# ---- uart_boot_sender ----
uart_boot_sender/metal_density.png
Drawn at 3 px/um. The die is cut into 22 by 22 equal tiles; white is low, dark blue is high, scaled to the fullest tile. Values are wire area over tile area, all layers added.
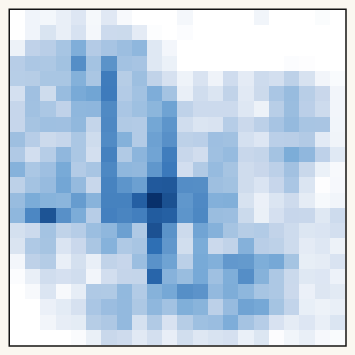
==> config.mk <==
export PLATFORM = sky130hd
export DESIGN_NAME = uart_boot_sender
export DESIGN_NICKNAME = d
export VERILOG_FILES = /design/src/rtl/uart_boot_sender.sv
export SDC_FILE = /design/constraint.sdc
export NUM_CORES = 1
export LEC_CHECK = 0
export CAP_MARGIN = 20
export CORE_MARGIN = 2
export CORE_UTILIZATION = 65
export DETAILED_ROUTE_END_ITERATION = 8
export DONT_BUFFER_PORTS = 1
export GPL_ROUTABILITY_DRIVEN = 0
export PLACE_DENSITY = 0.85
export SYNTH_ARGS = -nofsm -noshare
export SYNTH_HDL_FRONTEND = slang
export SYNTH_SLANG_ARGS = --single-unit
==> constraint.sdc <==
create_clock -name CLK -period 8.3 [get_ports CLK]
set_clock_uncertainty 0.15 [all_clocks]
set_input_delay 1.66 -clock CLK [delete_from_list [all_inputs] [get_ports CLK]]
set_output_delay 1.66 -clock CLK [all_outputs]
set_load 0.02 [all_outputs]
==> src/rtl/uart_boot_sender.sv <==
// Streams a boot image over an 8N1 UART line: header 0xA5, 16-bit length, the
// words (LSB first) fetched from a one-cycle-latency memory, then a byte checksum.
module uart_boot_sender #(
  parameter int unsigned CLKS_PER_BIT = 868,
  parameter logic [31:0] BASE_ADDR    = 32'h0000_0000
) (
  input  logic        CLK,
  input  logic        reset,
  input  logic        start,
  input  logic [15:0] num_words,
  output logic        rd_en,
  output logic [31:0] rd_addr,
  input  logic [31:0] rd_data,
  output logic        TX,
  output logic        busy,
  output logic        done
);

  // The read is issued three cycles before a byte ends, so FETCH and WAIT fill
  // the last two cycles of that byte's stop bit.
  localparam int unsigned TRIG_IDX  = 10 * CLKS_PER_BIT - 3;
  localparam logic [3:0]  TRIG_BIT  = 4'(TRIG_IDX / CLKS_PER_BIT);
  localparam logic [15:0] TRIG_BAUD = 16'(TRIG_IDX % CLKS_PER_BIT);
  localparam logic [15:0] LAST_BAUD = 16'(CLKS_PER_BIT - 1);

  typedef enum logic [3:0] {
    IDLE, HDR, LEN0, LEN1, FETCH, WAIT, WBYTE, CSUM, FIN
  } frameState_t;

  frameState_t state;
  logic [15:0] baudCnt;
  logic [3:0]  bitIdx;
  logic [9:0]  shiftReg;
  logic [15:0] numWordsReg;
  logic [15:0] wordCnt;
  logic [1:0]  byteIdx;
  logic [31:0] wordReg;
  logic [7:0]  csum;

  logic bitEnd, byteEnd, preFetch;

  assign bitEnd   = (baudCnt == LAST_BAUD);
  assign byteEnd  = bitEnd && (bitIdx == 4'd9);
  assign preFetch = (bitIdx == TRIG_BIT) && (baudCnt == TRIG_BAUD);
  assign TX       = shiftReg[0];

  function automatic logic [9:0] frameOf(input logic [7:0] b);
    return {1'b1, b, 1'b0};
  endfunction

  always_ff @(posedge CLK or negedge reset) begin
    // NOTE: every register here, the word buffer included, is cleared by the
    // async reset; shiftReg resets to all ones so TX goes idle-high at once.
    if (!reset) begin
      state       <= IDLE;
      baudCnt     <= '0;
      bitIdx      <= '0;
      shiftReg    <= '1;
      numWordsReg <= '0;
      wordCnt     <= '0;
      byteIdx     <= '0;
      wordReg     <= '0;
      csum        <= '0;
      rd_en       <= 1'b0;
      rd_addr     <= BASE_ADDR;
      busy        <= 1'b0;
      done        <= 1'b0;
    end else begin
      done <= 1'b0;

      // Bit engine: free-running baud count, reloaded only at each bit boundary.
      if (busy) begin
        if (bitEnd) begin
          baudCnt <= '0;
          if (!byteEnd) begin
            bitIdx   <= bitIdx + 4'd1;
            shiftReg <= {1'b1, shiftReg[9:1]};
          end
        end else begin
          baudCnt <= baudCnt + 16'd1;
        end
      end

      // NOTE: the byte loads below are later non-blocking writes to the same
      // registers as the bit engine, so at a byte end they take precedence.
      case (state)
        IDLE, FIN: begin
          if (start) begin
            numWordsReg <= num_words;
            csum        <= '0;
            wordCnt     <= '0;
            busy        <= 1'b1;
            shiftReg    <= frameOf(8'hA5);
            bitIdx      <= '0;
            baudCnt     <= '0;
            state       <= HDR;
          end else begin
            state <= IDLE;
          end
        end
        HDR: if (byteEnd) begin
          shiftReg <= frameOf(numWordsReg[7:0]);
          bitIdx   <= '0;
          state    <= LEN0;
        end
        LEN0: if (byteEnd) begin
          shiftReg <= frameOf(numWordsReg[15:8]);
          bitIdx   <= '0;
          state    <= LEN1;
        end
        LEN1, WBYTE: begin
          if (state == WBYTE && byteIdx != 2'd3) begin
            if (byteEnd) begin
              shiftReg <= frameOf(wordReg[{byteIdx + 2'd1, 3'b000} +: 8]);
              bitIdx   <= '0;
              byteIdx  <= byteIdx + 2'd1;
            end
          end else if (preFetch && wordCnt != numWordsReg) begin
            rd_en   <= 1'b1;
            rd_addr <= BASE_ADDR + {14'd0, wordCnt, 2'b00};
            wordCnt <= wordCnt + 16'd1;
            state   <= FETCH;
          end else if (byteEnd) begin
            shiftReg <= frameOf(csum);
            bitIdx   <= '0;
            state    <= CSUM;
          end
        end
        FETCH: begin
          rd_en <= 1'b0;
          state <= WAIT;
        end
        WAIT: begin
          // WAIT always coincides with the final cycle of the previous stop bit.
          wordReg  <= rd_data;
          csum     <= csum + rd_data[7:0] + rd_data[15:8] + rd_data[23:16] + rd_data[31:24];
          shiftReg <= frameOf(rd_data[7:0]);
          bitIdx   <= '0;
          byteIdx  <= '0;
          state    <= WBYTE;
        end
        CSUM: if (byteEnd) begin
          shiftReg <= '1;
          bitIdx   <= '0;
          busy     <= 1'b0;
          done     <= 1'b1;
          state    <= FIN;
        end
        default: state <= IDLE;
      endcase
    end
  end

endmodule
==> results.cfg <==
; synthesis and place-and-route metrics
[global_route]
gr-usage-met1_pct = 38.8
grt_pass1_wl_um = 30300

[status]
outcome = finished, final reports clean

[pwr]
p_per_area_mw_per_mm2 = 212
peakVddDrop_mv = 0.203
power_frac_comb_pct = 17.8
pg_comb_mw = 0.304
p_clk_share_pct = 44.1

[floorplanning]
fp.dieArea_mm2 = 0.0125

[synthesis]
ys_sh_aoi_pct = 10.8
synth.logic.top_family = simple AND/OR/NAND/NOR gates
postSynthSeqShare_pct = 42.3
largest_area_cell = dfrtp_1

[timing]
timing_hold_violations_final = 0
worst_slew_pin_slew_ns = 0.974

[routing]
wl_met2_um = 8750
met1_length_um = 6900

[clock_tree]
cts_resized = 0

[layout]
final_cell_mix = 157 x nand2_1, 117 x dfrtp_1, 68 x inv_1
Notes on uart_boot_sender/metal_density.png above:
densest ninth of the die: middle
tiles over half the peak: 13%
mean over tiles: 0.24
emptiest ninth of the die: top right
fullest tile: 0.86
routed via count: 5914
routed wire length: 17900 um
Tot GR Track Use: 30.9%
wire per inst: 18.8 um


# ---- noc_output_port_rr_flat ----
noc_output_port_rr_flat/metal_density.png
Drawn at 3 px/um. The die is cut into 27 by 27 equal tiles; white is low, dark blue is high, scaled to the fullest tile. Values are wire area over tile area, all layers added.
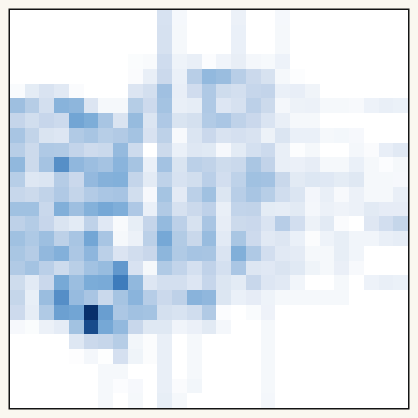
noc_output_port_rr_flat/logic_types.png
Drawn at 3 px/um.
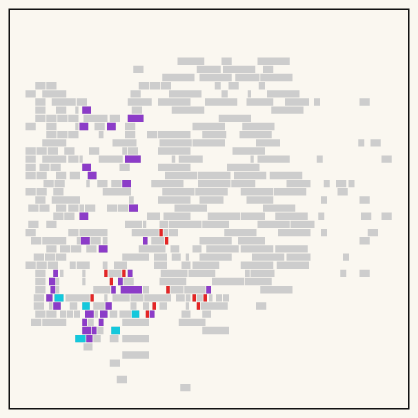
==> src/rtl/noc_pkg.sv <==
// Shared definitions for the NoC output-port slice: default widths, flit-type
// codes and the arbiter state type.
package noc_pkg;

   localparam int DEF_FLIT_W = 12;
   localparam int DEF_TYPE_W = 2;
   localparam int DEF_MOD_W  = DEF_FLIT_W + DEF_TYPE_W;

   localparam logic [1:0] FT_IDLE = 2'b00;
   localparam logic [1:0] FT_HEAD = 2'b01;
   localparam logic [1:0] FT_BODY = 2'b10;
   localparam logic [1:0] FT_TAIL = 2'b11;

   typedef enum logic {ARB_IDLE, ARB_LOCKED} arbState_e;

endpackage

==> src/rtl/noc_output_port_rr_if.sv <==
// Link bundle of the output port: tagged flits and block lines towards the
// input ports, valid/ready payload towards the downstream link.
interface noc_output_port_rr_if
   import noc_pkg::*;
#(
   parameter int FLIT_W = DEF_FLIT_W,
   parameter int TYPE_W = DEF_TYPE_W,
   parameter int NUM_IN = 4
);
   localparam int MOD_W = FLIT_W + TYPE_W;

   logic [NUM_IN*MOD_W-1:0] in_flit;
   logic [NUM_IN-1:0]       in_block;
   logic [FLIT_W-1:0]       out_flit;
   logic                    out_last;
   logic                    out_valid;
   logic                    out_ready;

   modport master (
      output in_flit, out_ready,
      input  in_block, out_flit, out_last, out_valid
   );

   modport slave (
      input  in_flit, out_ready,
      output in_block, out_flit, out_last, out_valid
   );

endinterface

==> src/rtl/noc_flit_fifo.sv <==
// Synchronous flit FIFO (payload + last bit) with full/empty flags; the head
// reads as zero while empty so the link outputs are clean after reset.
module noc_flit_fifo #(
   parameter int W     = 13,
   parameter int DEPTH = 4
) (
   input  logic         clk,
   input  logic         rst_n,
   input  logic         push,
   input  logic [W-1:0] pushData,
   input  logic         pop,
   output logic [W-1:0] popData,
   output logic         full,
   output logic         empty
);
   localparam int AW = $clog2(DEPTH);

   logic [W-1:0]  mem [DEPTH];
   logic [AW-1:0] wrPtr;
   logic [AW-1:0] rdPtr;
   logic [AW:0]   count;
   logic          doPush;
   logic          doPop;

   assign full    = (count == (AW+1)'(DEPTH));
   assign empty   = (count == '0);
   assign doPush  = push && !full;
   assign doPop   = pop && !empty;
   assign popData = empty ? '0 : mem[rdPtr];

   always_ff @(posedge clk) begin
      if (doPush) mem[wrPtr] <= pushData;
   end

   always_ff @(posedge clk or negedge rst_n) begin
      if (!rst_n) begin
         wrPtr <= '0;
         rdPtr <= '0;
         count <= '0;
      end else begin
         if (doPush) wrPtr <= wrPtr + 1'b1;
         if (doPop)  rdPtr <= rdPtr + 1'b1;
         case ({doPush, doPop})
            2'b10:   count <= count + 1'b1;
            2'b01:   count <= count - 1'b1;
            default: count <= count;
         endcase
      end
   end

endmodule

==> src/rtl/noc_output_port_rr.sv <==
// Router output port: round-robin packet arbitration with wormhole locking into
// an output FIFO. Optional counters under NOC_OUTPORT_STATS_EN.
//
// state      | meaning
// ARB_IDLE   | no packet owns the link; heads compete round-robin from rrPtr
// ARB_LOCKED | owner's flits pass until its tail is pushed; others are blocked
module noc_output_port_rr
   import noc_pkg::*;
#(
   parameter int FLIT_W = DEF_FLIT_W,
   parameter int TYPE_W = DEF_TYPE_W,
   parameter int NUM_IN = 4,
   parameter int DEPTH  = 4
) (
   input logic                clk,
   input logic                rst_n,
   noc_output_port_rr_if.slave port
`ifdef NOC_OUTPORT_STATS_EN
   ,
   output logic [15:0]        pkt_count,
   output logic [7:0]         err_count
`endif
);
   localparam int MOD_W = FLIT_W + TYPE_W;
   localparam int PW    = $clog2(NUM_IN);

   arbState_e         state;
   logic [PW-1:0]     owner;
   logic [PW-1:0]     rrPtr;
   logic [TYPE_W-1:0] chType [NUM_IN];
   logic [FLIT_W-1:0] chData [NUM_IN];
   logic              grantFound;
   logic [PW-1:0]     grantIdx;
   logic [NUM_IN-1:0] inBlock;
   logic              pushEn;
   logic [FLIT_W-1:0] pushData;
   logic              pushLast;
   logic              protoErr;
   logic              fifoFull;
   logic              fifoEmpty;
   logic [FLIT_W:0]   fifoHead;

   function automatic int rrIdx(input logic [PW-1:0] base, input int k);
      return (int'(base) + k) % NUM_IN;
   endfunction

   always_comb begin
      for (int i = 0; i < NUM_IN; i++) begin
         chData[i] = port.in_flit[i*MOD_W +: FLIT_W];
         chType[i] = port.in_flit[i*MOD_W + FLIT_W +: TYPE_W];
      end
   end

   always_comb begin
      grantFound = 1'b0;
      grantIdx   = '0;
      for (int k = 0; k < NUM_IN; k++) begin
         if (!grantFound && chType[rrIdx(rrPtr, k)] == TYPE_W'(FT_HEAD)) begin
            grantFound = 1'b1;
            grantIdx   = PW'(rrIdx(rrPtr, k));
         end
      end
   end

   // Block decisions look only at the current full flag; a same-cycle pop
   // does not open a slot for the inputs.
   always_comb begin
      inBlock  = '0;
      pushEn   = 1'b0;
      pushData = '0;
      pushLast = 1'b0;
      protoErr = 1'b0;
      for (int i = 0; i < NUM_IN; i++) begin
         if (chType[i] != TYPE_W'(FT_IDLE)) begin
            if (fifoFull) begin
               inBlock[i] = 1'b1;
            end else if (state == ARB_IDLE) begin
               if (chType[i] == TYPE_W'(FT_HEAD))
                  inBlock[i] = !(grantFound && grantIdx == PW'(i));
               else
                  protoErr = 1'b1;
            end else begin
               inBlock[i] = (PW'(i) != owner);
            end
         end
      end
      if (!fifoFull) begin
         if (state == ARB_IDLE) begin
            if (grantFound) begin
               pushEn   = 1'b1;
               pushData = chData[grantIdx];
            end
         end else if (chType[owner] != TYPE_W'(FT_IDLE)) begin
            pushEn   = 1'b1;
            pushData = chData[owner];
            pushLast = (chType[owner] == TYPE_W'(FT_TAIL));
            if (chType[owner] == TYPE_W'(FT_HEAD)) protoErr = 1'b1;
         end
      end
   end

   always_ff @(posedge clk or negedge rst_n) begin
      if (!rst_n) begin
         state <= ARB_IDLE;
         owner <= '0;
         rrPtr <= '0;
      end else begin
         case (state)
            ARB_IDLE: begin
               if (pushEn) begin
                  owner <= grantIdx;
                  state <= ARB_LOCKED;
               end
            end
            ARB_LOCKED: begin
               if (pushEn && pushLast) begin
                  state <= ARB_IDLE;
                  rrPtr <= (owner == PW'(NUM_IN-1)) ? '0 : owner + PW'(1);
               end
            end
            default: state <= ARB_IDLE;
         endcase
      end
   end

   noc_flit_fifo #(
      .W     (FLIT_W + 1),
      .DEPTH (DEPTH)
   ) u_fifo (
      .clk      (clk),
      .rst_n    (rst_n),
      .push     (pushEn),
      .pushData ({pushLast, pushData}),
      .pop      (port.out_ready),
      .popData  (fifoHead),
      .full     (fifoFull),
      .empty    (fifoEmpty)
   );

   assign port.in_block  = inBlock;
   assign port.out_flit  = fifoHead[FLIT_W-1:0];
   assign port.out_last  = fifoHead[FLIT_W];
   assign port.out_valid = !fifoEmpty;

`ifdef NOC_OUTPORT_STATS_EN
   always_ff @(posedge clk or negedge rst_n) begin
      if (!rst_n) begin
         pkt_count <= '0;
         err_count <= '0;
      end else begin
         if (pushEn && pushLast && state == ARB_LOCKED) pkt_count <= pkt_count + 16'd1;
         if (protoErr && err_count != 8'hFF) err_count <= err_count + 8'd1;
      end
   end
`endif

endmodule

==> src/flat_wrapper.sv <==
// flat-port wrapper written by rule: the top's interface ports become plain ports
module noc_output_port_rr_flat import noc_pkg::*;
#(
   parameter int FLIT_W = DEF_FLIT_W,
   parameter int TYPE_W = DEF_TYPE_W,
   parameter int NUM_IN = 4,
   parameter int DEPTH  = 4
)
  (clk, rst_n, port_in_flit, port_out_ready, port_in_block, port_out_flit, port_out_last, port_out_valid);
  noc_output_port_rr_if #(.FLIT_W(FLIT_W), .TYPE_W(TYPE_W), .NUM_IN(NUM_IN)) port_i ();
  input logic clk;
  input logic rst_n;
  input wire logic [$bits(port_i.in_flit)-1:0] port_in_flit;
  input wire logic [$bits(port_i.out_ready)-1:0] port_out_ready;
  output wire logic [$bits(port_i.in_block)-1:0] port_in_block;
  output wire logic [$bits(port_i.out_flit)-1:0] port_out_flit;
  output wire logic [$bits(port_i.out_last)-1:0] port_out_last;
  output wire logic [$bits(port_i.out_valid)-1:0] port_out_valid;
  assign port_i.in_flit = port_in_flit;
  assign port_i.out_ready = port_out_ready;
  assign port_in_block = port_i.in_block;
  assign port_out_flit = port_i.out_flit;
  assign port_out_last = port_i.out_last;
  assign port_out_valid = port_i.out_valid;
  noc_output_port_rr #(.FLIT_W(FLIT_W), .TYPE_W(TYPE_W), .NUM_IN(NUM_IN), .DEPTH(DEPTH)) u_core (.clk(clk), .rst_n(rst_n), .port(port_i));
endmodule
==> config.mk <==
export PLATFORM = sky130hd
export DESIGN_NAME = noc_output_port_rr_flat
export DESIGN_NICKNAME = d
export VERILOG_FILES = /design/src/rtl/noc_pkg.sv /design/src/rtl/noc_output_port_rr_if.sv /design/src/rtl/noc_flit_fifo.sv /design/src/rtl/noc_output_port_rr.sv /design/src/flat_wrapper.sv
export SDC_FILE = /design/constraint.sdc
export NUM_CORES = 1
export LEC_CHECK = 0
export ABC_AREA = 0
export CORE_MARGIN = 5
export CORE_UTILIZATION = 25
export CTS_BUF_LIST = sky130_fd_sc_hd__clkbuf_16
export DETAILED_ROUTE_END_ITERATION = 16
export SLEW_MARGIN = 5
export SYNTH_ARGS = -nofsm -noshare
export SYNTH_HDL_FRONTEND = slang
export SYNTH_SLANG_ARGS = --single-unit
==> constraint.sdc <==
create_clock -name clk -period 5.7 [get_ports clk]
set_input_delay 0.57 -clock clk [delete_from_list [all_inputs] [get_ports clk]]
set_output_delay 0.57 -clock clk [all_outputs]
set_load 0.005 [all_outputs]
==> results.cfg <==
; synthesis and place-and-route metrics
[clock_tree]
numClockSinks = 64
cts.clk_slew.worst_paths_ns = 0.05
ctsHtreeMaxLevel = 3

[synthesis]
postSynthSeqShare_pct = 49.5
async_reset_ff_share_pct = 18.8

[layout]
area_growth_pct = 30.6
clock_area_share_pct = 5.17
seq_share_pct = 37.9

[worst_setup_path]
cp_cell_sequence = clkdlybuf4s50_1, nor4b_1, a31oi_1, o211ai_1, buf_4, o21ai_0, a31oi_1, clkdlybuf4s50_1
cp_num_buf_inv = 3
crit_path_max_incr_delay_ns = 0.56

[routing]
firstDrtPassIters = 4

[job]
drv_cap = 0

[timing]
worst_slew_pin_slew_ns = 0.971

[floorplanning]
ios = 77

[status]
outcome = finished, final reports clean

[global_route]
grt_max_degree = 28

[pwr]
peakVddDrop_mv = 0.207
Notes on noc_output_port_rr_flat/metal_density.png above:
mean over tiles: 0.081
nearly empty tiles: 37%
emptiest ninth of the die: bottom right
densest ninth of the die: left middle

Notes on noc_output_port_rr_flat/logic_types.png above:
[cyan] non-inverting ao/oa cells | cells: 5 | most used: o22a_1 | where: bottom left
[purple] aoi and oai cells | cells: 32 | most used: o221ai_1
[red] inv cells | cells: 12 | most used: inv_1
most frequent logic cell in the layout: clkdlybuf4s50_1
multi-input combinational area share: 35.7%
Non-Filler Instances: 520


# ---- button_io ----
==> config.mk <==
export PLATFORM = sky130hd
export DESIGN_NAME = button_io
export DESIGN_NICKNAME = d
export VERILOG_FILES = /design/src/rtl/button_io.sv
export SDC_FILE = /design/constraint.sdc
export NUM_CORES = 1
export LEC_CHECK = 0
export CAP_MARGIN = 10
export CORE_MARGIN = 2
export CORE_UTILIZATION = 58
export DETAILED_ROUTE_END_ITERATION = 8
export GPL_TIMING_DRIVEN = 1
export PLACE_DENSITY = 0.78
export SETUP_SLACK_MARGIN = 0.4
export SLEW_MARGIN = 25
export SYNTH_ARGS = -nofsm -noshare
export SYNTH_HDL_FRONTEND = slang
export SYNTH_SLANG_ARGS = --single-unit
==> constraint.sdc <==
create_clock -name clock -period 3.2 [get_ports clock]
set_clock_uncertainty 0.2 [all_clocks]
set_input_delay 0.32 -clock clock [delete_from_list [all_inputs] [get_ports clock]]
set_output_delay 0.32 -clock clock [all_outputs]
set_load 0.01 [all_outputs]
==> src/rtl/button_io.sv <==
// -----------------------------------------------------------------------------
// button_io
//   Four-button input block for a memory-mapped processor port. Each raw
//   button is synchronised, debounced, and turned into a sticky "pending"
//   press flag. A second press before the processor reads the flag sets a
//   sticky "overrun" flag. A processor load (rd_en) returns the flags and
//   clears them.
//
//   Every 4-bit field uses the bit order [0]=U, [1]=L, [2]=D, [3]=R.
//
// Parameters
//   DEBOUNCE_CYCLES  consecutive stable cycles needed to accept a level
//                    change (>= 2)
//
// Ports
//   clock   in   1   system clock, all state changes on the rising edge
//   reset   in   1   synchronous active-high reset
//   BTNU    in   1   raw up button, active-high, asynchronous
//   BTNL    in   1   raw left button, active-high, asynchronous
//   BTND    in   1   raw down button, active-high, asynchronous
//   BTNR    in   1   raw right button, active-high, asynchronous
//   rd_en   in   1   processor load strobe, one cycle per load
//   q       out  32  read data: [3:0] pending, [7:4] stable, [11:8] overrun
//   stable  out  4   debounced button levels
// -----------------------------------------------------------------------------
module button_io #(
    parameter int DEBOUNCE_CYCLES = 400000
) (
    input  logic        clock,
    input  logic        reset,
    input  logic        BTNU,
    input  logic        BTNL,
    input  logic        BTND,
    input  logic        BTNR,
    input  logic        rd_en,
    output logic [31:0] q,
    output logic [3:0]  stable
);

    // Just wide enough to hold DEBOUNCE_CYCLES-1.
    localparam int              CNT_W   = $clog2(DEBOUNCE_CYCLES);
    localparam logic [CNT_W-1:0] CNT_MAX = CNT_W'(DEBOUNCE_CYCLES - 1);

    logic [3:0]       raw;
    logic [3:0]       sync_meta;  // first synchroniser stage, may go metastable
    logic [3:0]       sync;       // second stage, the only copy the logic uses
    logic [CNT_W-1:0] count [4];
    logic [3:0]       pending;
    logic [3:0]       overrun;
    logic [3:0]       commit;     // stable takes the synchronised level this edge
    logic [3:0]       press;      // commit of a 0->1 change

    assign raw = {BTNR, BTND, BTNL, BTNU};

    // A bit commits once its synchronised level has differed from stable on
    // DEBOUNCE_CYCLES consecutive edges: the counter has already seen
    // DEBOUNCE_CYCLES-1 of them and this edge is the last.
    always_comb begin
        // NOTE: every combinational output gets a default before any
        // conditional assignment, so no path can leave it unassigned and
        // infer a latch.
        commit = '0;
        for (int i = 0; i < 4; i++) begin
            commit[i] = (sync[i] != stable[i]) && (count[i] == CNT_MAX);
        end
    end

    // When a bit commits, the new level is sync; a new level of 1 is a press.
    assign press = commit & sync;

    always_ff @(posedge clock) begin
        // NOTE: sequential state is written with non-blocking assignments so
        // every register samples the pre-edge values, whatever the statement
        // order inside this block.
        if (reset) begin
            sync_meta <= '0;
            sync      <= '0;
            stable    <= '0;
            pending   <= '0;
            overrun   <= '0;
            // NOTE: the debounce counters are a small set of flops, not a RAM,
            // so clearing them on reset is cheap and keeps a partial count
            // from surviving the reset.
            for (int i = 0; i < 4; i++) begin
                count[i] <= '0;
            end
        end else begin
            sync_meta <= raw;
            sync      <= sync_meta;

            // Any cycle where sync matches stable restarts the count, so a
            // glitch shorter than DEBOUNCE_CYCLES never reaches a commit.
            for (int i = 0; i < 4; i++) begin
                if ((sync[i] == stable[i]) || commit[i]) begin
                    count[i] <= '0;
                end else begin
                    count[i] <= count[i] + CNT_W'(1);
                end
            end

            stable <= stable ^ commit;

            // A read clears every flag, except that a press on the same edge
            // leaves its pending bit set and its overrun bit clear.
            if (rd_en) begin
                pending <= press;
                overrun <= '0;
            end else begin
                overrun <= overrun | (press & pending);
                pending <= pending | press;
            end
        end
    end

    // Purely from registers, so the data is valid in the rd_en cycle itself.
    assign q = {20'd0, overrun, stable, pending};

endmodule

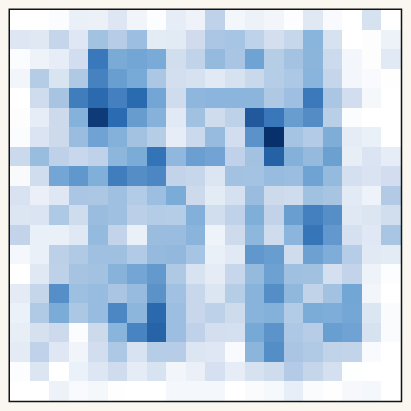
button_io/metal_density.png
Drawn at 4 px/um. The die is cut into 20 by 20 equal tiles; white is low, dark blue is high, scaled to the fullest tile. Values are wire area over tile area, all layers added.
nearly empty tiles: 9.5%
mean over tiles: 0.15
fullest tile: 0.52
tiles over half the peak: 14%

==> results.cfg <==
; synthesis and place-and-route metrics
[synthesis]
ys_sh_simple_pct = 24.7
edf_count = 76
synth_area_mm2 = 0.00509
ys_chip_area_mm2 = 0.00509
ys_sh_adder_pct = 0.983
ys_types = 46

[clock_tree]
root_buffer = clkbuf_8
cts.clk_slew.worst_paths_ns = 0.09
cts_buffer_depth = 2
numClockSinks = 96
cts_hold_buf = 0

[timing]
rsz0062_at_grt = false
final.period_utilization_pct = 80.6

[global_route]
grt_pass1_vias = 3580
grt_max_degree = 28
gr-usage-met1_pct = 26.1

[pwr]
power_frac_seq_pct = 59.2
peakVddDrop_mv = 0.281

[worst_setup_path]
endpoint = count[0][5]$_SDFFCE_PN0P_
slowest_stage = or4_1
r2r_end = count[0][5]$_SDFFCE_PN0P_
timing.rr.start = count[0][13]$_SDFFCE_PN0P_

[layout]
logic_area_mm2 = 0.00247
seqCellArea_mm2 = 0.00268
seq_share_pct = 46.0
n_fill_cell = 683

[place]
gp_congestion = 0.816
dp_hpwl_um = 6760

[routing]
wl_met2_um = 4650

[status]
outcome = finished, final reports clean

# ---- sprite_fetch_ctrl ----
sprite_fetch_ctrl/metal_density.png
Drawn at 3 px/um. The die is cut into 19 by 23 equal tiles; white is low, dark blue is high, scaled to the fullest tile. Values are wire area over tile area, all layers added.
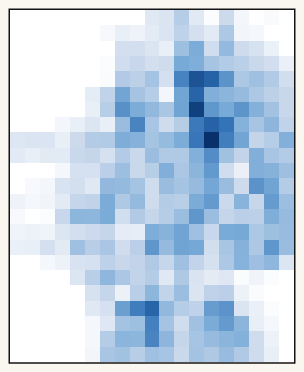
sprite_fetch_ctrl/io_fan.png
Drawn at 4 px/um.
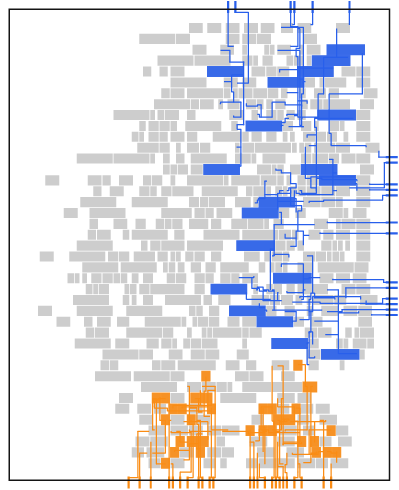
==> src/rtl/sprite_fetch_ctrl.sv <==
// Round-robin sprite fetcher: two renderers share one sprite RAM; a burst streams SPR_W*SPR_H pixels, each one cycle after its address.
// A burst occupies N+1 busy cycles; requests outside IDLE are held off (no gnt) until the engine is idle again.
module sprite_fetch_ctrl #(
  parameter int          SPR_W     = 40,
  parameter int          SPR_H     = 40,
  parameter logic [23:0] KEY_COLOR = 24'hFF00FF
) (
  input  logic        Clk,
  input  logic        Reset_n,
  input  logic        req0,
  input  logic        req1,
  input  logic [18:0] base0,
  input  logic [18:0] base1,
  output logic        gnt0,
  output logic        gnt1,
  output logic [18:0] ram_addr,
  input  logic [23:0] ram_data,
  output logic        pix_valid,
  output logic [23:0] pix_data,
  output logic        pix_opaque,
  output logic [5:0]  pix_col,
  output logic [5:0]  pix_row,
  output logic        pix_src,
  output logic        busy,
  output logic        done
);

  localparam logic [1:0] IDLE  = 2'd0;
  localparam logic [1:0] FETCH = 2'd1;
  localparam logic [1:0] DRAIN = 2'd2;

  localparam logic [5:0] COL_LAST = 6'(SPR_W - 1);
  localparam logic [5:0] ROW_LAST = 6'(SPR_H - 1);

  logic [1:0] state;
  logic [5:0] fcol;
  logic [5:0] frow;
  logic       src;
  logic       last_src;
  logic       win;
  logic       fetch_last;

  // On a tie the requester not served last wins; last_src resets to 1 so req0 wins first.
  always_comb begin
    win = req1;
    if (req0 && req1) begin
      win = ~last_src;
    end
  end

  assign fetch_last = (fcol == COL_LAST) && (frow == ROW_LAST);
  assign busy       = (state != IDLE);
  assign pix_data   = pix_valid ? ram_data : 24'd0;
  assign pix_opaque = pix_valid && (ram_data != KEY_COLOR);

  always_ff @(posedge Clk or negedge Reset_n) begin
    if (!Reset_n) begin
      state     <= IDLE;
      fcol      <= 6'd0;
      frow      <= 6'd0;
      src       <= 1'b0;
      last_src  <= 1'b1;
      ram_addr  <= 19'd0;
      gnt0      <= 1'b0;
      gnt1      <= 1'b0;
      pix_valid <= 1'b0;
      pix_col   <= 6'd0;
      pix_row   <= 6'd0;
      pix_src   <= 1'b0;
      done      <= 1'b0;
    end else begin
      gnt0 <= 1'b0;
      gnt1 <= 1'b0;
      done <= 1'b0;
      case (state)
        IDLE: begin
          pix_valid <= 1'b0;
          pix_col   <= 6'd0;
          pix_row   <= 6'd0;
          pix_src   <= 1'b0;
          ram_addr  <= 19'd0;
          if (req0 || req1) begin
            state    <= FETCH;
            src      <= win;
            last_src <= win;
            ram_addr <= win ? base1 : base0;
            gnt0     <= ~win;
            gnt1     <= win;
            fcol     <= 6'd0;
            frow     <= 6'd0;
          end
        end
        FETCH: begin
          // The pixel fetched this cycle is presented next cycle, alongside the RAM read data.
          pix_valid <= 1'b1;
          pix_col   <= fcol;
          pix_row   <= frow;
          pix_src   <= src;
          if (fetch_last) begin
            state    <= DRAIN;
            done     <= 1'b1;
            ram_addr <= 19'd0;
            fcol     <= 6'd0;
            frow     <= 6'd0;
          end else begin
            ram_addr <= ram_addr + 19'd1;
            if (fcol == COL_LAST) begin
              fcol <= 6'd0;
              frow <= frow + 6'd1;
            end else begin
              fcol <= fcol + 6'd1;
            end
          end
        end
        DRAIN: begin
          state     <= IDLE;
          pix_valid <= 1'b0;
          pix_col   <= 6'd0;
          pix_row   <= 6'd0;
          pix_src   <= 1'b0;
        end
        default: begin
          state <= IDLE;
        end
      endcase
    end
  end

endmodule

==> config.mk <==
export PLATFORM = sky130hd
export DESIGN_NAME = sprite_fetch_ctrl
export DESIGN_NICKNAME = d
export VERILOG_FILES = /design/src/rtl/sprite_fetch_ctrl.sv
export SDC_FILE = /design/constraint.sdc
export NUM_CORES = 1
export LEC_CHECK = 0
export CAP_MARGIN = 15
export CORE_ASPECT_RATIO = 1.25
export CORE_MARGIN = 2
export CORE_UTILIZATION = 30
export CTS_BUF_LIST = sky130_fd_sc_hd__clkbuf_16
export CTS_CLUSTER_DIAMETER = 120
export DETAILED_ROUTE_END_ITERATION = 10
export GPL_ROUTABILITY_DRIVEN = 0
export PLACE_DENSITY = 0.68
export SLEW_MARGIN = 20
export SYNTH_ARGS = -nofsm -noshare
export SYNTH_HDL_FRONTEND = slang
export SYNTH_SLANG_ARGS = --single-unit
==> constraint.sdc <==
create_clock -name Clk -period 1.65 [get_ports Clk]
set_input_delay 0.33 -clock Clk [delete_from_list [all_inputs] [get_ports Clk]]
set_output_delay 0.33 -clock Clk [all_outputs]
set_load 0.01 [all_outputs]
==> results.cfg <==
; synthesis and place-and-route metrics
[status]
outcome = finished with violations
violations = hold timing, setup timing

[timing]
setup_viol_count_final = 9
finalMaxSlewViolations = 0
fin_hold_ws_ns = -0.0145
fmax_mhz = 566
timing_hold_violations_final = 17
setup_ws_ns = -0.117
finalClockSkew_ns = 0.00973

[worst_setup_path]
critPathTopFamily = simple AND/OR/NAND/NOR gates
r2r_end = ram_addr[5]$_DFFE_PN0P_
required_ns = 1.83
endpoint_kind = flip-flop

[pwr]
power.net_switching_mw = 1.12
powerClk_mw = 1.10

[global_route]
use_met2_pct = 29.7
grt_max_degree = 36
antenna_found_initial = 0

[worst_hold_path]
worstHoldPathType = in2async

[place]
io_buffer_count = 127

[layout]
comb-cell-share_pct = 33.9
lay_top_count = clkdlybuf4s50_1
logic_area_mm2 = 0.00180
final_core_utilization_pct = 52.9
buffers = 194
layout-drive-gt1-share_pct = 22.7

[job]
log.warning_count = 29

[synthesis]
largest_area_cell = dfrtp_1
async_reset_ff_share_pct = 100
avgSynthCellArea_um2 = 9.21
About sprite_fetch_ctrl/metal_density.png:
tiles over half the peak: 10%
nearly empty tiles: 22%
fullest tile: 0.59

About sprite_fetch_ctrl/io_fan.png:
[orange] ram_data | bits: 24 | direction: input | end cells: 32 | buffers: 24 | wire: 693 um
[blue] ram_addr | bits: 19 | direction: output | end cells: 19 | buffers: 25 | wire: 902 um


# ---- pipe_hazard_ctrl ----
pipe_hazard_ctrl/congestion.png
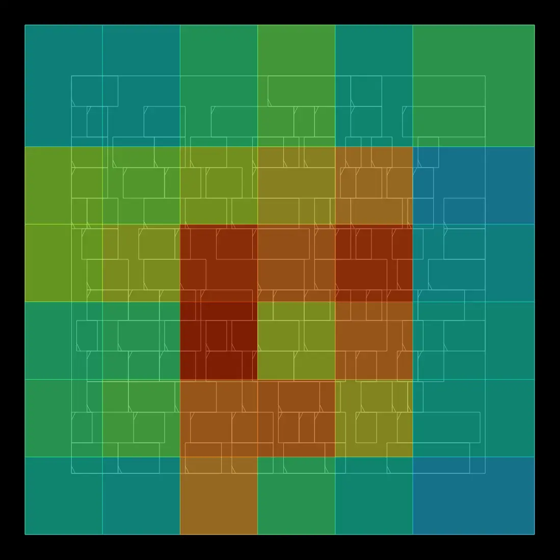
pipe_hazard_ctrl/io_fan.png
Drawn at 10 px/um.
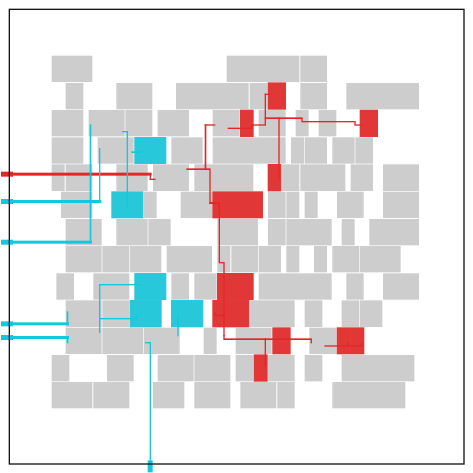
**src/rtl/pipe_hazard_ctrl_pkg.sv**
```systemverilog
// pipe_hazard_ctrl_pkg: state encodings and stage-control bundle shared by the hazard sequencer.
`default_nettype none

package pipe_hazard_ctrl_pkg;

  typedef enum logic {
    ST_RUN     = 1'b0,
    ST_MEMWAIT = 1'b1
  } state_e;

  typedef struct packed {
    logic pc_en;
    logic ifid_en;
    logic idex_en;
    logic exmem_en;
    logic ifid_flush;
    logic idex_flush;
    logic memwr_bubble;
  } stage_ctrl_t;

  function automatic stage_ctrl_t ctrl_free();
    stage_ctrl_t c;
    c.pc_en        = 1'b1;
    c.ifid_en      = 1'b1;
    c.idex_en      = 1'b1;
    c.exmem_en     = 1'b1;
    c.ifid_flush   = 1'b0;
    c.idex_flush   = 1'b0;
    c.memwr_bubble = 1'b0;
    return c;
  endfunction

endpackage

`default_nettype wire

```
**src/rtl/pipe_lu_detect.sv**
```systemverilog
// pipe_lu_detect: combinational load-use compare between the load in EX and the sources read in ID.
`default_nettype none

module pipe_lu_detect (
  input  logic       ex_mem_read,
  input  logic [4:0] ex_rw,
  input  logic [4:0] id_rs,
  input  logic [4:0] id_rt,
  input  logic       id_uses_rt,
  output logic       lu
);

  // $0 is hardwired, so a load targeting it can never feed a dependent instruction.
  assign lu = ex_mem_read && (ex_rw != 5'd0) &&
              ((ex_rw == id_rs) || (id_uses_rt && (ex_rw == id_rt)));

endmodule

`default_nettype wire

```
**src/rtl/pipe_hazard_ctrl.sv**
```systemverilog
// pipe_hazard_ctrl: stall/flush sequencer for the 5-stage pipeline with a data-memory wait watchdog.
// Optional macro PIPE_PERF_EN adds the perf_stall / perf_flush cycle counters.
`default_nettype none

module pipe_hazard_ctrl
  import pipe_hazard_ctrl_pkg::*;
#(
  parameter int MEM_TIMEOUT = 16,
  parameter int CNT_W       = 5
) (
  input  logic       clk,
  input  logic       rst,
  input  logic [4:0] ID_rs,
  input  logic [4:0] ID_rt,
  input  logic       ID_uses_rt,
  input  logic       ID_jump,
  input  logic       EX_MemRead,
  input  logic [4:0] EX_Rw,
  input  logic       EX_branch_taken,
  input  logic       MEM_req,
  input  logic       mem_ready,
  output logic       pc_en,
  output logic       IFID_en,
  output logic       IDEX_en,
  output logic       EXMEM_en,
  output logic       IFID_flush,
  output logic       IDEX_flush,
  output logic       MEMWR_bubble,
  output logic       mem_err
`ifdef PIPE_PERF_EN
  ,
  output logic [31:0] perf_stall,
  output logic [31:0] perf_flush
`endif
);

  localparam logic [CNT_W-1:0] LAST_CNT = CNT_W'(MEM_TIMEOUT - 1);
  localparam logic [CNT_W-1:0] ONE_CNT  = CNT_W'(1);
  localparam bit               NO_WAIT  = (MEM_TIMEOUT == 1);

  state_e           state_q, state_d;
  logic [CNT_W-1:0] wait_cnt_q, wait_cnt_d;
  logic             mem_err_q, mem_err_d;

  logic        lu;
  logic        mem_pending;
  logic        timeout;
  logic        mstall;
  logic        redirect_flush;
  stage_ctrl_t ctrl;

  pipe_lu_detect u_lu_detect (
    .ex_mem_read (EX_MemRead),
    .ex_rw       (EX_Rw),
    .id_rs       (ID_rs),
    .id_rt       (ID_rt),
    .id_uses_rt  (ID_uses_rt),
    .lu          (lu)
  );

  assign mem_pending = MEM_req && !mem_ready;

  // With a one-cycle budget the very first miss is already the last allowed cycle.
  assign timeout = mem_pending &&
                   (((state_q == ST_MEMWAIT) && (wait_cnt_q == LAST_CNT)) ||
                    (NO_WAIT && (state_q == ST_RUN)));

  assign mstall = mem_pending && !timeout;

  always_comb begin
    ctrl           = ctrl_free();
    redirect_flush = 1'b0;
    if (rst) begin
      ctrl.pc_en        = 1'b0;
      ctrl.ifid_en      = 1'b0;
      ctrl.idex_en      = 1'b0;
      ctrl.exmem_en     = 1'b0;
      ctrl.ifid_flush   = 1'b1;
      ctrl.idex_flush   = 1'b1;
      ctrl.memwr_bubble = 1'b1;
    end else if (mstall) begin
      // EX and ID stay frozen, so a pending branch/jump is simply re-seen on release.
      ctrl.pc_en        = 1'b0;
      ctrl.ifid_en      = 1'b0;
      ctrl.idex_en      = 1'b0;
      ctrl.exmem_en     = 1'b0;
      ctrl.memwr_bubble = 1'b1;
    end else if (EX_branch_taken) begin
      ctrl.ifid_flush = 1'b1;
      ctrl.idex_flush = 1'b1;
      redirect_flush  = 1'b1;
    end else if (lu) begin
      ctrl.pc_en      = 1'b0;
      ctrl.ifid_en    = 1'b0;
      ctrl.idex_flush = 1'b1;
    end else if (ID_jump) begin
      ctrl.ifid_flush = 1'b1;
      redirect_flush  = 1'b1;
    end
  end

  assign pc_en        = ctrl.pc_en;
  assign IFID_en      = ctrl.ifid_en;
  assign IDEX_en      = ctrl.idex_en;
  assign EXMEM_en     = ctrl.exmem_en;
  assign IFID_flush   = ctrl.ifid_flush;
  assign IDEX_flush   = ctrl.idex_flush;
  assign MEMWR_bubble = ctrl.memwr_bubble;
  assign mem_err      = mem_err_q;

  always_comb begin
    state_d    = state_q;
    wait_cnt_d = wait_cnt_q;
    mem_err_d  = mem_err_q;
    case (state_q)
      ST_RUN: begin
        if (mem_pending) begin
          if (timeout) begin
            mem_err_d = 1'b1;
          end else begin
            state_d    = ST_MEMWAIT;
            wait_cnt_d = ONE_CNT;
          end
        end
      end
      ST_MEMWAIT: begin
        if (!mem_pending) begin
          state_d    = ST_RUN;
          wait_cnt_d = '0;
        end else if (timeout) begin
          // Stale MEM result is let through; the fault is only reported.
          state_d    = ST_RUN;
          wait_cnt_d = '0;
          mem_err_d  = 1'b1;
        end else begin
          wait_cnt_d = wait_cnt_q + ONE_CNT;
        end
      end
      default: begin
        state_d    = ST_RUN;
        wait_cnt_d = '0;
      end
    endcase
  end

  always_ff @(posedge clk) begin
    if (rst) begin
      state_q    <= ST_RUN;
      wait_cnt_q <= '0;
      mem_err_q  <= 1'b0;
    end else begin
      state_q    <= state_d;
      wait_cnt_q <= wait_cnt_d;
      mem_err_q  <= mem_err_d;
    end
  end

`ifdef PIPE_PERF_EN
  logic [31:0] perf_stall_q, perf_stall_d;
  logic [31:0] perf_flush_q, perf_flush_d;

  always_comb begin
    perf_stall_d = perf_stall_q;
    perf_flush_d = perf_flush_q;
    if (mstall || lu) begin
      perf_stall_d = perf_stall_q + 32'd1;
    end
    if (redirect_flush) begin
      perf_flush_d = perf_flush_q + 32'd1;
    end
  end

  always_ff @(posedge clk) begin
    if (rst) begin
      perf_stall_q <= '0;
      perf_flush_q <= '0;
    end else begin
      perf_stall_q <= perf_stall_d;
      perf_flush_q <= perf_flush_d;
    end
  end

  assign perf_stall = perf_stall_q;
  assign perf_flush = perf_flush_q;
`else
  logic unused_redirect;
  assign unused_redirect = redirect_flush;
`endif

endmodule

`default_nettype wire
```
**config.mk**
```make
export PLATFORM = sky130hd
export DESIGN_NAME = pipe_hazard_ctrl
export DESIGN_NICKNAME = d
export VERILOG_FILES = /design/src/rtl/pipe_hazard_ctrl_pkg.sv /design/src/rtl/pipe_lu_detect.sv /design/src/rtl/pipe_hazard_ctrl.sv
export SDC_FILE = /design/constraint.sdc
export NUM_CORES = 1
export LEC_CHECK = 0
export CORE_MARGIN = 4
export CORE_UTILIZATION = 37
export CTS_BUF_LIST = sky130_fd_sc_hd__clkbuf_2
export DETAILED_ROUTE_END_ITERATION = 12
export PLACE_DENSITY = 0.8
export SLEW_MARGIN = 20
export SYNTH_ARGS = -nofsm -noshare
export SYNTH_HDL_FRONTEND = slang
export SYNTH_SLANG_ARGS = --single-unit
```
**constraint.sdc**
```tcl
create_clock -name clk -period 2.7 [get_ports clk]
set_input_delay 0.675 -clock clk [delete_from_list [all_inputs] [get_ports clk]]
set_output_delay 0.675 -clock clk [all_outputs]
set_load 0.005 [all_outputs]
```
==> results.cfg <==
; synthesis and place-and-route metrics
[status]
outcome = finished, final reports clean

[timing]
finalSetupTns_ns = 0
timing_hold_violations_final = 0
setup_viol_count_final = 0
setup_ws_ns = 0.0537

[worst_hold_path]
min_to = mem_err$_SDFFE_PP0P_

[worst_setup_path]
cp-startpoint = EX_Rw[4]
cp_max_fo = 3
crit_cells = 6
worst_setup_path_start_kind = input port

[layout]
antennaDiodeCount = 0
final_core_utilization_pct = 73.4
comb-cell-share_pct = 40.9
n_fill_cell = 115

[synthesis]
ys_top_cells_by_count = 10 x nor2_1, 10 x xnor2_1, 7 x dfxtp_1
xor_area_share_pct = 17.0

[pwr]
p_leak_nw = 0.403

[routing]
vias = 642
routed_via_density = 5.10

[floorplanning]
die_x_um = 45.3

[clock_tree]
cts_buffers = 3
About pipe_hazard_ctrl/congestion.png:
GR peak layer: met2
met2 Track Usage GR: 32.5%
met1 Usage GRT: 12.9%

About pipe_hazard_ctrl/io_fan.png:
[cyan] ID_rs | bits: 5 | direction: input | end cells: 5 | buffers: 5 | wire: 81.4 um
[red] rst | bits: 1 | direction: input | end cells: 11 | buffers: 3 | wire: 82.4 um


# ---- uart_rx_param_flat ----
==> src/rtl/uart_rx_param_if.sv <==
// Output handshake bundle of the parametrised UART receiver: received word, valid/ready
// pair, per-frame error pulses and the busy flag.
interface uart_rx_param_if #(
    parameter int unsigned DATA_BITS = 8
);
    logic [DATA_BITS-1:0] rx_data;
    logic                 rx_valid;
    logic                 rx_ready;
    logic                 frame_err;
    logic                 parity_err;
    logic                 overrun;
    logic                 busy;

    modport master (
        output rx_data, rx_valid, frame_err, parity_err, overrun, busy,
        input  rx_ready
    );

    modport slave (
        input  rx_data, rx_valid, frame_err, parity_err, overrun, busy,
        output rx_ready
    );
endinterface

==> src/rtl/uart_rx_param.sv <==
// Parametrised UART receiver: 2-FF synchroniser, mid-bit start validation, N data / 1-2 stop
// bits, framing and overrun detection, valid/ready output. Parity checking via UART_RX_PARITY_EN.
module uart_rx_param #(
    parameter int unsigned CLKS_PER_BIT = 5208,
    parameter int unsigned DATA_BITS    = 8,
    parameter int unsigned STOP_BITS    = 1,
    parameter int unsigned PARITY_ODD   = 0
) (
    input  logic              clk,
    input  logic              rst,
    input  logic              rx,
    uart_rx_param_if.master   bus
);

    localparam int unsigned CNT_W = $clog2(CLKS_PER_BIT);
    localparam int unsigned BIT_W = (DATA_BITS > 1) ? $clog2(DATA_BITS) : 1;

    localparam logic [CNT_W-1:0] CNT_FULL = CNT_W'(CLKS_PER_BIT - 1);
    localparam logic [CNT_W-1:0] CNT_HALF = CNT_W'(CLKS_PER_BIT / 2 - 1);
    localparam logic [BIT_W-1:0] BIT_LAST = BIT_W'(DATA_BITS - 1);
    localparam logic             STOP_LAST = 1'(STOP_BITS - 1);

    if (CLKS_PER_BIT < 4) begin : g_bad_cpb
        $error("uart_rx_param: CLKS_PER_BIT must be >= 4");
    end
    if (DATA_BITS < 5 || DATA_BITS > 9) begin : g_bad_db
        $error("uart_rx_param: DATA_BITS must be 5..9");
    end
    if (STOP_BITS < 1 || STOP_BITS > 2) begin : g_bad_sb
        $error("uart_rx_param: STOP_BITS must be 1 or 2");
    end
    if (PARITY_ODD > 1) begin : g_bad_po
        $error("uart_rx_param: PARITY_ODD must be 0 or 1");
    end

    typedef enum logic [2:0] {
        IDLE,
        START,
        DATA,
`ifdef UART_RX_PARITY_EN
        PARITY,
`endif
        STOP,
        WAIT_IDLE
    } state_t;

    state_t               state;
    logic                 rx_meta;
    logic                 rx_s;
    logic [CNT_W-1:0]     cnt;
    logic [BIT_W-1:0]     bit_cnt;
    logic                 stop_cnt;
    logic                 stop_bad;
    logic [DATA_BITS-1:0] shreg;
    logic                 deliver_pend;

    logic [DATA_BITS-1:0] rx_data_q;
    logic                 rx_valid_q;
    logic                 frame_err_q;
    logic                 parity_err_q;
    logic                 overrun_q;
    logic                 busy_q;

`ifdef UART_RX_PARITY_EN
    logic                 par_bad;
`endif

    wire tick = (cnt == '0);

    always_ff @(posedge clk) begin
        if (rst) begin
            state        <= IDLE;
            // Synchroniser resets to the idle line level so reset release never looks like a start bit.
            rx_meta      <= 1'b1;
            rx_s         <= 1'b1;
            cnt          <= '0;
            bit_cnt      <= '0;
            stop_cnt     <= 1'b0;
            stop_bad     <= 1'b0;
            shreg        <= '0;
            deliver_pend <= 1'b0;
            rx_data_q    <= '0;
            rx_valid_q   <= 1'b0;
            frame_err_q  <= 1'b0;
            parity_err_q <= 1'b0;
            overrun_q    <= 1'b0;
            busy_q       <= 1'b0;
`ifdef UART_RX_PARITY_EN
            par_bad      <= 1'b0;
`endif
        end else begin
            // NOTE: non-blocking everywhere here, so every branch reads the pre-edge value of each flop.
            rx_meta     <= rx;
            rx_s        <= rx_meta;
            frame_err_q <= 1'b0;
            parity_err_q <= 1'b0;
            overrun_q   <= 1'b0;

            // Delivery slot: the cycle after the final stop-bit sample.
            if (deliver_pend) begin
                deliver_pend <= 1'b0;
                if (!rx_valid_q || bus.rx_ready) begin
                    rx_data_q  <= shreg;
                    rx_valid_q <= 1'b1;
                end else begin
                    overrun_q  <= 1'b1;
                end
`ifdef UART_RX_PARITY_EN
                parity_err_q <= par_bad;
`endif
            end else if (rx_valid_q && bus.rx_ready) begin
                rx_valid_q <= 1'b0;
            end

            if (!tick) begin
                cnt <= cnt - 1'b1;
            end

            unique case (state)
                IDLE: begin
                    if (!rx_s) begin
                        state  <= START;
                        cnt    <= CNT_HALF;
                        busy_q <= 1'b1;
                    end
                end

                START: begin
                    if (tick) begin
                        if (rx_s) begin
                            state  <= IDLE;
                            busy_q <= 1'b0;
                        end else begin
                            state   <= DATA;
                            cnt     <= CNT_FULL;
                            bit_cnt <= '0;
                        end
                    end
                end

                DATA: begin
                    if (tick) begin
                        shreg   <= {rx_s, shreg[DATA_BITS-1:1]};
                        cnt     <= CNT_FULL;
                        bit_cnt <= bit_cnt + 1'b1;
                        if (bit_cnt == BIT_LAST) begin
                            stop_cnt <= 1'b0;
                            stop_bad <= 1'b0;
`ifdef UART_RX_PARITY_EN
                            state    <= PARITY;
`else
                            state    <= STOP;
`endif
                        end
                    end
                end

`ifdef UART_RX_PARITY_EN
                PARITY: begin
                    if (tick) begin
                        par_bad <= ((^shreg) ^ 1'(PARITY_ODD)) != rx_s;
                        cnt     <= CNT_FULL;
                        state   <= STOP;
                    end
                end
`endif

                STOP: begin
                    if (tick) begin
                        cnt <= CNT_FULL;
                        if (stop_cnt == STOP_LAST) begin
                            if (stop_bad || !rx_s) begin
                                frame_err_q <= 1'b1;
                                state       <= WAIT_IDLE;
                            end else begin
                                deliver_pend <= 1'b1;
                                state        <= IDLE;
                                busy_q       <= 1'b0;
                            end
                        end else begin
                            stop_cnt <= 1'b1;
                            stop_bad <= stop_bad | ~rx_s;
                        end
                    end
                end

                WAIT_IDLE: begin
                    // Hold off while the line stays low (break) so a long low is not read as a new start bit.
                    if (rx_s) begin
                        state  <= IDLE;
                        busy_q <= 1'b0;
                    end
                end

                default: begin
                    state  <= IDLE;
                    busy_q <= 1'b0;
                end
            endcase
        end
    end

    assign bus.rx_data    = rx_data_q;
    assign bus.rx_valid   = rx_valid_q;
    assign bus.frame_err  = frame_err_q;
    assign bus.parity_err = parity_err_q;
    assign bus.overrun    = overrun_q;
    assign bus.busy       = busy_q;

endmodule
==> src/flat_wrapper.sv <==
// flat-port wrapper written by rule: the top's interface ports become plain ports
module uart_rx_param_flat 
#(
    parameter int unsigned CLKS_PER_BIT = 5208,
    parameter int unsigned DATA_BITS    = 8,
    parameter int unsigned STOP_BITS    = 1,
    parameter int unsigned PARITY_ODD   = 0
)
  (clk, rst, rx, bus_rx_data, bus_rx_valid, bus_frame_err, bus_parity_err, bus_overrun, bus_busy, bus_rx_ready);
  uart_rx_param_if #(.DATA_BITS(DATA_BITS)) bus_i ();
  input  logic clk;
  input  logic rst;
  input  logic rx;
  output wire logic [$bits(bus_i.rx_data)-1:0] bus_rx_data;
  output wire logic [$bits(bus_i.rx_valid)-1:0] bus_rx_valid;
  output wire logic [$bits(bus_i.frame_err)-1:0] bus_frame_err;
  output wire logic [$bits(bus_i.parity_err)-1:0] bus_parity_err;
  output wire logic [$bits(bus_i.overrun)-1:0] bus_overrun;
  output wire logic [$bits(bus_i.busy)-1:0] bus_busy;
  input wire logic [$bits(bus_i.rx_ready)-1:0] bus_rx_ready;
  assign bus_rx_data = bus_i.rx_data;
  assign bus_rx_valid = bus_i.rx_valid;
  assign bus_frame_err = bus_i.frame_err;
  assign bus_parity_err = bus_i.parity_err;
  assign bus_overrun = bus_i.overrun;
  assign bus_busy = bus_i.busy;
  assign bus_i.rx_ready = bus_rx_ready;
  uart_rx_param #(.CLKS_PER_BIT(CLKS_PER_BIT), .DATA_BITS(DATA_BITS), .STOP_BITS(STOP_BITS), .PARITY_ODD(PARITY_ODD)) u_core (.clk(clk), .rst(rst), .rx(rx), .bus(bus_i));
endmodule
==> config.mk <==
export PLATFORM = sky130hd
export DESIGN_NAME = uart_rx_param_flat
export DESIGN_NICKNAME = d
export VERILOG_FILES = /design/src/rtl/uart_rx_param_if.sv /design/src/rtl/uart_rx_param.sv /design/src/flat_wrapper.sv
export SDC_FILE = /design/constraint.sdc
export NUM_CORES = 1
export LEC_CHECK = 0
export ABC_AREA = 1
export CORE_MARGIN = 4
export CORE_UTILIZATION = 43
export CTS_CLUSTER_DIAMETER = 120
export CTS_CLUSTER_SIZE = 25
export DETAILED_ROUTE_END_ITERATION = 8
export HOLD_SLACK_MARGIN = 0.06
export PLACE_DENSITY = 0.6
export SYNTH_ARGS = -nofsm -noshare
export SYNTH_HDL_FRONTEND = slang
export SYNTH_SLANG_ARGS = --single-unit
==> constraint.sdc <==
create_clock -name clk -period 2.75 [get_ports clk]
set_input_delay 0.55 -clock clk [delete_from_list [all_inputs] [get_ports clk]]
set_output_delay 0.55 -clock clk [all_outputs]
set_load 0.01 [all_outputs]
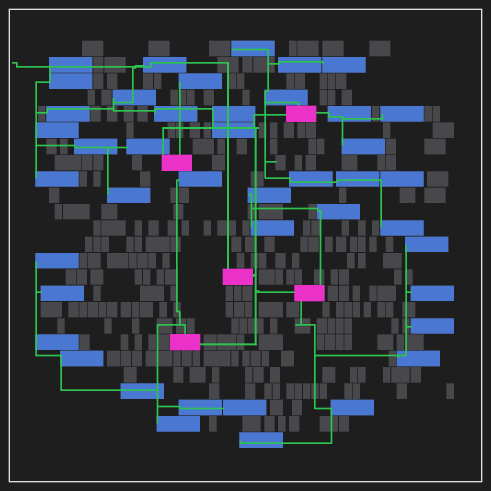
uart_rx_param_flat/clk_routes.png
Drawn at 6 px/um.
[magenta] clock drivers | count: 5
[green] clock wires | length: 584 um
[blue] flip-flops | count: 43
routed clock nets: 6
flops lie: spread over the die

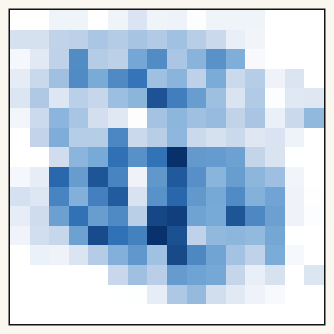
uart_rx_param_flat/metal_density.png
Drawn at 4 px/um. The die is cut into 16 by 16 equal tiles; white is low, dark blue is high, scaled to the fullest tile. Values are wire area over tile area, all layers added.
mean over tiles: 0.11
fullest tile: 0.39
densest ninth of the die: middle
nearly empty tiles: 23%

==> results.cfg <==
; synthesis and place-and-route metrics
[layout]
layout-drive-gt1-share_pct = 9.69
seq_share_pct = 35.6
top_register = u_core.cnt
final_cell_mix = 56 x nand2_1, 52 x nor2_1, 43 x dfxtp_1

[place]
dp_hpwl_um = 3310
placed_cell_area_mm2 = 0.00233

[worst_setup_path]
worst_setup_path_start_kind = flip-flop
cp_max_fo = 23

[global_route]
grt_pass1_vias = 1754
grt_busiest_layer = met2

[routing]
top_layer = met4
vias = 1858
met1_length_um = 2250

[floorplanning]
row_count = 25

[pwr]
p_per_area_mw_per_mm2 = 976
swShare_pct = 44.3
peakVddDrop_mv = 0.376

[job]
log.warning_count = 26

[synthesis]
ys_sh_adder_pct = 2.34
ys_chip_area_mm2 = 0.00214

[timing]
setup_viol_count_final = 0

[status]
outcome = finished, final reports clean
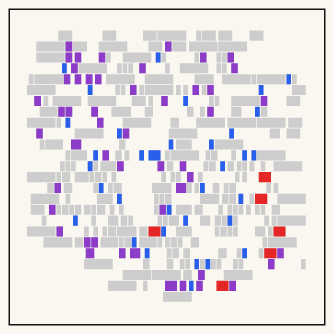
uart_rx_param_flat/logic_types.png
Drawn at 4 px/um.
[blue] inv cells | cells: 34 | most used: inv_1
[purple] aoi and oai cells | cells: 50 | most used: o21ai_0
[red] xor and xnor cells | cells: 6 | most used: xor2_1
Non-Filler Instances: 387
most frequent logic cell in the layout: nand2_1
multi-input combinational area share: 44.9%


# ---- add_sub_iter ----
## src/rtl/add_sub_iter.sv

```systemverilog
// Multi-cycle signed/unsigned adder-subtractor: one BLOCK-bit slice per clock through a
// single ripple slice with block-propagate skip. Optional saturation via `define ADDSUB_SAT_EN.
module add_sub_iter #(
    parameter int WIDTH = 32,
    parameter int BLOCK = 8
) (
    input  logic             clk,
    input  logic             rst,
    input  logic             start,
    input  logic             op,
    input  logic             cin,
    input  logic [WIDTH-1:0] x,
    input  logic [WIDTH-1:0] y,
    output logic             ready,
    output logic             done,
    output logic [WIDTH:0]   sum,
    output logic             cout,
    output logic             ovf,
    output logic             zero,
    output logic             neg
);
    localparam int NBLK = WIDTH / BLOCK;
    localparam int KW   = (NBLK > 1) ? $clog2(NBLK) : 1;

    typedef enum logic [1:0] {IDLE, RUN, DONE} state_t;
    state_t state, state_nxt;

    logic [WIDTH-1:0] xa, yb, work, res;
    logic             c;
    logic [KW-1:0]    k;
    logic             last;

    logic [BLOCK-1:0] a_k, b_k, s_k;
    logic             g_k, p_k, c_nxt, c_msb_k, ovf_n, msb_n;
    logic [WIDTH:0]   sum_n;

    assign last = (k == KW'(NBLK - 1));

    always_ff @(posedge clk or posedge rst) begin
        if (rst) state <= IDLE;
        else     state <= state_nxt;
    end

    always_comb begin
        state_nxt = state;
        ready     = 1'b1;
        done      = 1'b0;
        case (state)
            IDLE: state_nxt = start ? RUN : IDLE;
            RUN: begin
                ready = 1'b0;
                if (last) state_nxt = DONE;
            end
            DONE: begin
                done      = 1'b1;
                state_nxt = start ? RUN : IDLE;
            end
            default: state_nxt = IDLE;
        endcase
    end

    // One slice: full ripple with the live carry for the sum bits and the carry into the
    // top bit, plus a zero-carry ripple for g_k so the skip term can select the carry-out.
    always_comb begin
        logic rc, gc;
        a_k     = xa[int'(k)*BLOCK +: BLOCK];
        b_k     = yb[int'(k)*BLOCK +: BLOCK];
        s_k     = '0;
        rc      = c;
        gc      = 1'b0;
        c_msb_k = c;
        for (int i = 0; i < BLOCK; i++) begin
            s_k[i]  = a_k[i] ^ b_k[i] ^ rc;
            c_msb_k = rc;
            rc      = (a_k[i] & b_k[i]) | (rc & (a_k[i] ^ b_k[i]));
            gc      = (a_k[i] & b_k[i]) | (gc & (a_k[i] ^ b_k[i]));
        end
        g_k   = gc;
        p_k   = &(a_k ^ b_k);
        c_nxt = g_k | (p_k & c);

        res                          = work;
        res[int'(k)*BLOCK +: BLOCK]  = s_k;
        ovf_n = c_msb_k ^ c_nxt;
        msb_n = xa[WIDTH-1] ^ yb[WIDTH-1] ^ c_nxt;
        sum_n = {msb_n, res};
`ifdef ADDSUB_SAT_EN
        if (ovf_n)
            sum_n = msb_n ? {2'b11, {(WIDTH-1){1'b0}}} : {2'b00, {(WIDTH-1){1'b1}}};
`endif
    end

    // Outputs are only written on the final slice, so partial results never leak out.
    always_ff @(posedge clk or posedge rst) begin
        if (rst) begin
            xa   <= '0;
            yb   <= '0;
            c    <= 1'b0;
            k    <= '0;
            work <= '0;
            sum  <= '0;
            cout <= 1'b0;
            ovf  <= 1'b0;
            zero <= 1'b0;
            neg  <= 1'b0;
        end else if (state != RUN) begin
            if (start) begin
                xa   <= x;
                yb   <= op ? ~y : y;
                c    <= op ? ~cin : cin;
                k    <= '0;
                work <= '0;
            end
        end else begin
            work <= res;
            c    <= c_nxt;
            k    <= k + KW'(1);
            if (last) begin
                sum  <= sum_n;
                cout <= c_nxt;
                ovf  <= ovf_n;
                zero <= ~|sum_n[WIDTH-1:0];
                neg  <= sum_n[WIDTH];
            end
        end
    end
endmodule

```

## config.mk

```make
export PLATFORM = sky130hd
export DESIGN_NAME = add_sub_iter
export DESIGN_NICKNAME = d
export VERILOG_FILES = /design/src/rtl/add_sub_iter.sv
export SDC_FILE = /design/constraint.sdc
export NUM_CORES = 1
export LEC_CHECK = 0
export CORE_MARGIN = 1.5
export CORE_UTILIZATION = 35
export CTS_CLUSTER_SIZE = 25
export DETAILED_ROUTE_END_ITERATION = 6
export SYNTH_ARGS = -nofsm -noshare
export SYNTH_HDL_FRONTEND = slang
export SYNTH_SLANG_ARGS = --single-unit
```

## constraint.sdc

```tcl
create_clock -name clk -period 4.65 [get_ports clk]
set_clock_uncertainty 0.15 [all_clocks]
set_input_delay 0.93 -clock clk [delete_from_list [all_inputs] [get_ports clk]]
set_output_delay 0.93 -clock clk [all_outputs]
set_load 0.02 [all_outputs]
```

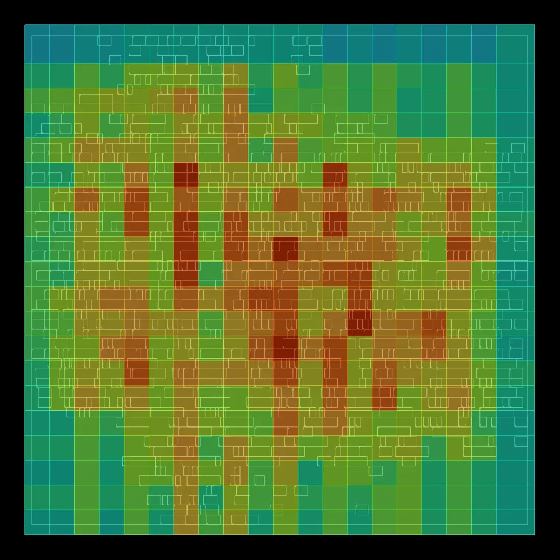
add_sub_iter/congestion.png
wire per inst: 16.2 um
Tot GR Track Use: 17.9%
met1 Usage GRT: 23.5%
met2 Track Usage GR: 28.2%
fin util: 46.4%

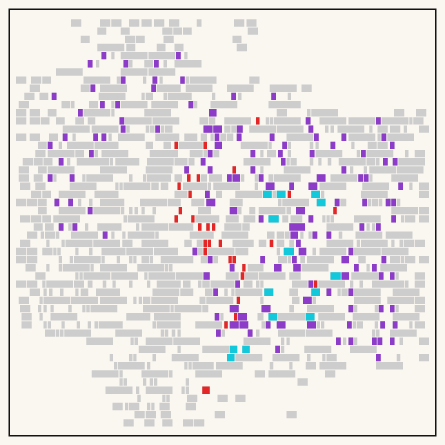
add_sub_iter/logic_types.png
Drawn at 3 px/um.
[red] inv cells | cells: 30 | most used: inv_1 | where: middle
[purple] aoi and oai cells | cells: 139 | most used: o21ai_0
[cyan] non-inverting ao/oa cells | cells: 14 | most used: a22o_1

==> results.cfg <==
; synthesis and place-and-route metrics
[status]
outcome = finished with violations
violations = setup timing

[worst_setup_path]
cp_num_buf_inv = 4
timing.rr.start = k[0]$_DFFE_PP0P_
regToRegSetupSlack_ns = -0.03

[layout]
n_all_inverters = 30
clockBufferCount = 17
final_area_mm2 = 0.00870
ff_count = 137
buf_share_pct = 13.9
lay_top_count = nand2_1
top_register = sum

[synthesis]
synth.logic.top_family = simple AND/OR/NAND/NOR gates

[clock_tree]
worstSkewPairLatency_ns = 0.42
cts_resized = 5
cts_tree = built

[floorplanning]
fp_util_pct = 35.9
row_count = 50
core_mm2 = 0.0188
dieHeight_um = 142

[routing]
post-route-drc-count = 0
dr_wl_met3_um = 888

[pwr]
powerClk_mw = 1.43
p_total_mw = 7.54
p_per_area_mw_per_mm2 = 867
pg_comb_mw = 4.10

[timing]
setup_ws_ns = -0.0291
final.period_utilization_pct = 101
setup_viol_count_final = 1

[global_route]
grt_overflow = 0

# ---- key_pulse_gen ----
key_pulse_gen/io_fan.png
Drawn at 12 px/um.
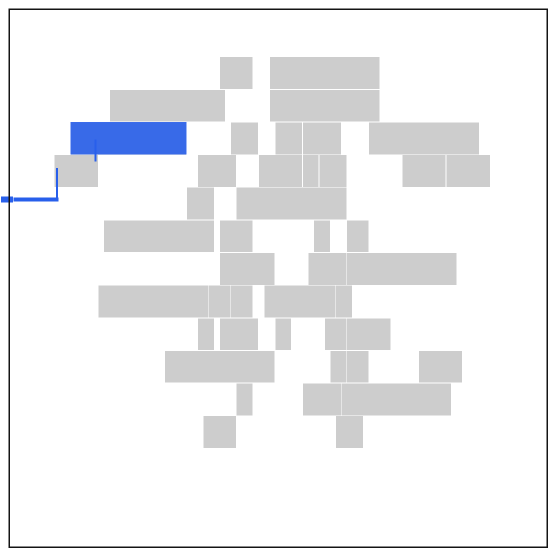
key_pulse_gen/logic_types.png
Drawn at 8 px/um.
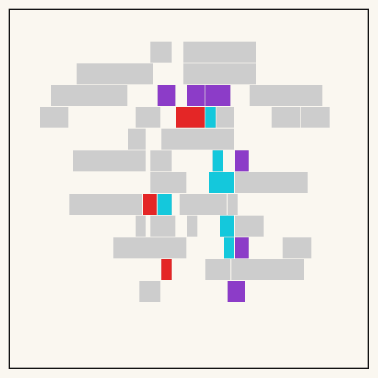
key_pulse_gen/clk_routes.png
Drawn at 12 px/um.
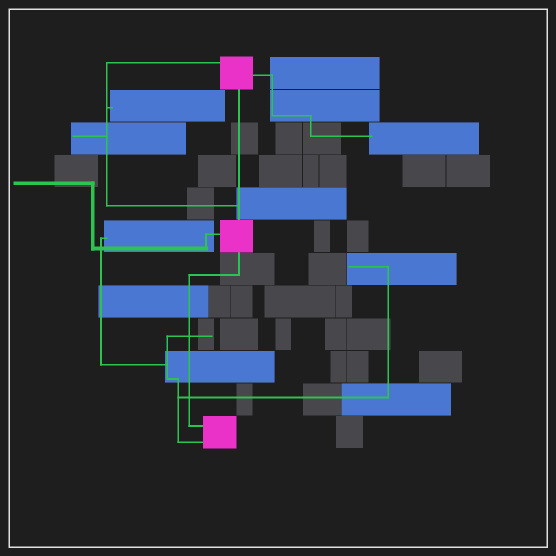
File: src/rtl/key_pulse_gen.sv
// Push-button conditioner: synchronizes and debounces a raw key, then emits one
// single-cycle enable pulse per accepted press plus the debounced key level.
module key_pulse_gen #(
  parameter int DEBOUNCE_CNT   = 20,
  parameter bit KEY_ACTIVE_LOW = 1'b1
) (
  input  logic i_clk,
  input  logic i_rst_n,
  input  logic i_key,
  output logic o_en,
  output logic o_key_level
);

  localparam int CNT_W = $clog2(DEBOUNCE_CNT);
  localparam logic [CNT_W-1:0] CNT_LAST = CNT_W'(DEBOUNCE_CNT - 1);
  localparam logic REL_LVL = KEY_ACTIVE_LOW;

  typedef enum logic [1:0] {
    IDLE        = 2'd0,
    DEB_PRESS   = 2'd1,
    HELD        = 2'd2,
    DEB_RELEASE = 2'd3
  } state_t;

  state_t           state_q, state_d;
  logic [CNT_W-1:0] cnt_q, cnt_d;
  logic             sync1_q, sync2_q;
  logic             pressed;
  logic             en_d, level_d;

  // Sync flops rest at the released level so a key held through reset is
  // seen as a fresh press, never as an instantaneous pulse.
  always_ff @(posedge i_clk or negedge i_rst_n) begin
    if (!i_rst_n) begin
      sync1_q <= REL_LVL;
      sync2_q <= REL_LVL;
    end else begin
      sync1_q <= i_key;
      sync2_q <= sync1_q;
    end
  end

  assign pressed = sync2_q ^ REL_LVL;

  always_ff @(posedge i_clk or negedge i_rst_n) begin
    if (!i_rst_n) begin
      state_q     <= IDLE;
      cnt_q       <= '0;
      o_en        <= 1'b0;
      o_key_level <= 1'b0;
    end else begin
      state_q     <= state_d;
      cnt_q       <= cnt_d;
      o_en        <= en_d;
      o_key_level <= level_d;
    end
  end

  always_comb begin
    state_d = state_q;
    cnt_d   = '0;
    en_d    = 1'b0;
    case (state_q)
      IDLE: begin
        if (pressed) state_d = DEB_PRESS;
      end
      DEB_PRESS: begin
        if (!pressed) begin
          state_d = IDLE;
        end else if (cnt_q == CNT_LAST) begin
          state_d = HELD;
          en_d    = 1'b1;
        end else begin
          cnt_d = cnt_q + CNT_W'(1);
        end
      end
      HELD: begin
        if (!pressed) state_d = DEB_RELEASE;
      end
      DEB_RELEASE: begin
        // A press seen here is release bounce: back to HELD without a pulse.
        if (pressed) begin
          state_d = HELD;
        end else if (cnt_q == CNT_LAST) begin
          state_d = IDLE;
        end else begin
          cnt_d = cnt_q + CNT_W'(1);
        end
      end
      default: state_d = IDLE;
    endcase
    level_d = (state_d == HELD) || (state_d == DEB_RELEASE);
  end

endmodule

File: config.mk
export PLATFORM = sky130hd
export DESIGN_NAME = key_pulse_gen
export DESIGN_NICKNAME = d
export VERILOG_FILES = /design/src/rtl/key_pulse_gen.sv
export SDC_FILE = /design/constraint.sdc
export NUM_CORES = 1
export LEC_CHECK = 0
export CAP_MARGIN = 15
export CORE_MARGIN = 3
export CORE_UTILIZATION = 30
export CTS_CLUSTER_SIZE = 14
export DETAILED_ROUTE_END_ITERATION = 7
export PLACE_DENSITY_LB_ADDON = 0.12
export SLEW_MARGIN = 20
export SYNTH_ARGS = -nofsm -noshare
export SYNTH_HDL_FRONTEND = slang
export SYNTH_SLANG_ARGS = --single-unit
export TNS_END_PERCENT = 1
File: constraint.sdc
create_clock -name i_clk -period 2.3 [get_ports i_clk]
set_clock_uncertainty 0.05 [all_clocks]
set_input_delay 0.575 -clock i_clk [delete_from_list [all_inputs] [get_ports i_clk]]
set_output_delay 0.575 -clock i_clk [all_outputs]
set_load 0.03 [all_outputs]
==> results.cfg <==
; synthesis and place-and-route metrics
[layout]
n_fill_cell = 143
antennaDiodeCount = 0
area_growth_pct = 18.9
logic_gates = 23
buffers = 4
buf_share_pct = 7.49

[worst_setup_path]
r2r_cells = 3
timing.rr.start = sync2_q$_DFF_PN1_
r2r_end = cnt_q[4]$_DFF_PN0_
cp-startpoint = o_key_level$_DFF_PN0_

[synthesis]
ys_sh_simple_pct = 19.2
avgSynthCellArea_um2 = 12.5
synth_area_um2 = 449
ys_top_cells_by_count = 9 x dfrtp_1, 3 x a31oi_1, 3 x nand2_1

[floorplanning]
fp.dieArea_mm2 = 0.00200
fp_util_pct = 33.3

[pwr]
power_leader = registers
powerClk_mw = 0.133
peakVddDrop_mv = 0.213
seq_power_mw = 0.203

[timing]
setup_ws_ns = 0.421
fin_crit_ns = 1.88

[status]
outcome = finished, final reports clean

[global_route]
antenna_found_initial = 0
gr-usage-met1_pct = 11.3

[job]
drv_cap = 0

[place]
dp_hpwl_um = 545

[clock_tree]
worstSkewPairLatency_ns = 0.27
## Picture notes: key_pulse_gen/io_fan.png
[blue] i_key | bits: 1 | direction: input | end cells: 1 | buffers: 1 | wire: 7.70 um
# port buffers: 4
io pins: 5

## Picture notes: key_pulse_gen/logic_types.png
[purple] aoi and oai cells | cells: 6 | most used: a31oi_1
[red] nor cells | cells: 3
[cyan] nand cells | cells: 6 | most used: nand2_1 | where: middle
Non-Filler Instances: 59
most frequent logic cell in the layout: dfrtp_1
multi-input combinational area share: 30.7%

## Picture notes: key_pulse_gen/clk_routes.png
[green] clock wires | length: 177 um
[magenta] clock drivers | count: 3
[blue] flip-flops | count: 11
routed clock nets: 4


# ---- trigger_delay_host ----
trigger_delay_host/io_fan.png
Drawn at 4 px/um.
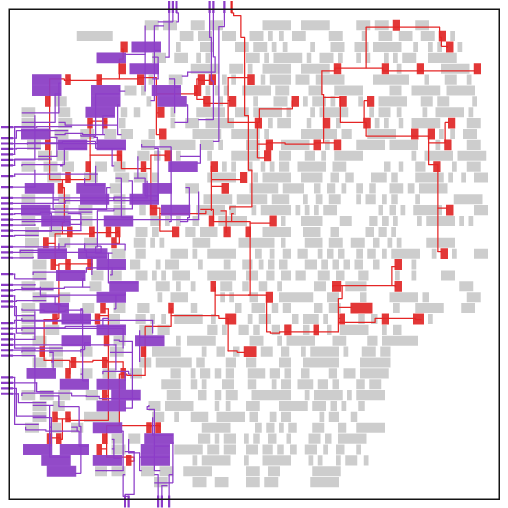
trigger_delay_host/congestion.png
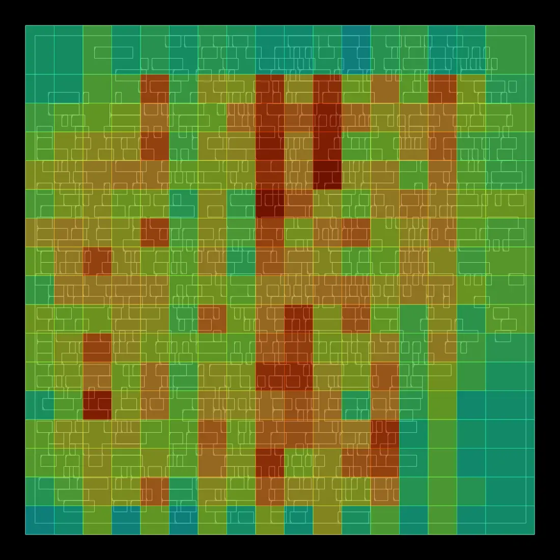
<file path="src/rtl/trigger_delay_pkg.sv">
// rtl/trigger_delay_pkg.sv - command kinds, opcodes and frame helpers for the trigger-delay host
package trigger_delay_pkg;

   typedef enum logic [2:0] {
      KIND_SET_DELAY   = 3'd0,
      KIND_GET_DELAY   = 3'd1,
      KIND_SET_EDGE    = 3'd2,
      KIND_GET_EDGE    = 3'd3,
      KIND_GET_STATUS  = 3'd4,
      KIND_RESET_COUNT = 3'd5
   } cmd_kind_t;

   typedef enum logic [2:0] {
      S_IDLE    = 3'd0,
      S_TX_BYTE = 3'd1,
      S_TX_WAIT = 3'd2,
      S_RX_WAIT = 3'd3,
      S_DONE    = 3'd4
   } host_state_t;

   localparam logic [7:0] CMD_SET_DELAY   = 8'h01;
   localparam logic [7:0] CMD_GET_DELAY   = 8'h02;
   localparam logic [7:0] CMD_SET_EDGE    = 8'h03;
   localparam logic [7:0] CMD_GET_EDGE    = 8'h04;
   localparam logic [7:0] CMD_GET_STATUS  = 8'h05;
   localparam logic [7:0] CMD_RESET_COUNT = 8'h06;

   function automatic logic kind_valid(input logic [2:0] kind);
      return kind <= KIND_RESET_COUNT;
   endfunction

   function automatic logic [7:0] opcode(input logic [2:0] kind);
      case (kind)
         KIND_SET_DELAY:   return CMD_SET_DELAY;
         KIND_GET_DELAY:   return CMD_GET_DELAY;
         KIND_SET_EDGE:    return CMD_SET_EDGE;
         KIND_GET_EDGE:    return CMD_GET_EDGE;
         KIND_GET_STATUS:  return CMD_GET_STATUS;
         KIND_RESET_COUNT: return CMD_RESET_COUNT;
         default:          return 8'h00;
      endcase
   endfunction

   // Bytes sent including the opcode.
   function automatic logic [2:0] tx_len(input logic [2:0] kind);
      case (kind)
         KIND_SET_DELAY:   return 3'd5;
         KIND_SET_EDGE:    return 3'd2;
         KIND_GET_DELAY,
         KIND_GET_EDGE,
         KIND_GET_STATUS,
         KIND_RESET_COUNT: return 3'd1;
         default:          return 3'd0;
      endcase
   endfunction

   function automatic logic [2:0] rx_len(input logic [2:0] kind);
      case (kind)
         KIND_GET_DELAY:  return 3'd4;
         KIND_GET_EDGE:   return 3'd1;
         KIND_GET_STATUS: return 3'd6;
         default:         return 3'd0;
      endcase
   endfunction

   function automatic logic [7:0] tx_byte(input logic [2:0] kind, input logic [31:0] data,
                                          input logic [2:0] idx);
      if (idx == 3'd0) return opcode(kind);
      if (kind == KIND_SET_EDGE) return {6'd0, data[1:0]};
      case (idx)
         3'd1:    return data[7:0];
         3'd2:    return data[15:8];
         3'd3:    return data[23:16];
         3'd4:    return data[31:24];
         default: return 8'h00;
      endcase
   endfunction

endpackage

</file>
<file path="src/rtl/trigger_delay_host.sv">
// rtl/trigger_delay_host.sv - UART command initiator: sends one request frame, collects the reply
module trigger_delay_host
   import trigger_delay_pkg::*;
#(
   parameter int CLK_FREQ       = 100_000_000,
   parameter int TIMEOUT_CYCLES = 100_000
) (
   input  logic        clk,
   input  logic        rst,
   input  logic        cmd_valid,
   output logic        cmd_ready,
   input  logic [2:0]  cmd_kind,
   input  logic [31:0] cmd_data,
   output logic        tx_en,
   output logic [7:0]  tx_data,
   input  logic        tx_ready,
   input  logic [7:0]  rx_data,
   input  logic        rx_data_valid,
   output logic        rsp_valid,
   output logic [47:0] rsp_data,
   output logic [2:0]  rsp_len,
   output logic        rsp_timeout,
   output logic        busy,
   output logic        stray_rx
);

   // A zero TIMEOUT_CYCLES falls back to a 1 ms window derived from the clock.
   localparam int EFF_TIMEOUT = (TIMEOUT_CYCLES > 0) ? TIMEOUT_CYCLES : (CLK_FREQ / 1000);
   localparam int TW          = $clog2(EFF_TIMEOUT + 1);
   localparam logic [TW-1:0] TIMER_LAST = TW'(EFF_TIMEOUT - 1);

   host_state_t   state, state_n;
   logic [2:0]    kind_q;
   logic [31:0]   data_q;
   logic [2:0]    idx;
   logic          tx_low_seen;
   logic [TW-1:0] timer;

   always_comb begin
      state_n   = state;
      cmd_ready = 1'b0;
      tx_en     = 1'b0;
      tx_data   = 8'h00;
      case (state)
         S_IDLE: begin
            cmd_ready = 1'b1;
            if (cmd_valid) state_n = kind_valid(cmd_kind) ? S_TX_BYTE : S_DONE;
         end
         S_TX_BYTE: begin
            if (tx_ready) begin
               tx_en   = 1'b1;
               tx_data = tx_byte(kind_q, data_q, idx);
               state_n = S_TX_WAIT;
            end
         end
         S_TX_WAIT: begin
            // The byte is only on the wire once the UART has gone busy and back to idle.
            if (tx_low_seen && tx_ready) begin
               if (idx + 3'd1 < tx_len(kind_q)) state_n = S_TX_BYTE;
               else if (rx_len(kind_q) == 3'd0) state_n = S_DONE;
               else                             state_n = S_RX_WAIT;
            end
         end
         S_RX_WAIT: begin
            if (rx_data_valid) begin
               if (rsp_len + 3'd1 == rx_len(kind_q)) state_n = S_DONE;
            end else if (timer == TIMER_LAST) begin
               state_n = S_DONE;
            end
         end
         S_DONE:  state_n = S_IDLE;
         default: state_n = S_IDLE;
      endcase
   end

   always_ff @(posedge clk) begin
      if (rst) begin
         state       <= S_IDLE;
         kind_q      <= 3'd0;
         data_q      <= 32'd0;
         idx         <= 3'd0;
         tx_low_seen <= 1'b0;
         timer       <= '0;
         rsp_data    <= 48'd0;
         rsp_len     <= 3'd0;
         rsp_timeout <= 1'b0;
         stray_rx    <= 1'b0;
      end else begin
         state    <= state_n;
         stray_rx <= rx_data_valid && (state != S_RX_WAIT);
         case (state)
            S_IDLE: begin
               if (cmd_valid) begin
                  kind_q      <= cmd_kind;
                  data_q      <= cmd_data;
                  idx         <= 3'd0;
                  tx_low_seen <= 1'b0;
                  rsp_data    <= 48'd0;
                  rsp_len     <= 3'd0;
                  rsp_timeout <= !kind_valid(cmd_kind);
               end
            end
            S_TX_BYTE: begin
               if (tx_ready) tx_low_seen <= 1'b0;
            end
            S_TX_WAIT: begin
               if (!tx_ready) begin
                  tx_low_seen <= 1'b1;
               end else if (tx_low_seen) begin
                  idx   <= idx + 3'd1;
                  timer <= '0;
               end
            end
            S_RX_WAIT: begin
               // A byte landing on the timeout cycle still counts and restarts the window.
               if (rx_data_valid) begin
                  for (int i = 0; i < 6; i++)
                     if (rsp_len == 3'(i)) rsp_data[8*i +: 8] <= rx_data;
                  rsp_len <= rsp_len + 3'd1;
                  timer   <= '0;
               end else if (timer == TIMER_LAST) begin
                  rsp_timeout <= 1'b1;
               end else begin
                  timer <= timer + 1'b1;
               end
            end
            default: ;
         endcase
      end
   end

   assign rsp_valid = (state == S_DONE);
   assign busy      = !cmd_ready;

endmodule

</file>
<file path="config.mk">
export PLATFORM = sky130hd
export DESIGN_NAME = trigger_delay_host
export DESIGN_NICKNAME = d
export VERILOG_FILES = /design/src/rtl/trigger_delay_pkg.sv /design/src/rtl/trigger_delay_host.sv
export SDC_FILE = /design/constraint.sdc
export NUM_CORES = 1
export LEC_CHECK = 0
export CELL_PAD_IN_SITES_DETAIL_PLACEMENT = 1
export CELL_PAD_IN_SITES_GLOBAL_PLACEMENT = 1
export CORE_MARGIN = 2
export CORE_UTILIZATION = 37
export CTS_CLUSTER_SIZE = 24
export DETAILED_ROUTE_END_ITERATION = 7
export GPL_TIMING_DRIVEN = 1
export MAX_ROUTING_LAYER = met4
export PLACE_DENSITY = 0.78
export SYNTH_ARGS = -nofsm -noshare
export SYNTH_HDL_FRONTEND = slang
export SYNTH_SLANG_ARGS = --single-unit
</file>
<file path="constraint.sdc">
create_clock -name clk -period 2.9 [get_ports clk]
set_input_delay 0.58 -clock clk [delete_from_list [all_inputs] [get_ports clk]]
set_output_delay 0.58 -clock clk [all_outputs]
set_load 0.05 [all_outputs]
</file>
==> results.cfg <==
; synthesis and place-and-route metrics
[layout]
fin_cells = 901
logic_gates = 457
clock_area_share_pct = 3.99

[status]
outcome = finished, final reports clean

[worst_hold_path]
min-delay-start = rsp_data[24]$_SDFFE_PP0P_

[floorplanning]
fp.dieArea_mm2 = 0.0149

[timing]
fin_hold_ws_ns = 0.460
setup_ws_ns = 0.114
setup_viol_count_final = 0
finalClockSkew_ns = 0.00555

[synthesis]
ys_sh_aoi_pct = 22.4
syn_inst = 626
ys_types = 62
ys_sh_adder_pct = 3.15
ys_top_cells_by_count = 112 x dfxtp_1, 109 x nand2_1, 74 x nor2_1, 63 x a21oi_1, 41 x a32oi_1
top_cell_area_share_pct = 43.4

[worst_setup_path]
required_ns = 2.32

[pwr]
power.net_switching_mw = 1.46
peakVddDrop_mv = 0.298

[clock_tree]
ctsHtreeMaxLevel = 3

[routing]
drt_iter0_drc = 334
## Picture notes: trigger_delay_host/io_fan.png
[red] rst | bits: 1 | direction: input | end cells: 99 | buffers: 2 | wire: 953 um
[purple] rsp_data | bits: 48 | direction: output | end cells: 48 | buffers: 48 | wire: 1760 um
io pins: 113
# port buffers: 112

## Picture notes: trigger_delay_host/congestion.png
met2 Track Usage GR: 38.1%
met1 Usage GRT: 27.3%
wire per inst: 18.1 um
fin util: 49.4%
GR Util met3: 7.21%


# ---- mem_arbiter_flat ----
[src/rtl/rv32_mem_pkg.sv]
// rtl/rv32_mem_pkg.sv - shared types and constants for the unified memory arbiter
//
// Contents:
//   owner_t        who a grant or an outstanding read belongs to
//   MW_B/MW_H/MW_W funct3 access widths (byte, half, word)
//   lat_cnt_width  bits needed to hold a down-counter loaded with a given value
package rv32_mem_pkg;

  typedef enum logic [1:0] {
    OWN_NONE,
    OWN_I,
    OWN_D
  } owner_t;

  localparam logic [2:0] MW_B = 3'b000;
  localparam logic [2:0] MW_H = 3'b001;
  localparam logic [2:0] MW_W = 3'b010;

  function automatic int lat_cnt_width(input int max_val);
    return (max_val < 2) ? 1 : $clog2(max_val + 1);
  endfunction

endpackage

[src/rtl/mem_arbiter_if.sv]
// rtl/mem_arbiter_if.sv - requester and memory-port bundle of the unified memory arbiter
//
// Signals:
//   if_*   instruction-fetch requester: req/addr in, gnt/rvalid/rdata out
//   d_*    MEM-stage data requester: req/we/width/addr/wdata in, gnt/rvalid/rdata out
//   mem_*  single-port memory: en/we/width/addr/wdata out, rdata in
// Modports:
//   slave   the arbiter side
//   master  the requester and memory side
interface mem_arbiter_if;

  logic        if_req;
  logic [31:0] if_addr;
  logic        if_gnt;
  logic        if_rvalid;
  logic [31:0] if_rdata;

  logic        d_req;
  logic        d_we;
  logic [2:0]  d_width;
  logic [31:0] d_addr;
  logic [31:0] d_wdata;
  logic        d_gnt;
  logic        d_rvalid;
  logic [31:0] d_rdata;

  logic        mem_en;
  logic        mem_we;
  logic [2:0]  mem_width;
  logic [31:0] mem_addr;
  logic [31:0] mem_wdata;
  logic [31:0] mem_rdata;

  modport slave (
    input  if_req, if_addr, d_req, d_we, d_width, d_addr, d_wdata, mem_rdata,
    output if_gnt, if_rvalid, if_rdata, d_gnt, d_rvalid, d_rdata,
           mem_en, mem_we, mem_width, mem_addr, mem_wdata
  );

  modport master (
    output if_req, if_addr, d_req, d_we, d_width, d_addr, d_wdata, mem_rdata,
    input  if_gnt, if_rvalid, if_rdata, d_gnt, d_rvalid, d_rdata,
           mem_en, mem_we, mem_width, mem_addr, mem_wdata
  );

endinterface

[src/rtl/mem_arb_starve.sv]
// rtl/mem_arb_starve.sv - fetch starvation counter and fetch-priority flag
//
// Ports:
//   clk, rst   clock, synchronous active-high reset
//   if_req     fetch request
//   if_gnt     fetch granted this cycle
//   if_first   fetch has been denied STARVE_MAX cycles and wins the next arbitration
module mem_arb_starve
  import rv32_mem_pkg::*;
#(
  parameter int STARVE_MAX = 4
) (
  input  logic clk,
  input  logic rst,
  input  logic if_req,
  input  logic if_gnt,
  output logic if_first
);

  localparam int SW = lat_cnt_width(STARVE_MAX);
  localparam logic [SW-1:0] SAT = SW'(STARVE_MAX);

  logic [SW-1:0] starve_cnt;

  // Every cycle a pending fetch is refused counts, including cycles where
  // nothing could issue because a read was still in flight.
  always_ff @(posedge clk) begin
    if (rst) begin
      starve_cnt <= '0;
    end else if (if_gnt) begin
      starve_cnt <= '0;
    end else if (if_req && (starve_cnt != SAT)) begin
      starve_cnt <= starve_cnt + SW'(1);
    end
  end

  assign if_first = (starve_cnt == SAT);

endmodule

[src/rtl/mem_arbiter.sv]
// rtl/mem_arbiter.sv - single-port unified memory arbiter for fetch and data requesters
//
// Ports:
//   clk           clock
//   rst           synchronous active-high reset
//   bus           mem_arbiter_if.slave: fetch requester, data requester, memory port
//   conflict_cnt  [31:0] cycles with both requests present and a grant made
//                 (only when MEM_ARB_PERF_EN is defined)
// Parameters:
//   MEM_LAT       read latency from issue to valid mem_rdata (1..7)
//   STARVE_MAX    denied fetch cycles after which fetch wins arbitration
// Build option:
//   MEM_ARB_PERF_EN  adds the conflict_cnt output and counter
module mem_arbiter
  import rv32_mem_pkg::*;
#(
  parameter int MEM_LAT    = 1,
  parameter int STARVE_MAX = 4
) (
  input  logic         clk,
  input  logic         rst,
  mem_arbiter_if.slave bus
`ifdef MEM_ARB_PERF_EN
  ,
  output logic [31:0]  conflict_cnt
`endif
);

  localparam int LW = lat_cnt_width(MEM_LAT);

  typedef enum logic [1:0] {
    IDLE,
    RD_I,
    RD_D
  } state_t;

  state_t        state_q, state_d;
  logic [LW-1:0] lat_q, lat_d;
  logic          ret;
  logic          if_first;
  owner_t        win;

  mem_arb_starve #(
    .STARVE_MAX (STARVE_MAX)
  ) u_starve (
    .clk      (clk),
    .rst      (rst),
    .if_req   (bus.if_req),
    .if_gnt   (bus.if_gnt),
    .if_first (if_first)
  );

  // Arbitration: the port is free when idle or in the cycle the outstanding
  // read returns, which allows back-to-back reads every MEM_LAT cycles.
  always_comb begin
    ret = (state_q != IDLE) && (lat_q == LW'(1));
    win = OWN_NONE;
    if (!rst && ((state_q == IDLE) || ret)) begin
      if (bus.d_req && !(bus.if_req && if_first)) begin
        win = OWN_D;
      end else if (bus.if_req) begin
        win = OWN_I;
      end
    end
  end

  // Memory port and requester outputs; everything idles at zero without a grant.
  always_comb begin
    bus.if_gnt    = (win == OWN_I);
    bus.d_gnt     = (win == OWN_D);
    bus.mem_en    = (win != OWN_NONE);
    bus.mem_we    = (win == OWN_D) && bus.d_we;
    bus.mem_width = '0;
    bus.mem_addr  = '0;
    bus.mem_wdata = '0;
    if (win == OWN_I) begin
      bus.mem_width = MW_W;
      bus.mem_addr  = {2'b00, bus.if_addr[31:2]};
    end else if (win == OWN_D) begin
      bus.mem_width = bus.d_width;
      bus.mem_addr  = {2'b00, bus.d_addr[31:2]};
      bus.mem_wdata = bus.d_wdata;
    end
    bus.if_rvalid = !rst && ret && (state_q == RD_I);
    bus.d_rvalid  = !rst && ret && (state_q == RD_D);
    bus.if_rdata  = (!rst && ret && (state_q == RD_I)) ? bus.mem_rdata : '0;
    bus.d_rdata   = (!rst && ret && (state_q == RD_D)) ? bus.mem_rdata : '0;
  end

  // Stores leave no outstanding state; only reads occupy the port.
  always_comb begin
    state_d = state_q;
    lat_d   = lat_q;
    if (state_q != IDLE) begin
      lat_d = lat_q - LW'(1);
      if (ret) begin
        state_d = IDLE;
      end
    end
    if (win == OWN_I) begin
      state_d = RD_I;
      lat_d   = LW'(MEM_LAT);
    end else if ((win == OWN_D) && !bus.d_we) begin
      state_d = RD_D;
      lat_d   = LW'(MEM_LAT);
    end
  end

  always_ff @(posedge clk) begin
    if (rst) begin
      state_q <= IDLE;
      lat_q   <= '0;
    end else begin
      state_q <= state_d;
      lat_q   <= lat_d;
    end
  end

`ifdef MEM_ARB_PERF_EN
  always_ff @(posedge clk) begin
    if (rst) begin
      conflict_cnt <= '0;
    end else if (bus.if_req && bus.d_req && (win != OWN_NONE)) begin
      conflict_cnt <= conflict_cnt + 32'd1;
    end
  end
`endif

  // A requester keeps its request and payload stable until granted.
  if_hold_a: assert property (@(posedge clk) disable iff (rst)
    (bus.if_req && !bus.if_gnt) |=> (bus.if_req && $stable(bus.if_addr)));

  d_hold_a: assert property (@(posedge clk) disable iff (rst)
    (bus.d_req && !bus.d_gnt) |=>
      (bus.d_req && $stable({bus.d_we, bus.d_width, bus.d_addr, bus.d_wdata})));

endmodule
[src/flat_wrapper.sv]
// flat-port wrapper written by rule: the top's interface ports become plain ports
module mem_arbiter_flat import rv32_mem_pkg::*;
#(
  parameter int MEM_LAT    = 1,
  parameter int STARVE_MAX = 4
)
  (clk, rst, bus_if_req, bus_if_addr, bus_d_req, bus_d_we, bus_d_width, bus_d_addr, bus_d_wdata, bus_mem_rdata, bus_if_gnt, bus_if_rvalid, bus_if_rdata, bus_d_gnt, bus_d_rvalid, bus_d_rdata, bus_mem_en, bus_mem_we, bus_mem_width, bus_mem_addr, bus_mem_wdata);
  mem_arbiter_if bus_i ();
  input  logic clk;
  input  logic rst;
  input wire logic [$bits(bus_i.if_req)-1:0] bus_if_req;
  input wire logic [$bits(bus_i.if_addr)-1:0] bus_if_addr;
  input wire logic [$bits(bus_i.d_req)-1:0] bus_d_req;
  input wire logic [$bits(bus_i.d_we)-1:0] bus_d_we;
  input wire logic [$bits(bus_i.d_width)-1:0] bus_d_width;
  input wire logic [$bits(bus_i.d_addr)-1:0] bus_d_addr;
  input wire logic [$bits(bus_i.d_wdata)-1:0] bus_d_wdata;
  input wire logic [$bits(bus_i.mem_rdata)-1:0] bus_mem_rdata;
  output wire logic [$bits(bus_i.if_gnt)-1:0] bus_if_gnt;
  output wire logic [$bits(bus_i.if_rvalid)-1:0] bus_if_rvalid;
  output wire logic [$bits(bus_i.if_rdata)-1:0] bus_if_rdata;
  output wire logic [$bits(bus_i.d_gnt)-1:0] bus_d_gnt;
  output wire logic [$bits(bus_i.d_rvalid)-1:0] bus_d_rvalid;
  output wire logic [$bits(bus_i.d_rdata)-1:0] bus_d_rdata;
  output wire logic [$bits(bus_i.mem_en)-1:0] bus_mem_en;
  output wire logic [$bits(bus_i.mem_we)-1:0] bus_mem_we;
  output wire logic [$bits(bus_i.mem_width)-1:0] bus_mem_width;
  output wire logic [$bits(bus_i.mem_addr)-1:0] bus_mem_addr;
  output wire logic [$bits(bus_i.mem_wdata)-1:0] bus_mem_wdata;
  assign bus_i.if_req = bus_if_req;
  assign bus_i.if_addr = bus_if_addr;
  assign bus_i.d_req = bus_d_req;
  assign bus_i.d_we = bus_d_we;
  assign bus_i.d_width = bus_d_width;
  assign bus_i.d_addr = bus_d_addr;
  assign bus_i.d_wdata = bus_d_wdata;
  assign bus_i.mem_rdata = bus_mem_rdata;
  assign bus_if_gnt = bus_i.if_gnt;
  assign bus_if_rvalid = bus_i.if_rvalid;
  assign bus_if_rdata = bus_i.if_rdata;
  assign bus_d_gnt = bus_i.d_gnt;
  assign bus_d_rvalid = bus_i.d_rvalid;
  assign bus_d_rdata = bus_i.d_rdata;
  assign bus_mem_en = bus_i.mem_en;
  assign bus_mem_we = bus_i.mem_we;
  assign bus_mem_width = bus_i.mem_width;
  assign bus_mem_addr = bus_i.mem_addr;
  assign bus_mem_wdata = bus_i.mem_wdata;
  mem_arbiter #(.MEM_LAT(MEM_LAT), .STARVE_MAX(STARVE_MAX)) u_core (.clk(clk), .rst(rst), .bus(bus_i));
endmodule
[config.mk]
export PLATFORM = sky130hd
export DESIGN_NAME = mem_arbiter_flat
export DESIGN_NICKNAME = d
export VERILOG_FILES = /design/src/rtl/rv32_mem_pkg.sv /design/src/rtl/mem_arbiter_if.sv /design/src/rtl/mem_arb_starve.sv /design/src/rtl/mem_arbiter.sv /design/src/flat_wrapper.sv
export SDC_FILE = /design/constraint.sdc
export NUM_CORES = 1
export LEC_CHECK = 0
export CAP_MARGIN = 20
export CORE_AREA = 2 2 105 107
export CTS_BUF_LIST = sky130_fd_sc_hd__clkbuf_16
export DETAILED_ROUTE_END_ITERATION = 7
export DIE_AREA = 0 0 107 109
export RECOVER_POWER = 100
export SLEW_MARGIN = 20
export SYNTH_ARGS = -nofsm -noshare
export SYNTH_HDL_FRONTEND = slang
export SYNTH_SLANG_ARGS = --single-unit
export TNS_END_PERCENT = 100
[constraint.sdc]
create_clock -name clk -period 1.9 [get_ports clk]
set_input_delay 0.38 -clock clk [delete_from_list [all_inputs] [get_ports clk]]
set_output_delay 0.38 -clock clk [all_outputs]
set_load 0.005 [all_outputs]
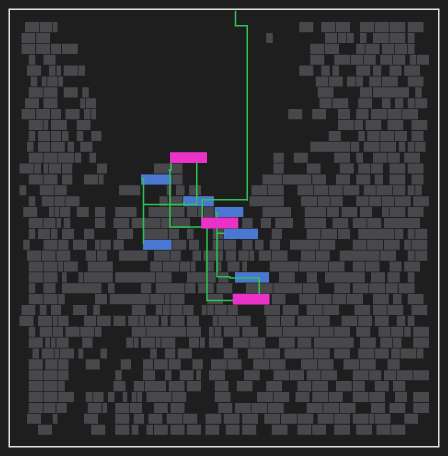
mem_arbiter_flat/clk_routes.png
Drawn at 4 px/um.
[magenta] clock drivers | count: 3
[blue] flip-flops | count: 6
[green] clock wires | length: 202 um
routed clock nets: 4
Clock Latency Late Sink: 0.23 ns
Clock power frac: 22.9%
Clk power: 0.351 mW
Setup Skew: 0.000343 ns

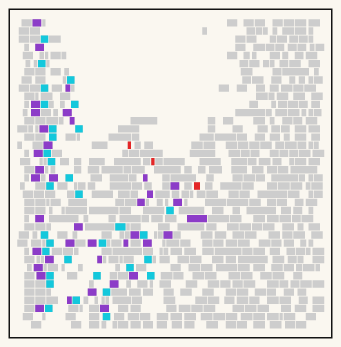
mem_arbiter_flat/logic_types.png
Drawn at 3 px/um.
[purple] aoi and oai cells | cells: 38 | most used: a21oi_2
[cyan] non-inverting ao/oa cells | cells: 32 | most used: a21o_1
[red] inv cells | cells: 3 | most used: inv_2

==> results.cfg <==
; synthesis and place-and-route metrics
[pwr]
p_leak_nw = 2.85

[clock_tree]
cts_tree = built
cts_hold_buf = 0
cts_buffer_depth = 2

[timing]
setup_ws_ns = -0.190
timing_hold_violations_final = 0
setup_viol_count_final = 91
final.period_utilization_pct = 110

[worst_hold_path]
min_path_cells = 2
min-delay-start = u_core.lat_q$_SDFFE_PP0P_
worstHoldPathType = reg2reg

[floorplanning]
core_mm2 = 0.0106

[global_route]
use_met3_pct = 5.02
gr-usage-met1_pct = 19.1

[status]
outcome = finished with violations
violations = setup timing

[synthesis]
ys_sh_mux_pct = 0.545
ys_sh_adder_pct = 1.36
synth_area_mm2 = 0.00184
largest_area_cell = and2_1

[worst_setup_path]
cp_cell_sequence = inv_2, ha_4, nand3_4, and2_4, buf_6, buf_6, buf_16, and3_4, buf_6
r2r_end = u_core.state_q[1]$_SDFFE_PP0P_

[routing]
met1_length_um = 4560

[place]
io_buffer_count = 266

# ---- cnt_div_ctrl ----
cnt_div_ctrl/logic_types.png
Drawn at 6 px/um.
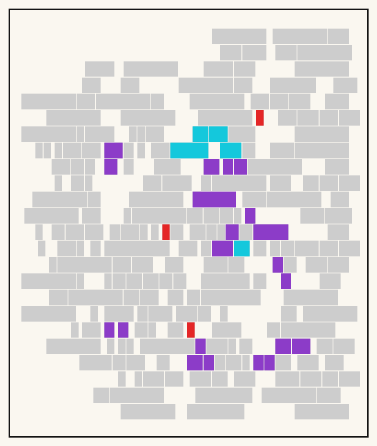
cnt_div_ctrl/io_fan.png
Drawn at 6 px/um.
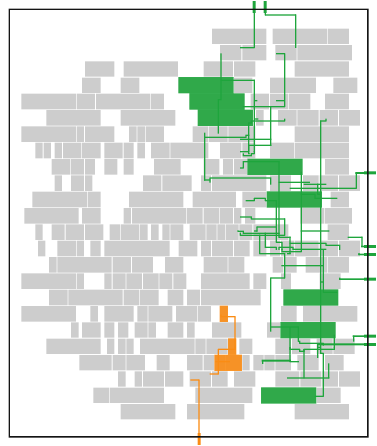
cnt_div_ctrl/congestion.png
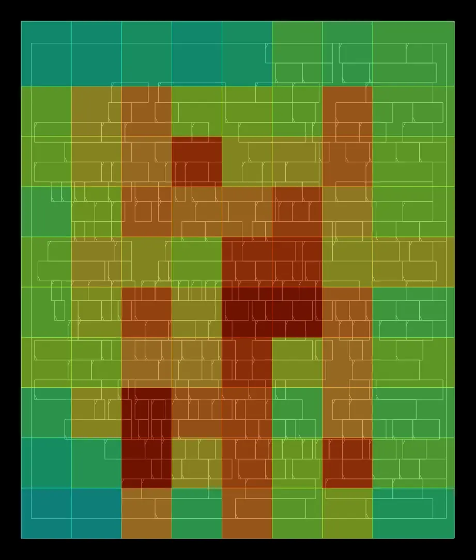
### config.mk
export PLATFORM = sky130hd
export DESIGN_NAME = cnt_div_ctrl
export DESIGN_NICKNAME = d
export VERILOG_FILES = /design/src/rtl/cnt_div_ctrl.sv
export SDC_FILE = /design/constraint.sdc
export NUM_CORES = 1
export LEC_CHECK = 0
export CORE_ASPECT_RATIO = 1.2
export CORE_UTILIZATION = 49
export CTS_CLUSTER_SIZE = 16
export DETAILED_ROUTE_END_ITERATION = 8
export MAX_ROUTING_LAYER = met4
export PLACE_DENSITY = 0.78
export SETUP_SLACK_MARGIN = 0.15
export SLEW_MARGIN = 15
export SYNTH_ARGS = -nofsm -noshare
export SYNTH_HDL_FRONTEND = slang
export SYNTH_SLANG_ARGS = --single-unit
### constraint.sdc
create_clock -name Clk -period 2.1 [get_ports Clk]
set_input_delay 0.21 -clock Clk [delete_from_list [all_inputs] [get_ports Clk]]
set_output_delay 0.21 -clock Clk [all_outputs]
set_load 0.03 [all_outputs]
### src/rtl/cnt_div_ctrl.sv
// Start/Stop/Hold run-control for a prescaled up-counter with terminal pulse.
// Define CNT_CTRL_AUTORELOAD_EN to let Reload restart the count at terminal.
module cnt_div_ctrl #(
    parameter int PRE_W = 18,
    parameter int CNT_W = 8
) (
    input  logic             Clk,
    input  logic             RST_N,
    input  logic             Start,
    input  logic             Stop,
    input  logic             Hold,
    input  logic [CNT_W-1:0] Cmp_Val,
    input  logic             Reload,
    output logic [CNT_W-1:0] Cnt_Out,
    output logic             Done,
    output logic             Busy,
    output logic [1:0]       State
);

    typedef enum logic [1:0] {
        S_IDLE  = 2'd0,
        S_RUN   = 2'd1,
        S_PAUSE = 2'd2,
        S_DONE  = 2'd3
    } state_e;

    state_e           state_q, state_d;
    logic [PRE_W-1:0] pre_q, pre_d;
    logic [CNT_W-1:0] cmp_q, cmp_d;
    logic [CNT_W-1:0] cnt_q, cnt_d;
    logic             done_q, done_d;

    logic             idle_or_done;
    logic             active;
    logic             tick;
    logic             term;

    assign idle_or_done = (state_q == S_IDLE) || (state_q == S_DONE);
    assign active       = (state_q == S_RUN) || (state_q == S_PAUSE);
    assign tick         = &pre_q;
    assign term         = (cnt_q == cmp_q);

`ifndef CNT_CTRL_AUTORELOAD_EN
    logic unused_reload;
    assign unused_reload = Reload;
`endif

    always_comb begin
        state_d = state_q;
        pre_d   = pre_q;
        cmp_d   = cmp_q;
        cnt_d   = cnt_q;
        done_d  = 1'b0;
        if (Stop) begin
            state_d = S_IDLE;
            pre_d   = '0;
            cnt_d   = '0;
        end else if (Start && idle_or_done) begin
            state_d = S_RUN;
            cmp_d   = Cmp_Val;
            pre_d   = '0;
            cnt_d   = '0;
        end else if (active && Hold) begin
            state_d = S_PAUSE;
        end else if (active) begin
            // Leaving PAUSE advances in the same edge, so a hold costs one clock per cycle held.
            state_d = S_RUN;
            pre_d   = pre_q + 1'b1;
            if (tick) begin
                if (!term) begin
                    cnt_d = cnt_q + 1'b1;
                end else begin
                    done_d = 1'b1;
`ifdef CNT_CTRL_AUTORELOAD_EN
                    if (Reload) begin
                        cnt_d = '0;
                    end else begin
                        state_d = S_DONE;
                    end
`else
                    state_d = S_DONE;
`endif
                end
            end
        end
    end

    always_ff @(posedge Clk or negedge RST_N) begin
        if (!RST_N) begin
            state_q <= S_IDLE;
            pre_q   <= '0;
            cmp_q   <= '0;
            cnt_q   <= '0;
            done_q  <= 1'b0;
        end else begin
            state_q <= state_d;
            pre_q   <= pre_d;
            cmp_q   <= cmp_d;
            cnt_q   <= cnt_d;
            done_q  <= done_d;
        end
    end

    assign Cnt_Out = cnt_q;
    assign Done    = done_q;
    assign State   = state_q;
    assign Busy    = active;

endmodule
==> results.cfg <==
; synthesis and place-and-route metrics
[status]
outcome = finished, final reports clean

[worst_setup_path]
crit_type = reg2reg
worst_setup_path_start_kind = flip-flop
critPathTopFamily = simple AND/OR/NAND/NOR gates

[synthesis]
ys_sh_aoi_pct = 8.87
synth.logic.top_family = simple AND/OR/NAND/NOR gates
ys_top_cells_by_count = 37 x dfrtp_1, 21 x nor2_1, 20 x xor2_1, 12 x nand4_1, 11 x nand2_1
synthTopCellsByArea = dfrtp_1 48%, xor2_1 9.0%, mux2_2 5.2%
postSynthSeqShare_pct = 47.6

[clock_tree]
cts_hold_buf = 0
cts_setup_buffers = 5

[timing]
timing_hold_violations_final = 0
fin_hold_ws_ns = 0.342

[layout]
comb-cell-share_pct = 41.8
clock_area_share_pct = 4.73
layout-drive-gt1-share_pct = 21.0

[floorplanning]
fp.dieArea_mm2 = 0.00423

[pwr]
peakVddDrop_mv = 0.432
## Picture notes: cnt_div_ctrl/logic_types.png
[purple] aoi and oai cells | cells: 21
[red] inv cells | cells: 3 | most used: inv_1
[cyan] non-inverting ao/oa cells | cells: 5 | most used: a21o_1

## Picture notes: cnt_div_ctrl/io_fan.png
[green] Cnt_Out | bits: 8 | direction: output | end cells: 8 | buffers: 10 | wire: 438 um
[orange] Start | bits: 1 | direction: input | end cells: 4 | buffers: 1 | wire: 29.0 um
io pins: 26
# port buffers: 24

## Picture notes: cnt_div_ctrl/congestion.png
wire per inst: 16.1 um
Tot GR Track Use: 24.7%
GR Util met3: 5.12%
GR peak layer: met2


# ---- adpll_gain_scheduler ----
[src/rtl/adpll_gain_scheduler.sv]
// rtl/adpll_gain_scheduler.sv - ADPLL loop-gain scheduler: staggered node enable, acquire/track gains, lock detect
//
// Purpose:
//   Brings up the four phase-detector nodes one at a time, spaced SETTLE_CYCLES
//   apart. It then runs the loop with acquisition gains until every enabled node
//   has been in-window for LOCK_COUNT consecutive reference edges. After that it
//   switches to tracking gains. It falls back to acquisition after UNLOCK_COUNT
//   consecutive out-of-window reference edges.
//
// Ports:
//   fpga_clk_i       sole clock, all state changes on its rising edge
//   reset_i          synchronous active-high reset
//   start_i          level; high runs the sequence, low forces IDLE
//   ref_i            reference clock, asynchronous to fpga_clk_i
//   error_i          four signed phase-error words, node n at [n*PDET_WIDTH +: PDET_WIDTH]
//   kp_acq_i/ki_acq_i  acquisition gains
//   kp_trk_i/ki_trk_i  tracking gains
//   node_enable_o    per-node enable, bit n = node n
//   kp_o/ki_o        registered gains broadcast to all nodes
//   locked_o         high only in TRACK
//   state_o          IDLE=0, STAGGER=1, ACQUIRE=2, TRACK=3
//   lock_loss_cnt_o  saturating count of TRACK->ACQUIRE transitions

module adpll_gain_scheduler #(
  parameter int PDET_WIDTH    = 5,
  parameter int KP_WIDTH      = 8,
  parameter int KI_WIDTH      = 10,
  parameter int LOCK_THRESH   = 2,
  parameter int LOCK_COUNT    = 64,
  parameter int UNLOCK_COUNT  = 4,
  parameter int SETTLE_CYCLES = 1024
) (
  input  logic                    fpga_clk_i,
  input  logic                    reset_i,
  input  logic                    start_i,
  input  logic                    ref_i,
  input  logic [4*PDET_WIDTH-1:0] error_i,
  input  logic [KP_WIDTH-1:0]     kp_acq_i,
  input  logic [KI_WIDTH-1:0]     ki_acq_i,
  input  logic [KP_WIDTH-1:0]     kp_trk_i,
  input  logic [KI_WIDTH-1:0]     ki_trk_i,
  output logic [3:0]              node_enable_o,
  output logic [KP_WIDTH-1:0]     kp_o,
  output logic [KI_WIDTH-1:0]     ki_o,
  output logic                    locked_o,
  output logic [1:0]              state_o,
  output logic [7:0]              lock_loss_cnt_o
);

  typedef enum logic [1:0] {
    ST_IDLE    = 2'd0,
    ST_STAGGER = 2'd1,
    ST_ACQUIRE = 2'd2,
    ST_TRACK   = 2'd3
  } state_t;

  localparam int SW = (SETTLE_CYCLES > 1) ? $clog2(SETTLE_CYCLES) : 1;
  localparam int GW = $clog2(LOCK_COUNT + 1);
  localparam int BW = $clog2(UNLOCK_COUNT + 1);

  localparam logic [SW-1:0]         SETTLE_LAST = SW'(SETTLE_CYCLES - 1);
  localparam logic [GW-1:0]         GOOD_LAST   = GW'(LOCK_COUNT - 1);
  localparam logic [BW-1:0]         BAD_LAST    = BW'(UNLOCK_COUNT - 1);
  localparam logic [PDET_WIDTH:0]   THRESH      = (PDET_WIDTH + 1)'(LOCK_THRESH);

  // Reference edge detection: two synchronizer flops, then one history flop.
  logic ref_meta;
  logic ref_sync;
  logic ref_prev;
  logic ref_tick;

  assign ref_tick = ref_sync & ~ref_prev;

  // Window check per node. The magnitude is taken one bit wider than the
  // error word so the most negative code maps to its true magnitude.
  logic [3:0] in_win;

  for (genvar n = 0; n < 4; n++) begin : g_node
    logic [PDET_WIDTH:0] err_ext;
    logic [PDET_WIDTH:0] err_mag;
    assign err_ext   = {error_i[n*PDET_WIDTH + PDET_WIDTH - 1], error_i[n*PDET_WIDTH +: PDET_WIDTH]};
    assign err_mag   = err_ext[PDET_WIDTH] ? ((PDET_WIDTH + 1)'(0) - err_ext) : err_ext;
    assign in_win[n] = (err_mag <= THRESH);
  end

  // Disabled nodes count as in-window so they cannot block or break lock.
  logic win_ok;
  assign win_ok = &(in_win | ~node_enable_o);

  state_t          state_q, state_d;
  logic [SW-1:0]   settle_q, settle_d;
  logic [GW-1:0]   good_q, good_d;
  logic [BW-1:0]   bad_q, bad_d;
  logic [3:0]      enable_d;
  logic [KP_WIDTH-1:0] kp_d;
  logic [KI_WIDTH-1:0] ki_d;
  logic            locked_d;
  logic [7:0]      loss_d;

  assign state_o = state_q;

  always_ff @(posedge fpga_clk_i) begin
    if (reset_i) begin
      ref_meta        <= 1'b0;
      ref_sync        <= 1'b0;
      ref_prev        <= 1'b0;
      state_q         <= ST_IDLE;
      settle_q        <= '0;
      good_q          <= '0;
      bad_q           <= '0;
      node_enable_o   <= '0;
      kp_o            <= '0;
      ki_o            <= '0;
      locked_o        <= 1'b0;
      lock_loss_cnt_o <= '0;
    end else begin
      ref_meta        <= ref_i;
      ref_sync        <= ref_meta;
      ref_prev        <= ref_sync;
      state_q         <= state_d;
      settle_q        <= settle_d;
      good_q          <= good_d;
      bad_q           <= bad_d;
      node_enable_o   <= enable_d;
      kp_o            <= kp_d;
      ki_o            <= ki_d;
      locked_o        <= locked_d;
      lock_loss_cnt_o <= loss_d;
    end
  end

  always_comb begin
    state_d  = state_q;
    settle_d = settle_q;
    good_d   = good_q;
    bad_d    = bad_q;
    enable_d = node_enable_o;
    loss_d   = lock_loss_cnt_o;

    case (state_q)
      ST_IDLE: begin
        enable_d = 4'b0000;
        if (start_i) begin
          state_d  = ST_STAGGER;
          enable_d = 4'b0001;
          settle_d = '0;
        end
      end

      ST_STAGGER: begin
        if (settle_q == SETTLE_LAST) begin
          settle_d = '0;
          if (node_enable_o == 4'b1111) begin
            state_d = ST_ACQUIRE;
            good_d  = '0;
            bad_d   = '0;
          end else begin
            enable_d = {node_enable_o[2:0], 1'b1};
          end
        end else begin
          settle_d = settle_q + SW'(1);
        end
      end

      ST_ACQUIRE: begin
        if (ref_tick) begin
          if (win_ok) begin
            if (good_q == GOOD_LAST) begin
              state_d = ST_TRACK;
              good_d  = '0;
              bad_d   = '0;
            end else begin
              good_d = good_q + GW'(1);
            end
          end else begin
            good_d = '0;
          end
        end
      end

      ST_TRACK: begin
        if (ref_tick) begin
          if (!win_ok) begin
            if (bad_q == BAD_LAST) begin
              state_d = ST_ACQUIRE;
              bad_d   = '0;
              good_d  = '0;
              if (lock_loss_cnt_o != 8'hFF) begin
                loss_d = lock_loss_cnt_o + 8'd1;
              end
            end else begin
              bad_d = bad_q + BW'(1);
            end
          end else begin
            bad_d = '0;
          end
        end
      end

      default: begin
        state_d = ST_IDLE;
      end
    endcase

    // Dropping start wins over any same-cycle tick or settle wrap.
    if (!start_i) begin
      state_d  = ST_IDLE;
      enable_d = 4'b0000;
      settle_d = '0;
      good_d   = '0;
      bad_d    = '0;
      loss_d   = lock_loss_cnt_o;
    end

    // Gains and lock flag follow the next state so they move on the same
    // edge as state_o.
    kp_d     = '0;
    ki_d     = '0;
    locked_d = 1'b0;
    case (state_d)
      ST_STAGGER, ST_ACQUIRE: begin
        kp_d = kp_acq_i;
        ki_d = ki_acq_i;
      end
      ST_TRACK: begin
        kp_d     = kp_trk_i;
        ki_d     = ki_trk_i;
        locked_d = 1'b1;
      end
      default: begin
        kp_d = '0;
        ki_d = '0;
      end
    endcase
  end

endmodule

[config.mk]
export PLATFORM = sky130hd
export DESIGN_NAME = adpll_gain_scheduler
export DESIGN_NICKNAME = d
export VERILOG_FILES = /design/src/rtl/adpll_gain_scheduler.sv
export SDC_FILE = /design/constraint.sdc
export NUM_CORES = 1
export LEC_CHECK = 0
export CORE_MARGIN = 1.5
export CORE_UTILIZATION = 51
export CTS_BUF_LIST = sky130_fd_sc_hd__clkbuf_8
export DETAILED_ROUTE_END_ITERATION = 8
export GPL_TIMING_DRIVEN = 0
export PLACE_DENSITY = 0.88
export SKIP_CTS_REPAIR_TIMING = 1
export SLEW_MARGIN = 20
export SYNTH_ARGS = -nofsm -noshare
export SYNTH_HDL_FRONTEND = slang
export SYNTH_SLANG_ARGS = --single-unit
[constraint.sdc]
create_clock -name fpga_clk_i -period 7 [get_ports fpga_clk_i]
set_input_delay 0.7 -clock fpga_clk_i [delete_from_list [all_inputs] [get_ports fpga_clk_i]]
set_output_delay 0.7 -clock fpga_clk_i [all_outputs]
set_load 0.1 [all_outputs]
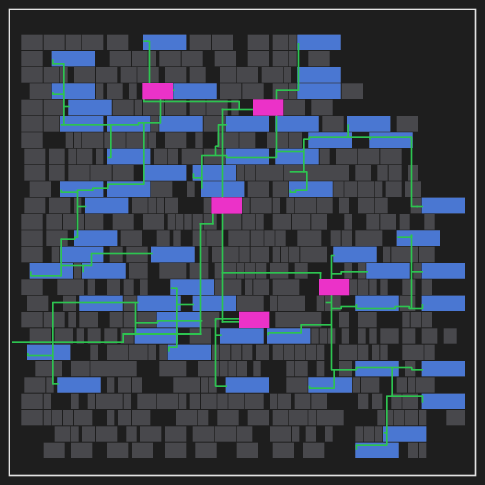
adpll_gain_scheduler/clk_routes.png
Drawn at 6 px/um.
[blue] flip-flops | count: 56
[magenta] clock drivers | count: 5
[green] clock wires | length: 581 um
flops lie: spread over the die

==> results.cfg <==
; synthesis and place-and-route metrics
[status]
outcome = finished, final reports clean

[place]
io_buffer_count = 92

[floorplanning]
ios = 93
die_x_um = 77.5

[layout]
comb-cell-share_pct = 40.7
buffers = 103

[job]
drv_cap = 0

[worst_setup_path]
cp_max_fo = 10
cp-startpoint = error_i[5]

[synthesis]
ys_warn_count = 0

[pwr]
p_leak_nw = 1.48

[clock_tree]
root_buffer = clkbuf_8

[timing]
finalClockSkew_ns = 0.00937
worst_slew_pin_slew_ns = 1.00

[routing]
postRouteAntennaNets = 0
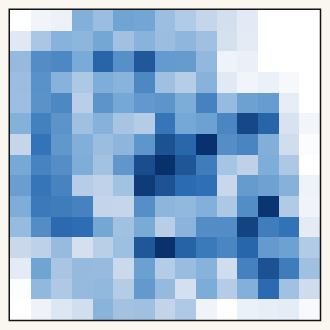
adpll_gain_scheduler/metal_density.png
Drawn at 4 px/um. The die is cut into 15 by 15 equal tiles; white is low, dark blue is high, scaled to the fullest tile. Values are wire area over tile area, all layers added.
densest ninth of the die: middle
nearly empty tiles: 7.6%
emptiest ninth of the die: top right
fullest tile: 0.44
Tot GR Track Use: 23.9%
wire per inst: 14.0 um
routed wire length: 7050 um
routed via count: 2768


# ---- aes_key_expander ----
$ cat src/rtl/aes_key_expander.sv
// Iterative AES-128 key schedule generator.
// A start request loads the cipher key into round slot 0. Each following clock
// derives one more round key, until all 11 round keys sit in one packed
// register that stays stable until the next start.
//
// Handshake: start is a single-cycle request that is honoured only in IDLE or
// DONE. It is dropped, not queued, while busy=1. expanded_key is meaningful only
// while key_valid=1. busy and key_valid are never high together.
//
// The FSM state lives in state_q (type state_e), so an external checker can
// bind to it directly.
module aes_key_expander #(
  parameter int NUM_ROUNDS = 10
) (
  input  logic                          clk,
  input  logic                          rst,
  input  logic                          start,
  input  logic [127:0]                  key_in,
  output logic                          busy,
  output logic                          key_valid,
  output logic [128*(NUM_ROUNDS+1)-1:0] expanded_key
);

  typedef enum logic [1:0] {
    IDLE   = 2'd0,
    EXPAND = 2'd1,
    DONE   = 2'd2
  } state_e;

  // AES S-box. Entry 0 is at the MSB end, so byte x lives at bit offset (255-x)*8.
  localparam logic [2047:0] SBOX_TBL = {
    128'h637c777bf26b6fc53001672bfed7ab76,
    128'hca82c97dfa5947f0add4a2af9ca472c0,
    128'hb7fd9326363ff7cc34a5e5f171d83115,
    128'h04c723c31896059a071280e2eb27b275,
    128'h09832c1a1b6e5aa0523bd6b329e32f84,
    128'h53d100ed20fcb15b6acbbe394a4c58cf,
    128'hd0efaafb434d338545f9027f503c9fa8,
    128'h51a3408f929d38f5bcb6da2110fff3d2,
    128'hcd0c13ec5f974417c4a77e3d645d1973,
    128'h60814fdc222a908846eeb814de5e0bdb,
    128'he0323a0a4906245cc2d3ac629195e479,
    128'he7c8376d8dd54ea96c56f4ea657aae08,
    128'hba78252e1ca6b4c6e8dd741f4bbd8b8a,
    128'h703eb5664803f60e613557b986c11d9e,
    128'he1f8981169d98e949b1e87e9ce5528df,
    128'h8ca1890dbfe6426841992d0fb054bb16
  };

  function automatic logic [7:0] sbox(input logic [7:0] x);
    // ~x equals 255-x, so {~x, 3'b000} is the bit offset of entry x.
    logic [10:0] idx;
    idx = {~x, 3'b000};
    return SBOX_TBL[idx +: 8];
  endfunction

  function automatic logic [7:0] xtime(input logic [7:0] b);
    return {b[6:0], 1'b0} ^ (b[7] ? 8'h1b : 8'h00);
  endfunction

  state_e       state_q, state_d;
  logic [3:0]   rnd_q, rnd_d;
  logic [7:0]   rcon_q, rcon_d;
  logic         busy_q, busy_d;
  logic         key_valid_q, key_valid_d;
  logic [127:0] slot_q [0:NUM_ROUNDS];
  logic [127:0] slot_d [0:NUM_ROUNDS];

  logic [127:0] prev_key;
  logic [31:0]  w0, w1, w2, w3, t_word;
  logic [31:0]  n0, n1, n2, n3;

  // One key-schedule step from the previous round key and the current rcon.
  always_comb begin
    prev_key = slot_q[rnd_q - 4'd1];
    w0 = prev_key[127:96];
    w1 = prev_key[95:64];
    w2 = prev_key[63:32];
    w3 = prev_key[31:0];
    // RotWord moves byte a0 of w3 to the end; SubWord applies the S-box to each byte.
    t_word = {sbox(w3[23:16]) ^ rcon_q, sbox(w3[15:8]), sbox(w3[7:0]), sbox(w3[31:24])};
    n0 = w0 ^ t_word;
    n1 = n0 ^ w1;
    n2 = n1 ^ w2;
    n3 = n2 ^ w3;
  end

  // Next-state logic for the FSM, round counter, rcon and slot register.
  always_comb begin
    state_d     = state_q;
    rnd_d       = rnd_q;
    rcon_d      = rcon_q;
    busy_d      = busy_q;
    key_valid_d = key_valid_q;
    for (int i = 0; i <= NUM_ROUNDS; i++) slot_d[i] = slot_q[i];

    case (state_q)
      IDLE, DONE: begin
        if (start) begin
          slot_d[0] = key_in;
          for (int i = 1; i <= NUM_ROUNDS; i++) slot_d[i] = '0;
          rnd_d       = 4'd1;
          rcon_d      = 8'h01;
          busy_d      = 1'b1;
          key_valid_d = 1'b0;
          state_d     = EXPAND;
        end
      end
      EXPAND: begin
        slot_d[rnd_q] = {n0, n1, n2, n3};
        rcon_d        = xtime(rcon_q);
        rnd_d         = rnd_q + 4'd1;
        if (rnd_q == 4'(NUM_ROUNDS)) begin
          busy_d      = 1'b0;
          key_valid_d = 1'b1;
          state_d     = DONE;
        end
      end
      default: state_d = IDLE;
    endcase
  end

  // State register. Reset clears everything and overrides any start.
  always_ff @(posedge clk) begin
    if (rst) begin
      state_q     <= IDLE;
      rnd_q       <= 4'd0;
      rcon_q      <= 8'h01;
      busy_q      <= 1'b0;
      key_valid_q <= 1'b0;
      for (int i = 0; i <= NUM_ROUNDS; i++) slot_q[i] <= '0;
    end else begin
      state_q     <= state_d;
      rnd_q       <= rnd_d;
      rcon_q      <= rcon_d;
      busy_q      <= busy_d;
      key_valid_q <= key_valid_d;
      for (int i = 0; i <= NUM_ROUNDS; i++) slot_q[i] <= slot_d[i];
    end
  end

  assign busy      = busy_q;
  assign key_valid = key_valid_q;

  // Round r occupies bits [1407-128r : 1280-128r], so round 0 is at the top.
  for (genvar g = 0; g <= NUM_ROUNDS; g++) begin : g_pack
    assign expanded_key[(NUM_ROUNDS-g)*128 +: 128] = slot_q[g];
  end

endmodule
$ cat config.mk
export PLATFORM = sky130hd
export DESIGN_NAME = aes_key_expander
export DESIGN_NICKNAME = d
export VERILOG_FILES = /design/src/rtl/aes_key_expander.sv
export SDC_FILE = /design/constraint.sdc
export NUM_CORES = 2
export LEC_CHECK = 0
export ABC_AREA = 1
export ABC_CLOCK_PERIOD_IN_PS = 5600
export CAP_MARGIN = 25
export CORE_ASPECT_RATIO = 0.6
export CORE_MARGIN = 2
export CORE_UTILIZATION = 25
export DETAILED_ROUTE_END_ITERATION = 16
export PLACE_DENSITY = 0.45
export SLEW_MARGIN = 10
export SYNTH_ARGS = -nofsm -noshare
export SYNTH_HDL_FRONTEND = slang
export SYNTH_SLANG_ARGS = --single-unit
$ cat constraint.sdc
create_clock -name clk -period 5.6 [get_ports clk]
set_clock_uncertainty 0.05 [all_clocks]
set_input_delay 1.12 -clock clk [delete_from_list [all_inputs] [get_ports clk]]
set_output_delay 1.12 -clock clk [all_outputs]
set_load 0.02 [all_outputs]
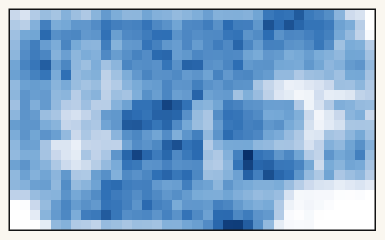
aes_key_expander/metal_density.png
Drawn at 0.5 px/um. The die is cut into 36 by 22 equal tiles; white is low, dark blue is high, scaled to the fullest tile. Values are wire area over tile area, all layers added.
emptiest ninth of the die: bottom right
nearly empty tiles: 3.9%
fullest tile: 0.68
mean over tiles: 0.33
tiles over half the peak: 54%

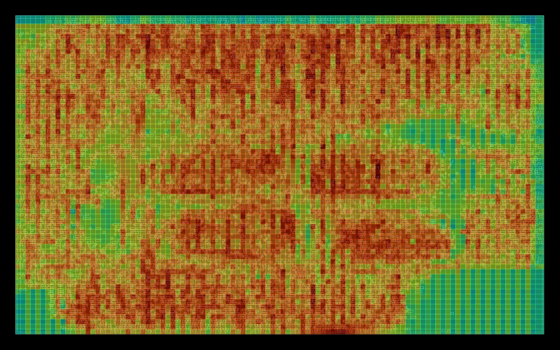
aes_key_expander/congestion.png
GR peak layer: met1
met1 Usage GRT: 52.8%

==> results.cfg <==
; synthesis and place-and-route metrics
[status]
outcome = finished, final reports clean

[worst_setup_path]
crit_path_max_incr_delay_ns = 0.68
crit_type = reg2reg
cp_cell_sequence = inv_8, ha_4, inv_16, buf_12, buf_4, o21ai_0, o21ai_0, o221ai_1, nand2_1, nand3_1, nand2_1, nand2_1, nand2_1, nand2_1, nand2_1, nand2_2, nand3_1, a21oi_1
required_ns = 6.26

[pwr]
p_leak_nw = 37.6
swShare_pct = 49.6
power_frac_comb_pct = 49.3

[clock_tree]
worstSkewPairLatency_ns = 0.90

[synthesis]
ys_chip_area_mm2 = 0.0789
ys_sh_mux_pct = 0
largest_area_cell = dfxtp_1

[floorplanning]
ios = 1541

[global_route]
antenna_found_initial = 46

[place]
place_inst = 17400
post-place-ws_ns = -0.0880

[layout]
final_cell_mix = 3599 x nand2_1, 2367 x nand3_1, 1614 x a21oi_1
area_growth_pct = 34.6

[routing]
drt_iter0_drc = 15100
post-route-drc-count = 0


==> notes/layouts.md <==
Pictures saved along the way, in no particular order.

Port wiring.
panel A
Drawn at 4 px/um.
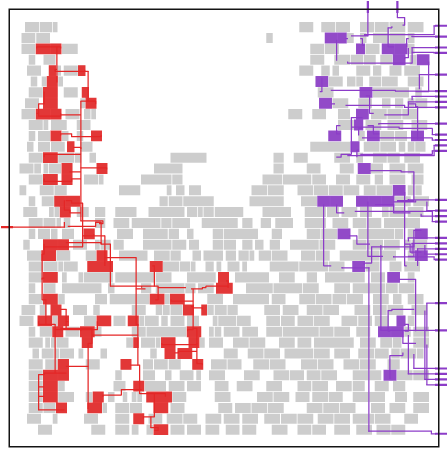
panel B
Drawn at 6 px/um.
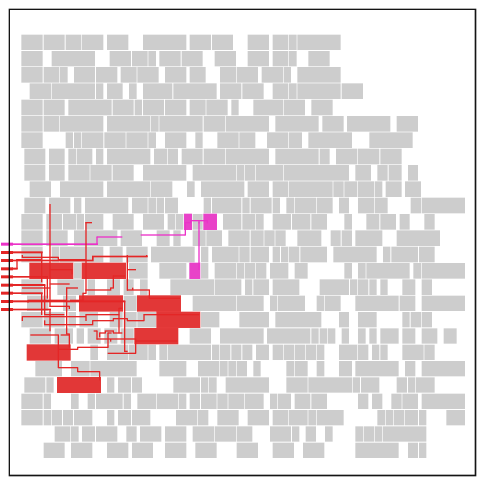
panel C
Drawn at 1 px/um.
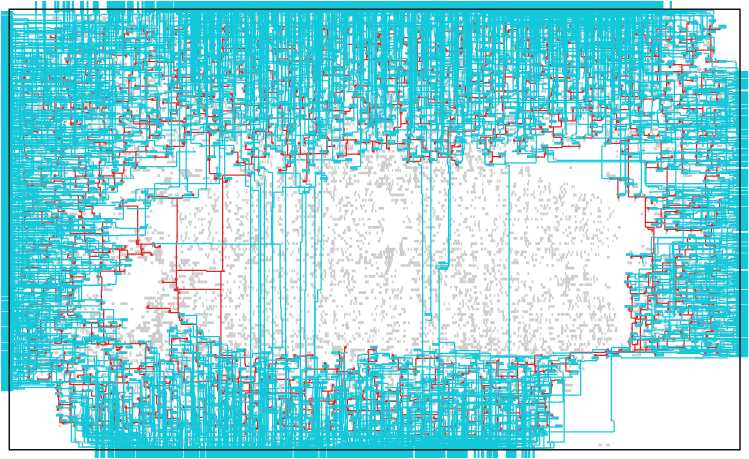
panel D
Drawn at 4 px/um.
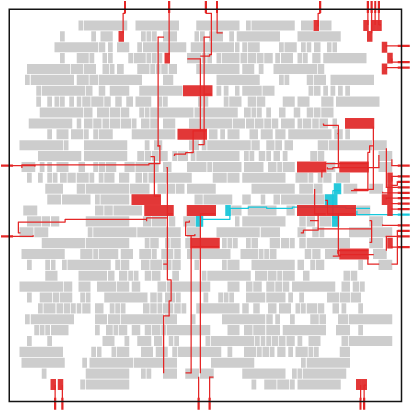
panel E
Drawn at 3 px/um.
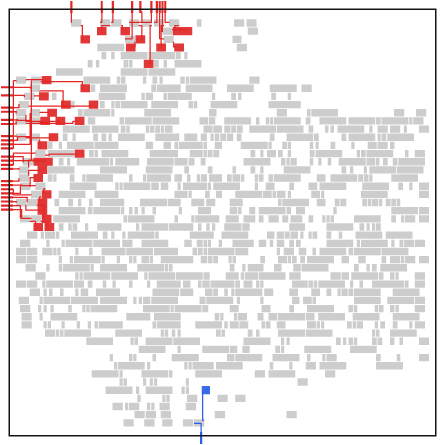
panel F
Drawn at 6 px/um.
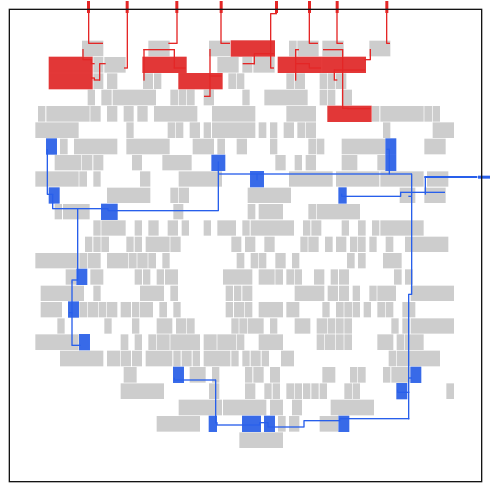
Of these, most cells: panel C
Of these, largest die: panel C
| picture | from |
|---|---|
| panel B | adpll_gain_scheduler |
| panel E | add_sub_iter |
| panel A | mem_arbiter_flat |
| panel D | button_io |
| panel C | aes_key_expander |
| panel F | uart_rx_param_flat |

Key to panel B:
[magenta] start_i | bits: 1 | direction: input | end cells: 3 | buffers: 1 | wire: 41.3 um
[red] lock_loss_cnt_o | bits: 8 | direction: output | end cells: 8 | buffers: 8 | wire: 324 um


==> notes/layouts.md <==
Pictures saved along the way, in no particular order.

Clock wires, drivers and flops.
picture 1
Drawn at 4 px/um.
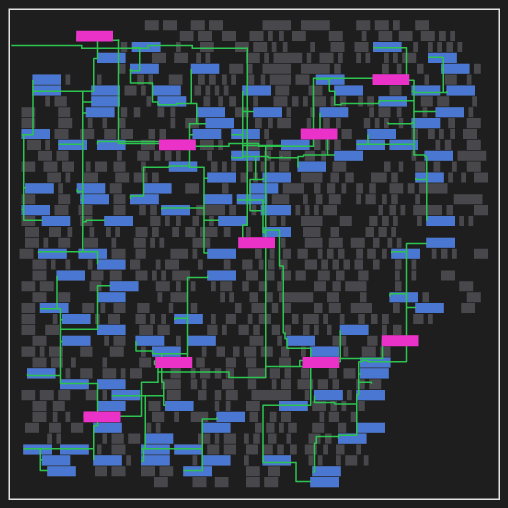
picture 2
Drawn at 3 px/um.
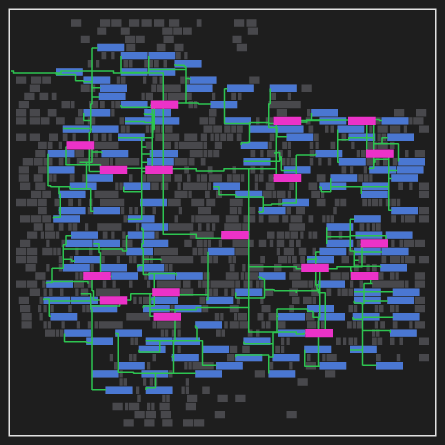
picture 3
Drawn at 4 px/um.
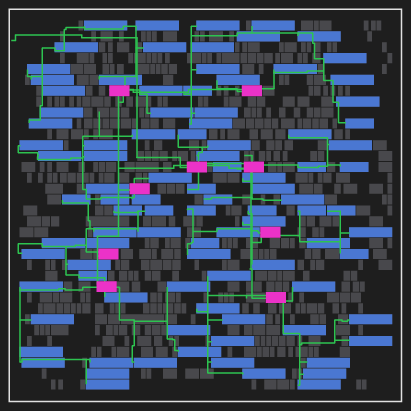
picture 4
Drawn at 4 px/um.
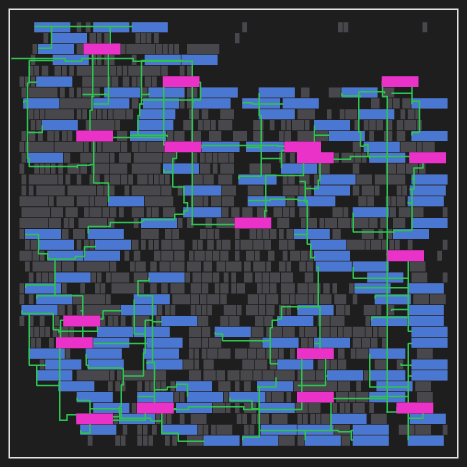
picture 5
Drawn at 4 px/um.
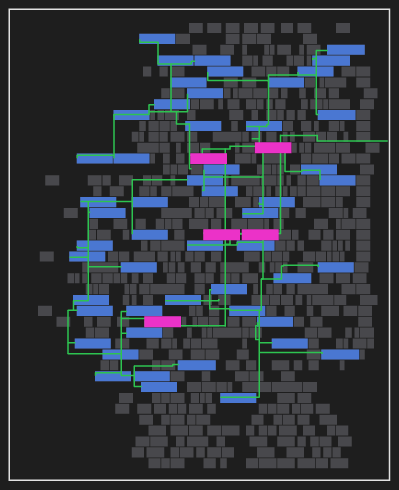
picture 6
Drawn at 6 px/um.
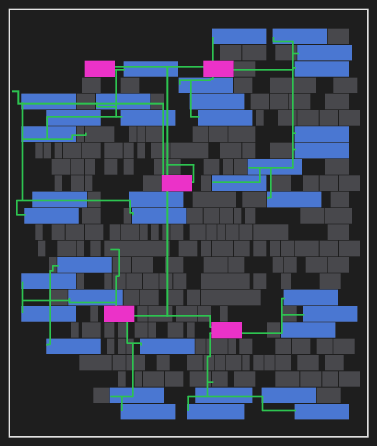
Of these, fewest sequential cells: picture 6
| picture | from |
|---|---|
| picture 4 | uart_boot_sender |
| picture 1 | trigger_delay_host |
| picture 6 | cnt_div_ctrl |
| picture 5 | sprite_fetch_ctrl |
| picture 3 | button_io |
| picture 2 | add_sub_iter |

Key to picture 4:
[blue] flip-flops | count: 127
[magenta] clock drivers | count: 17
[green] clock wires | length: 1590 um
routed clock nets: 18

No activity file was given, so power comes from the tool's default toggle rates.
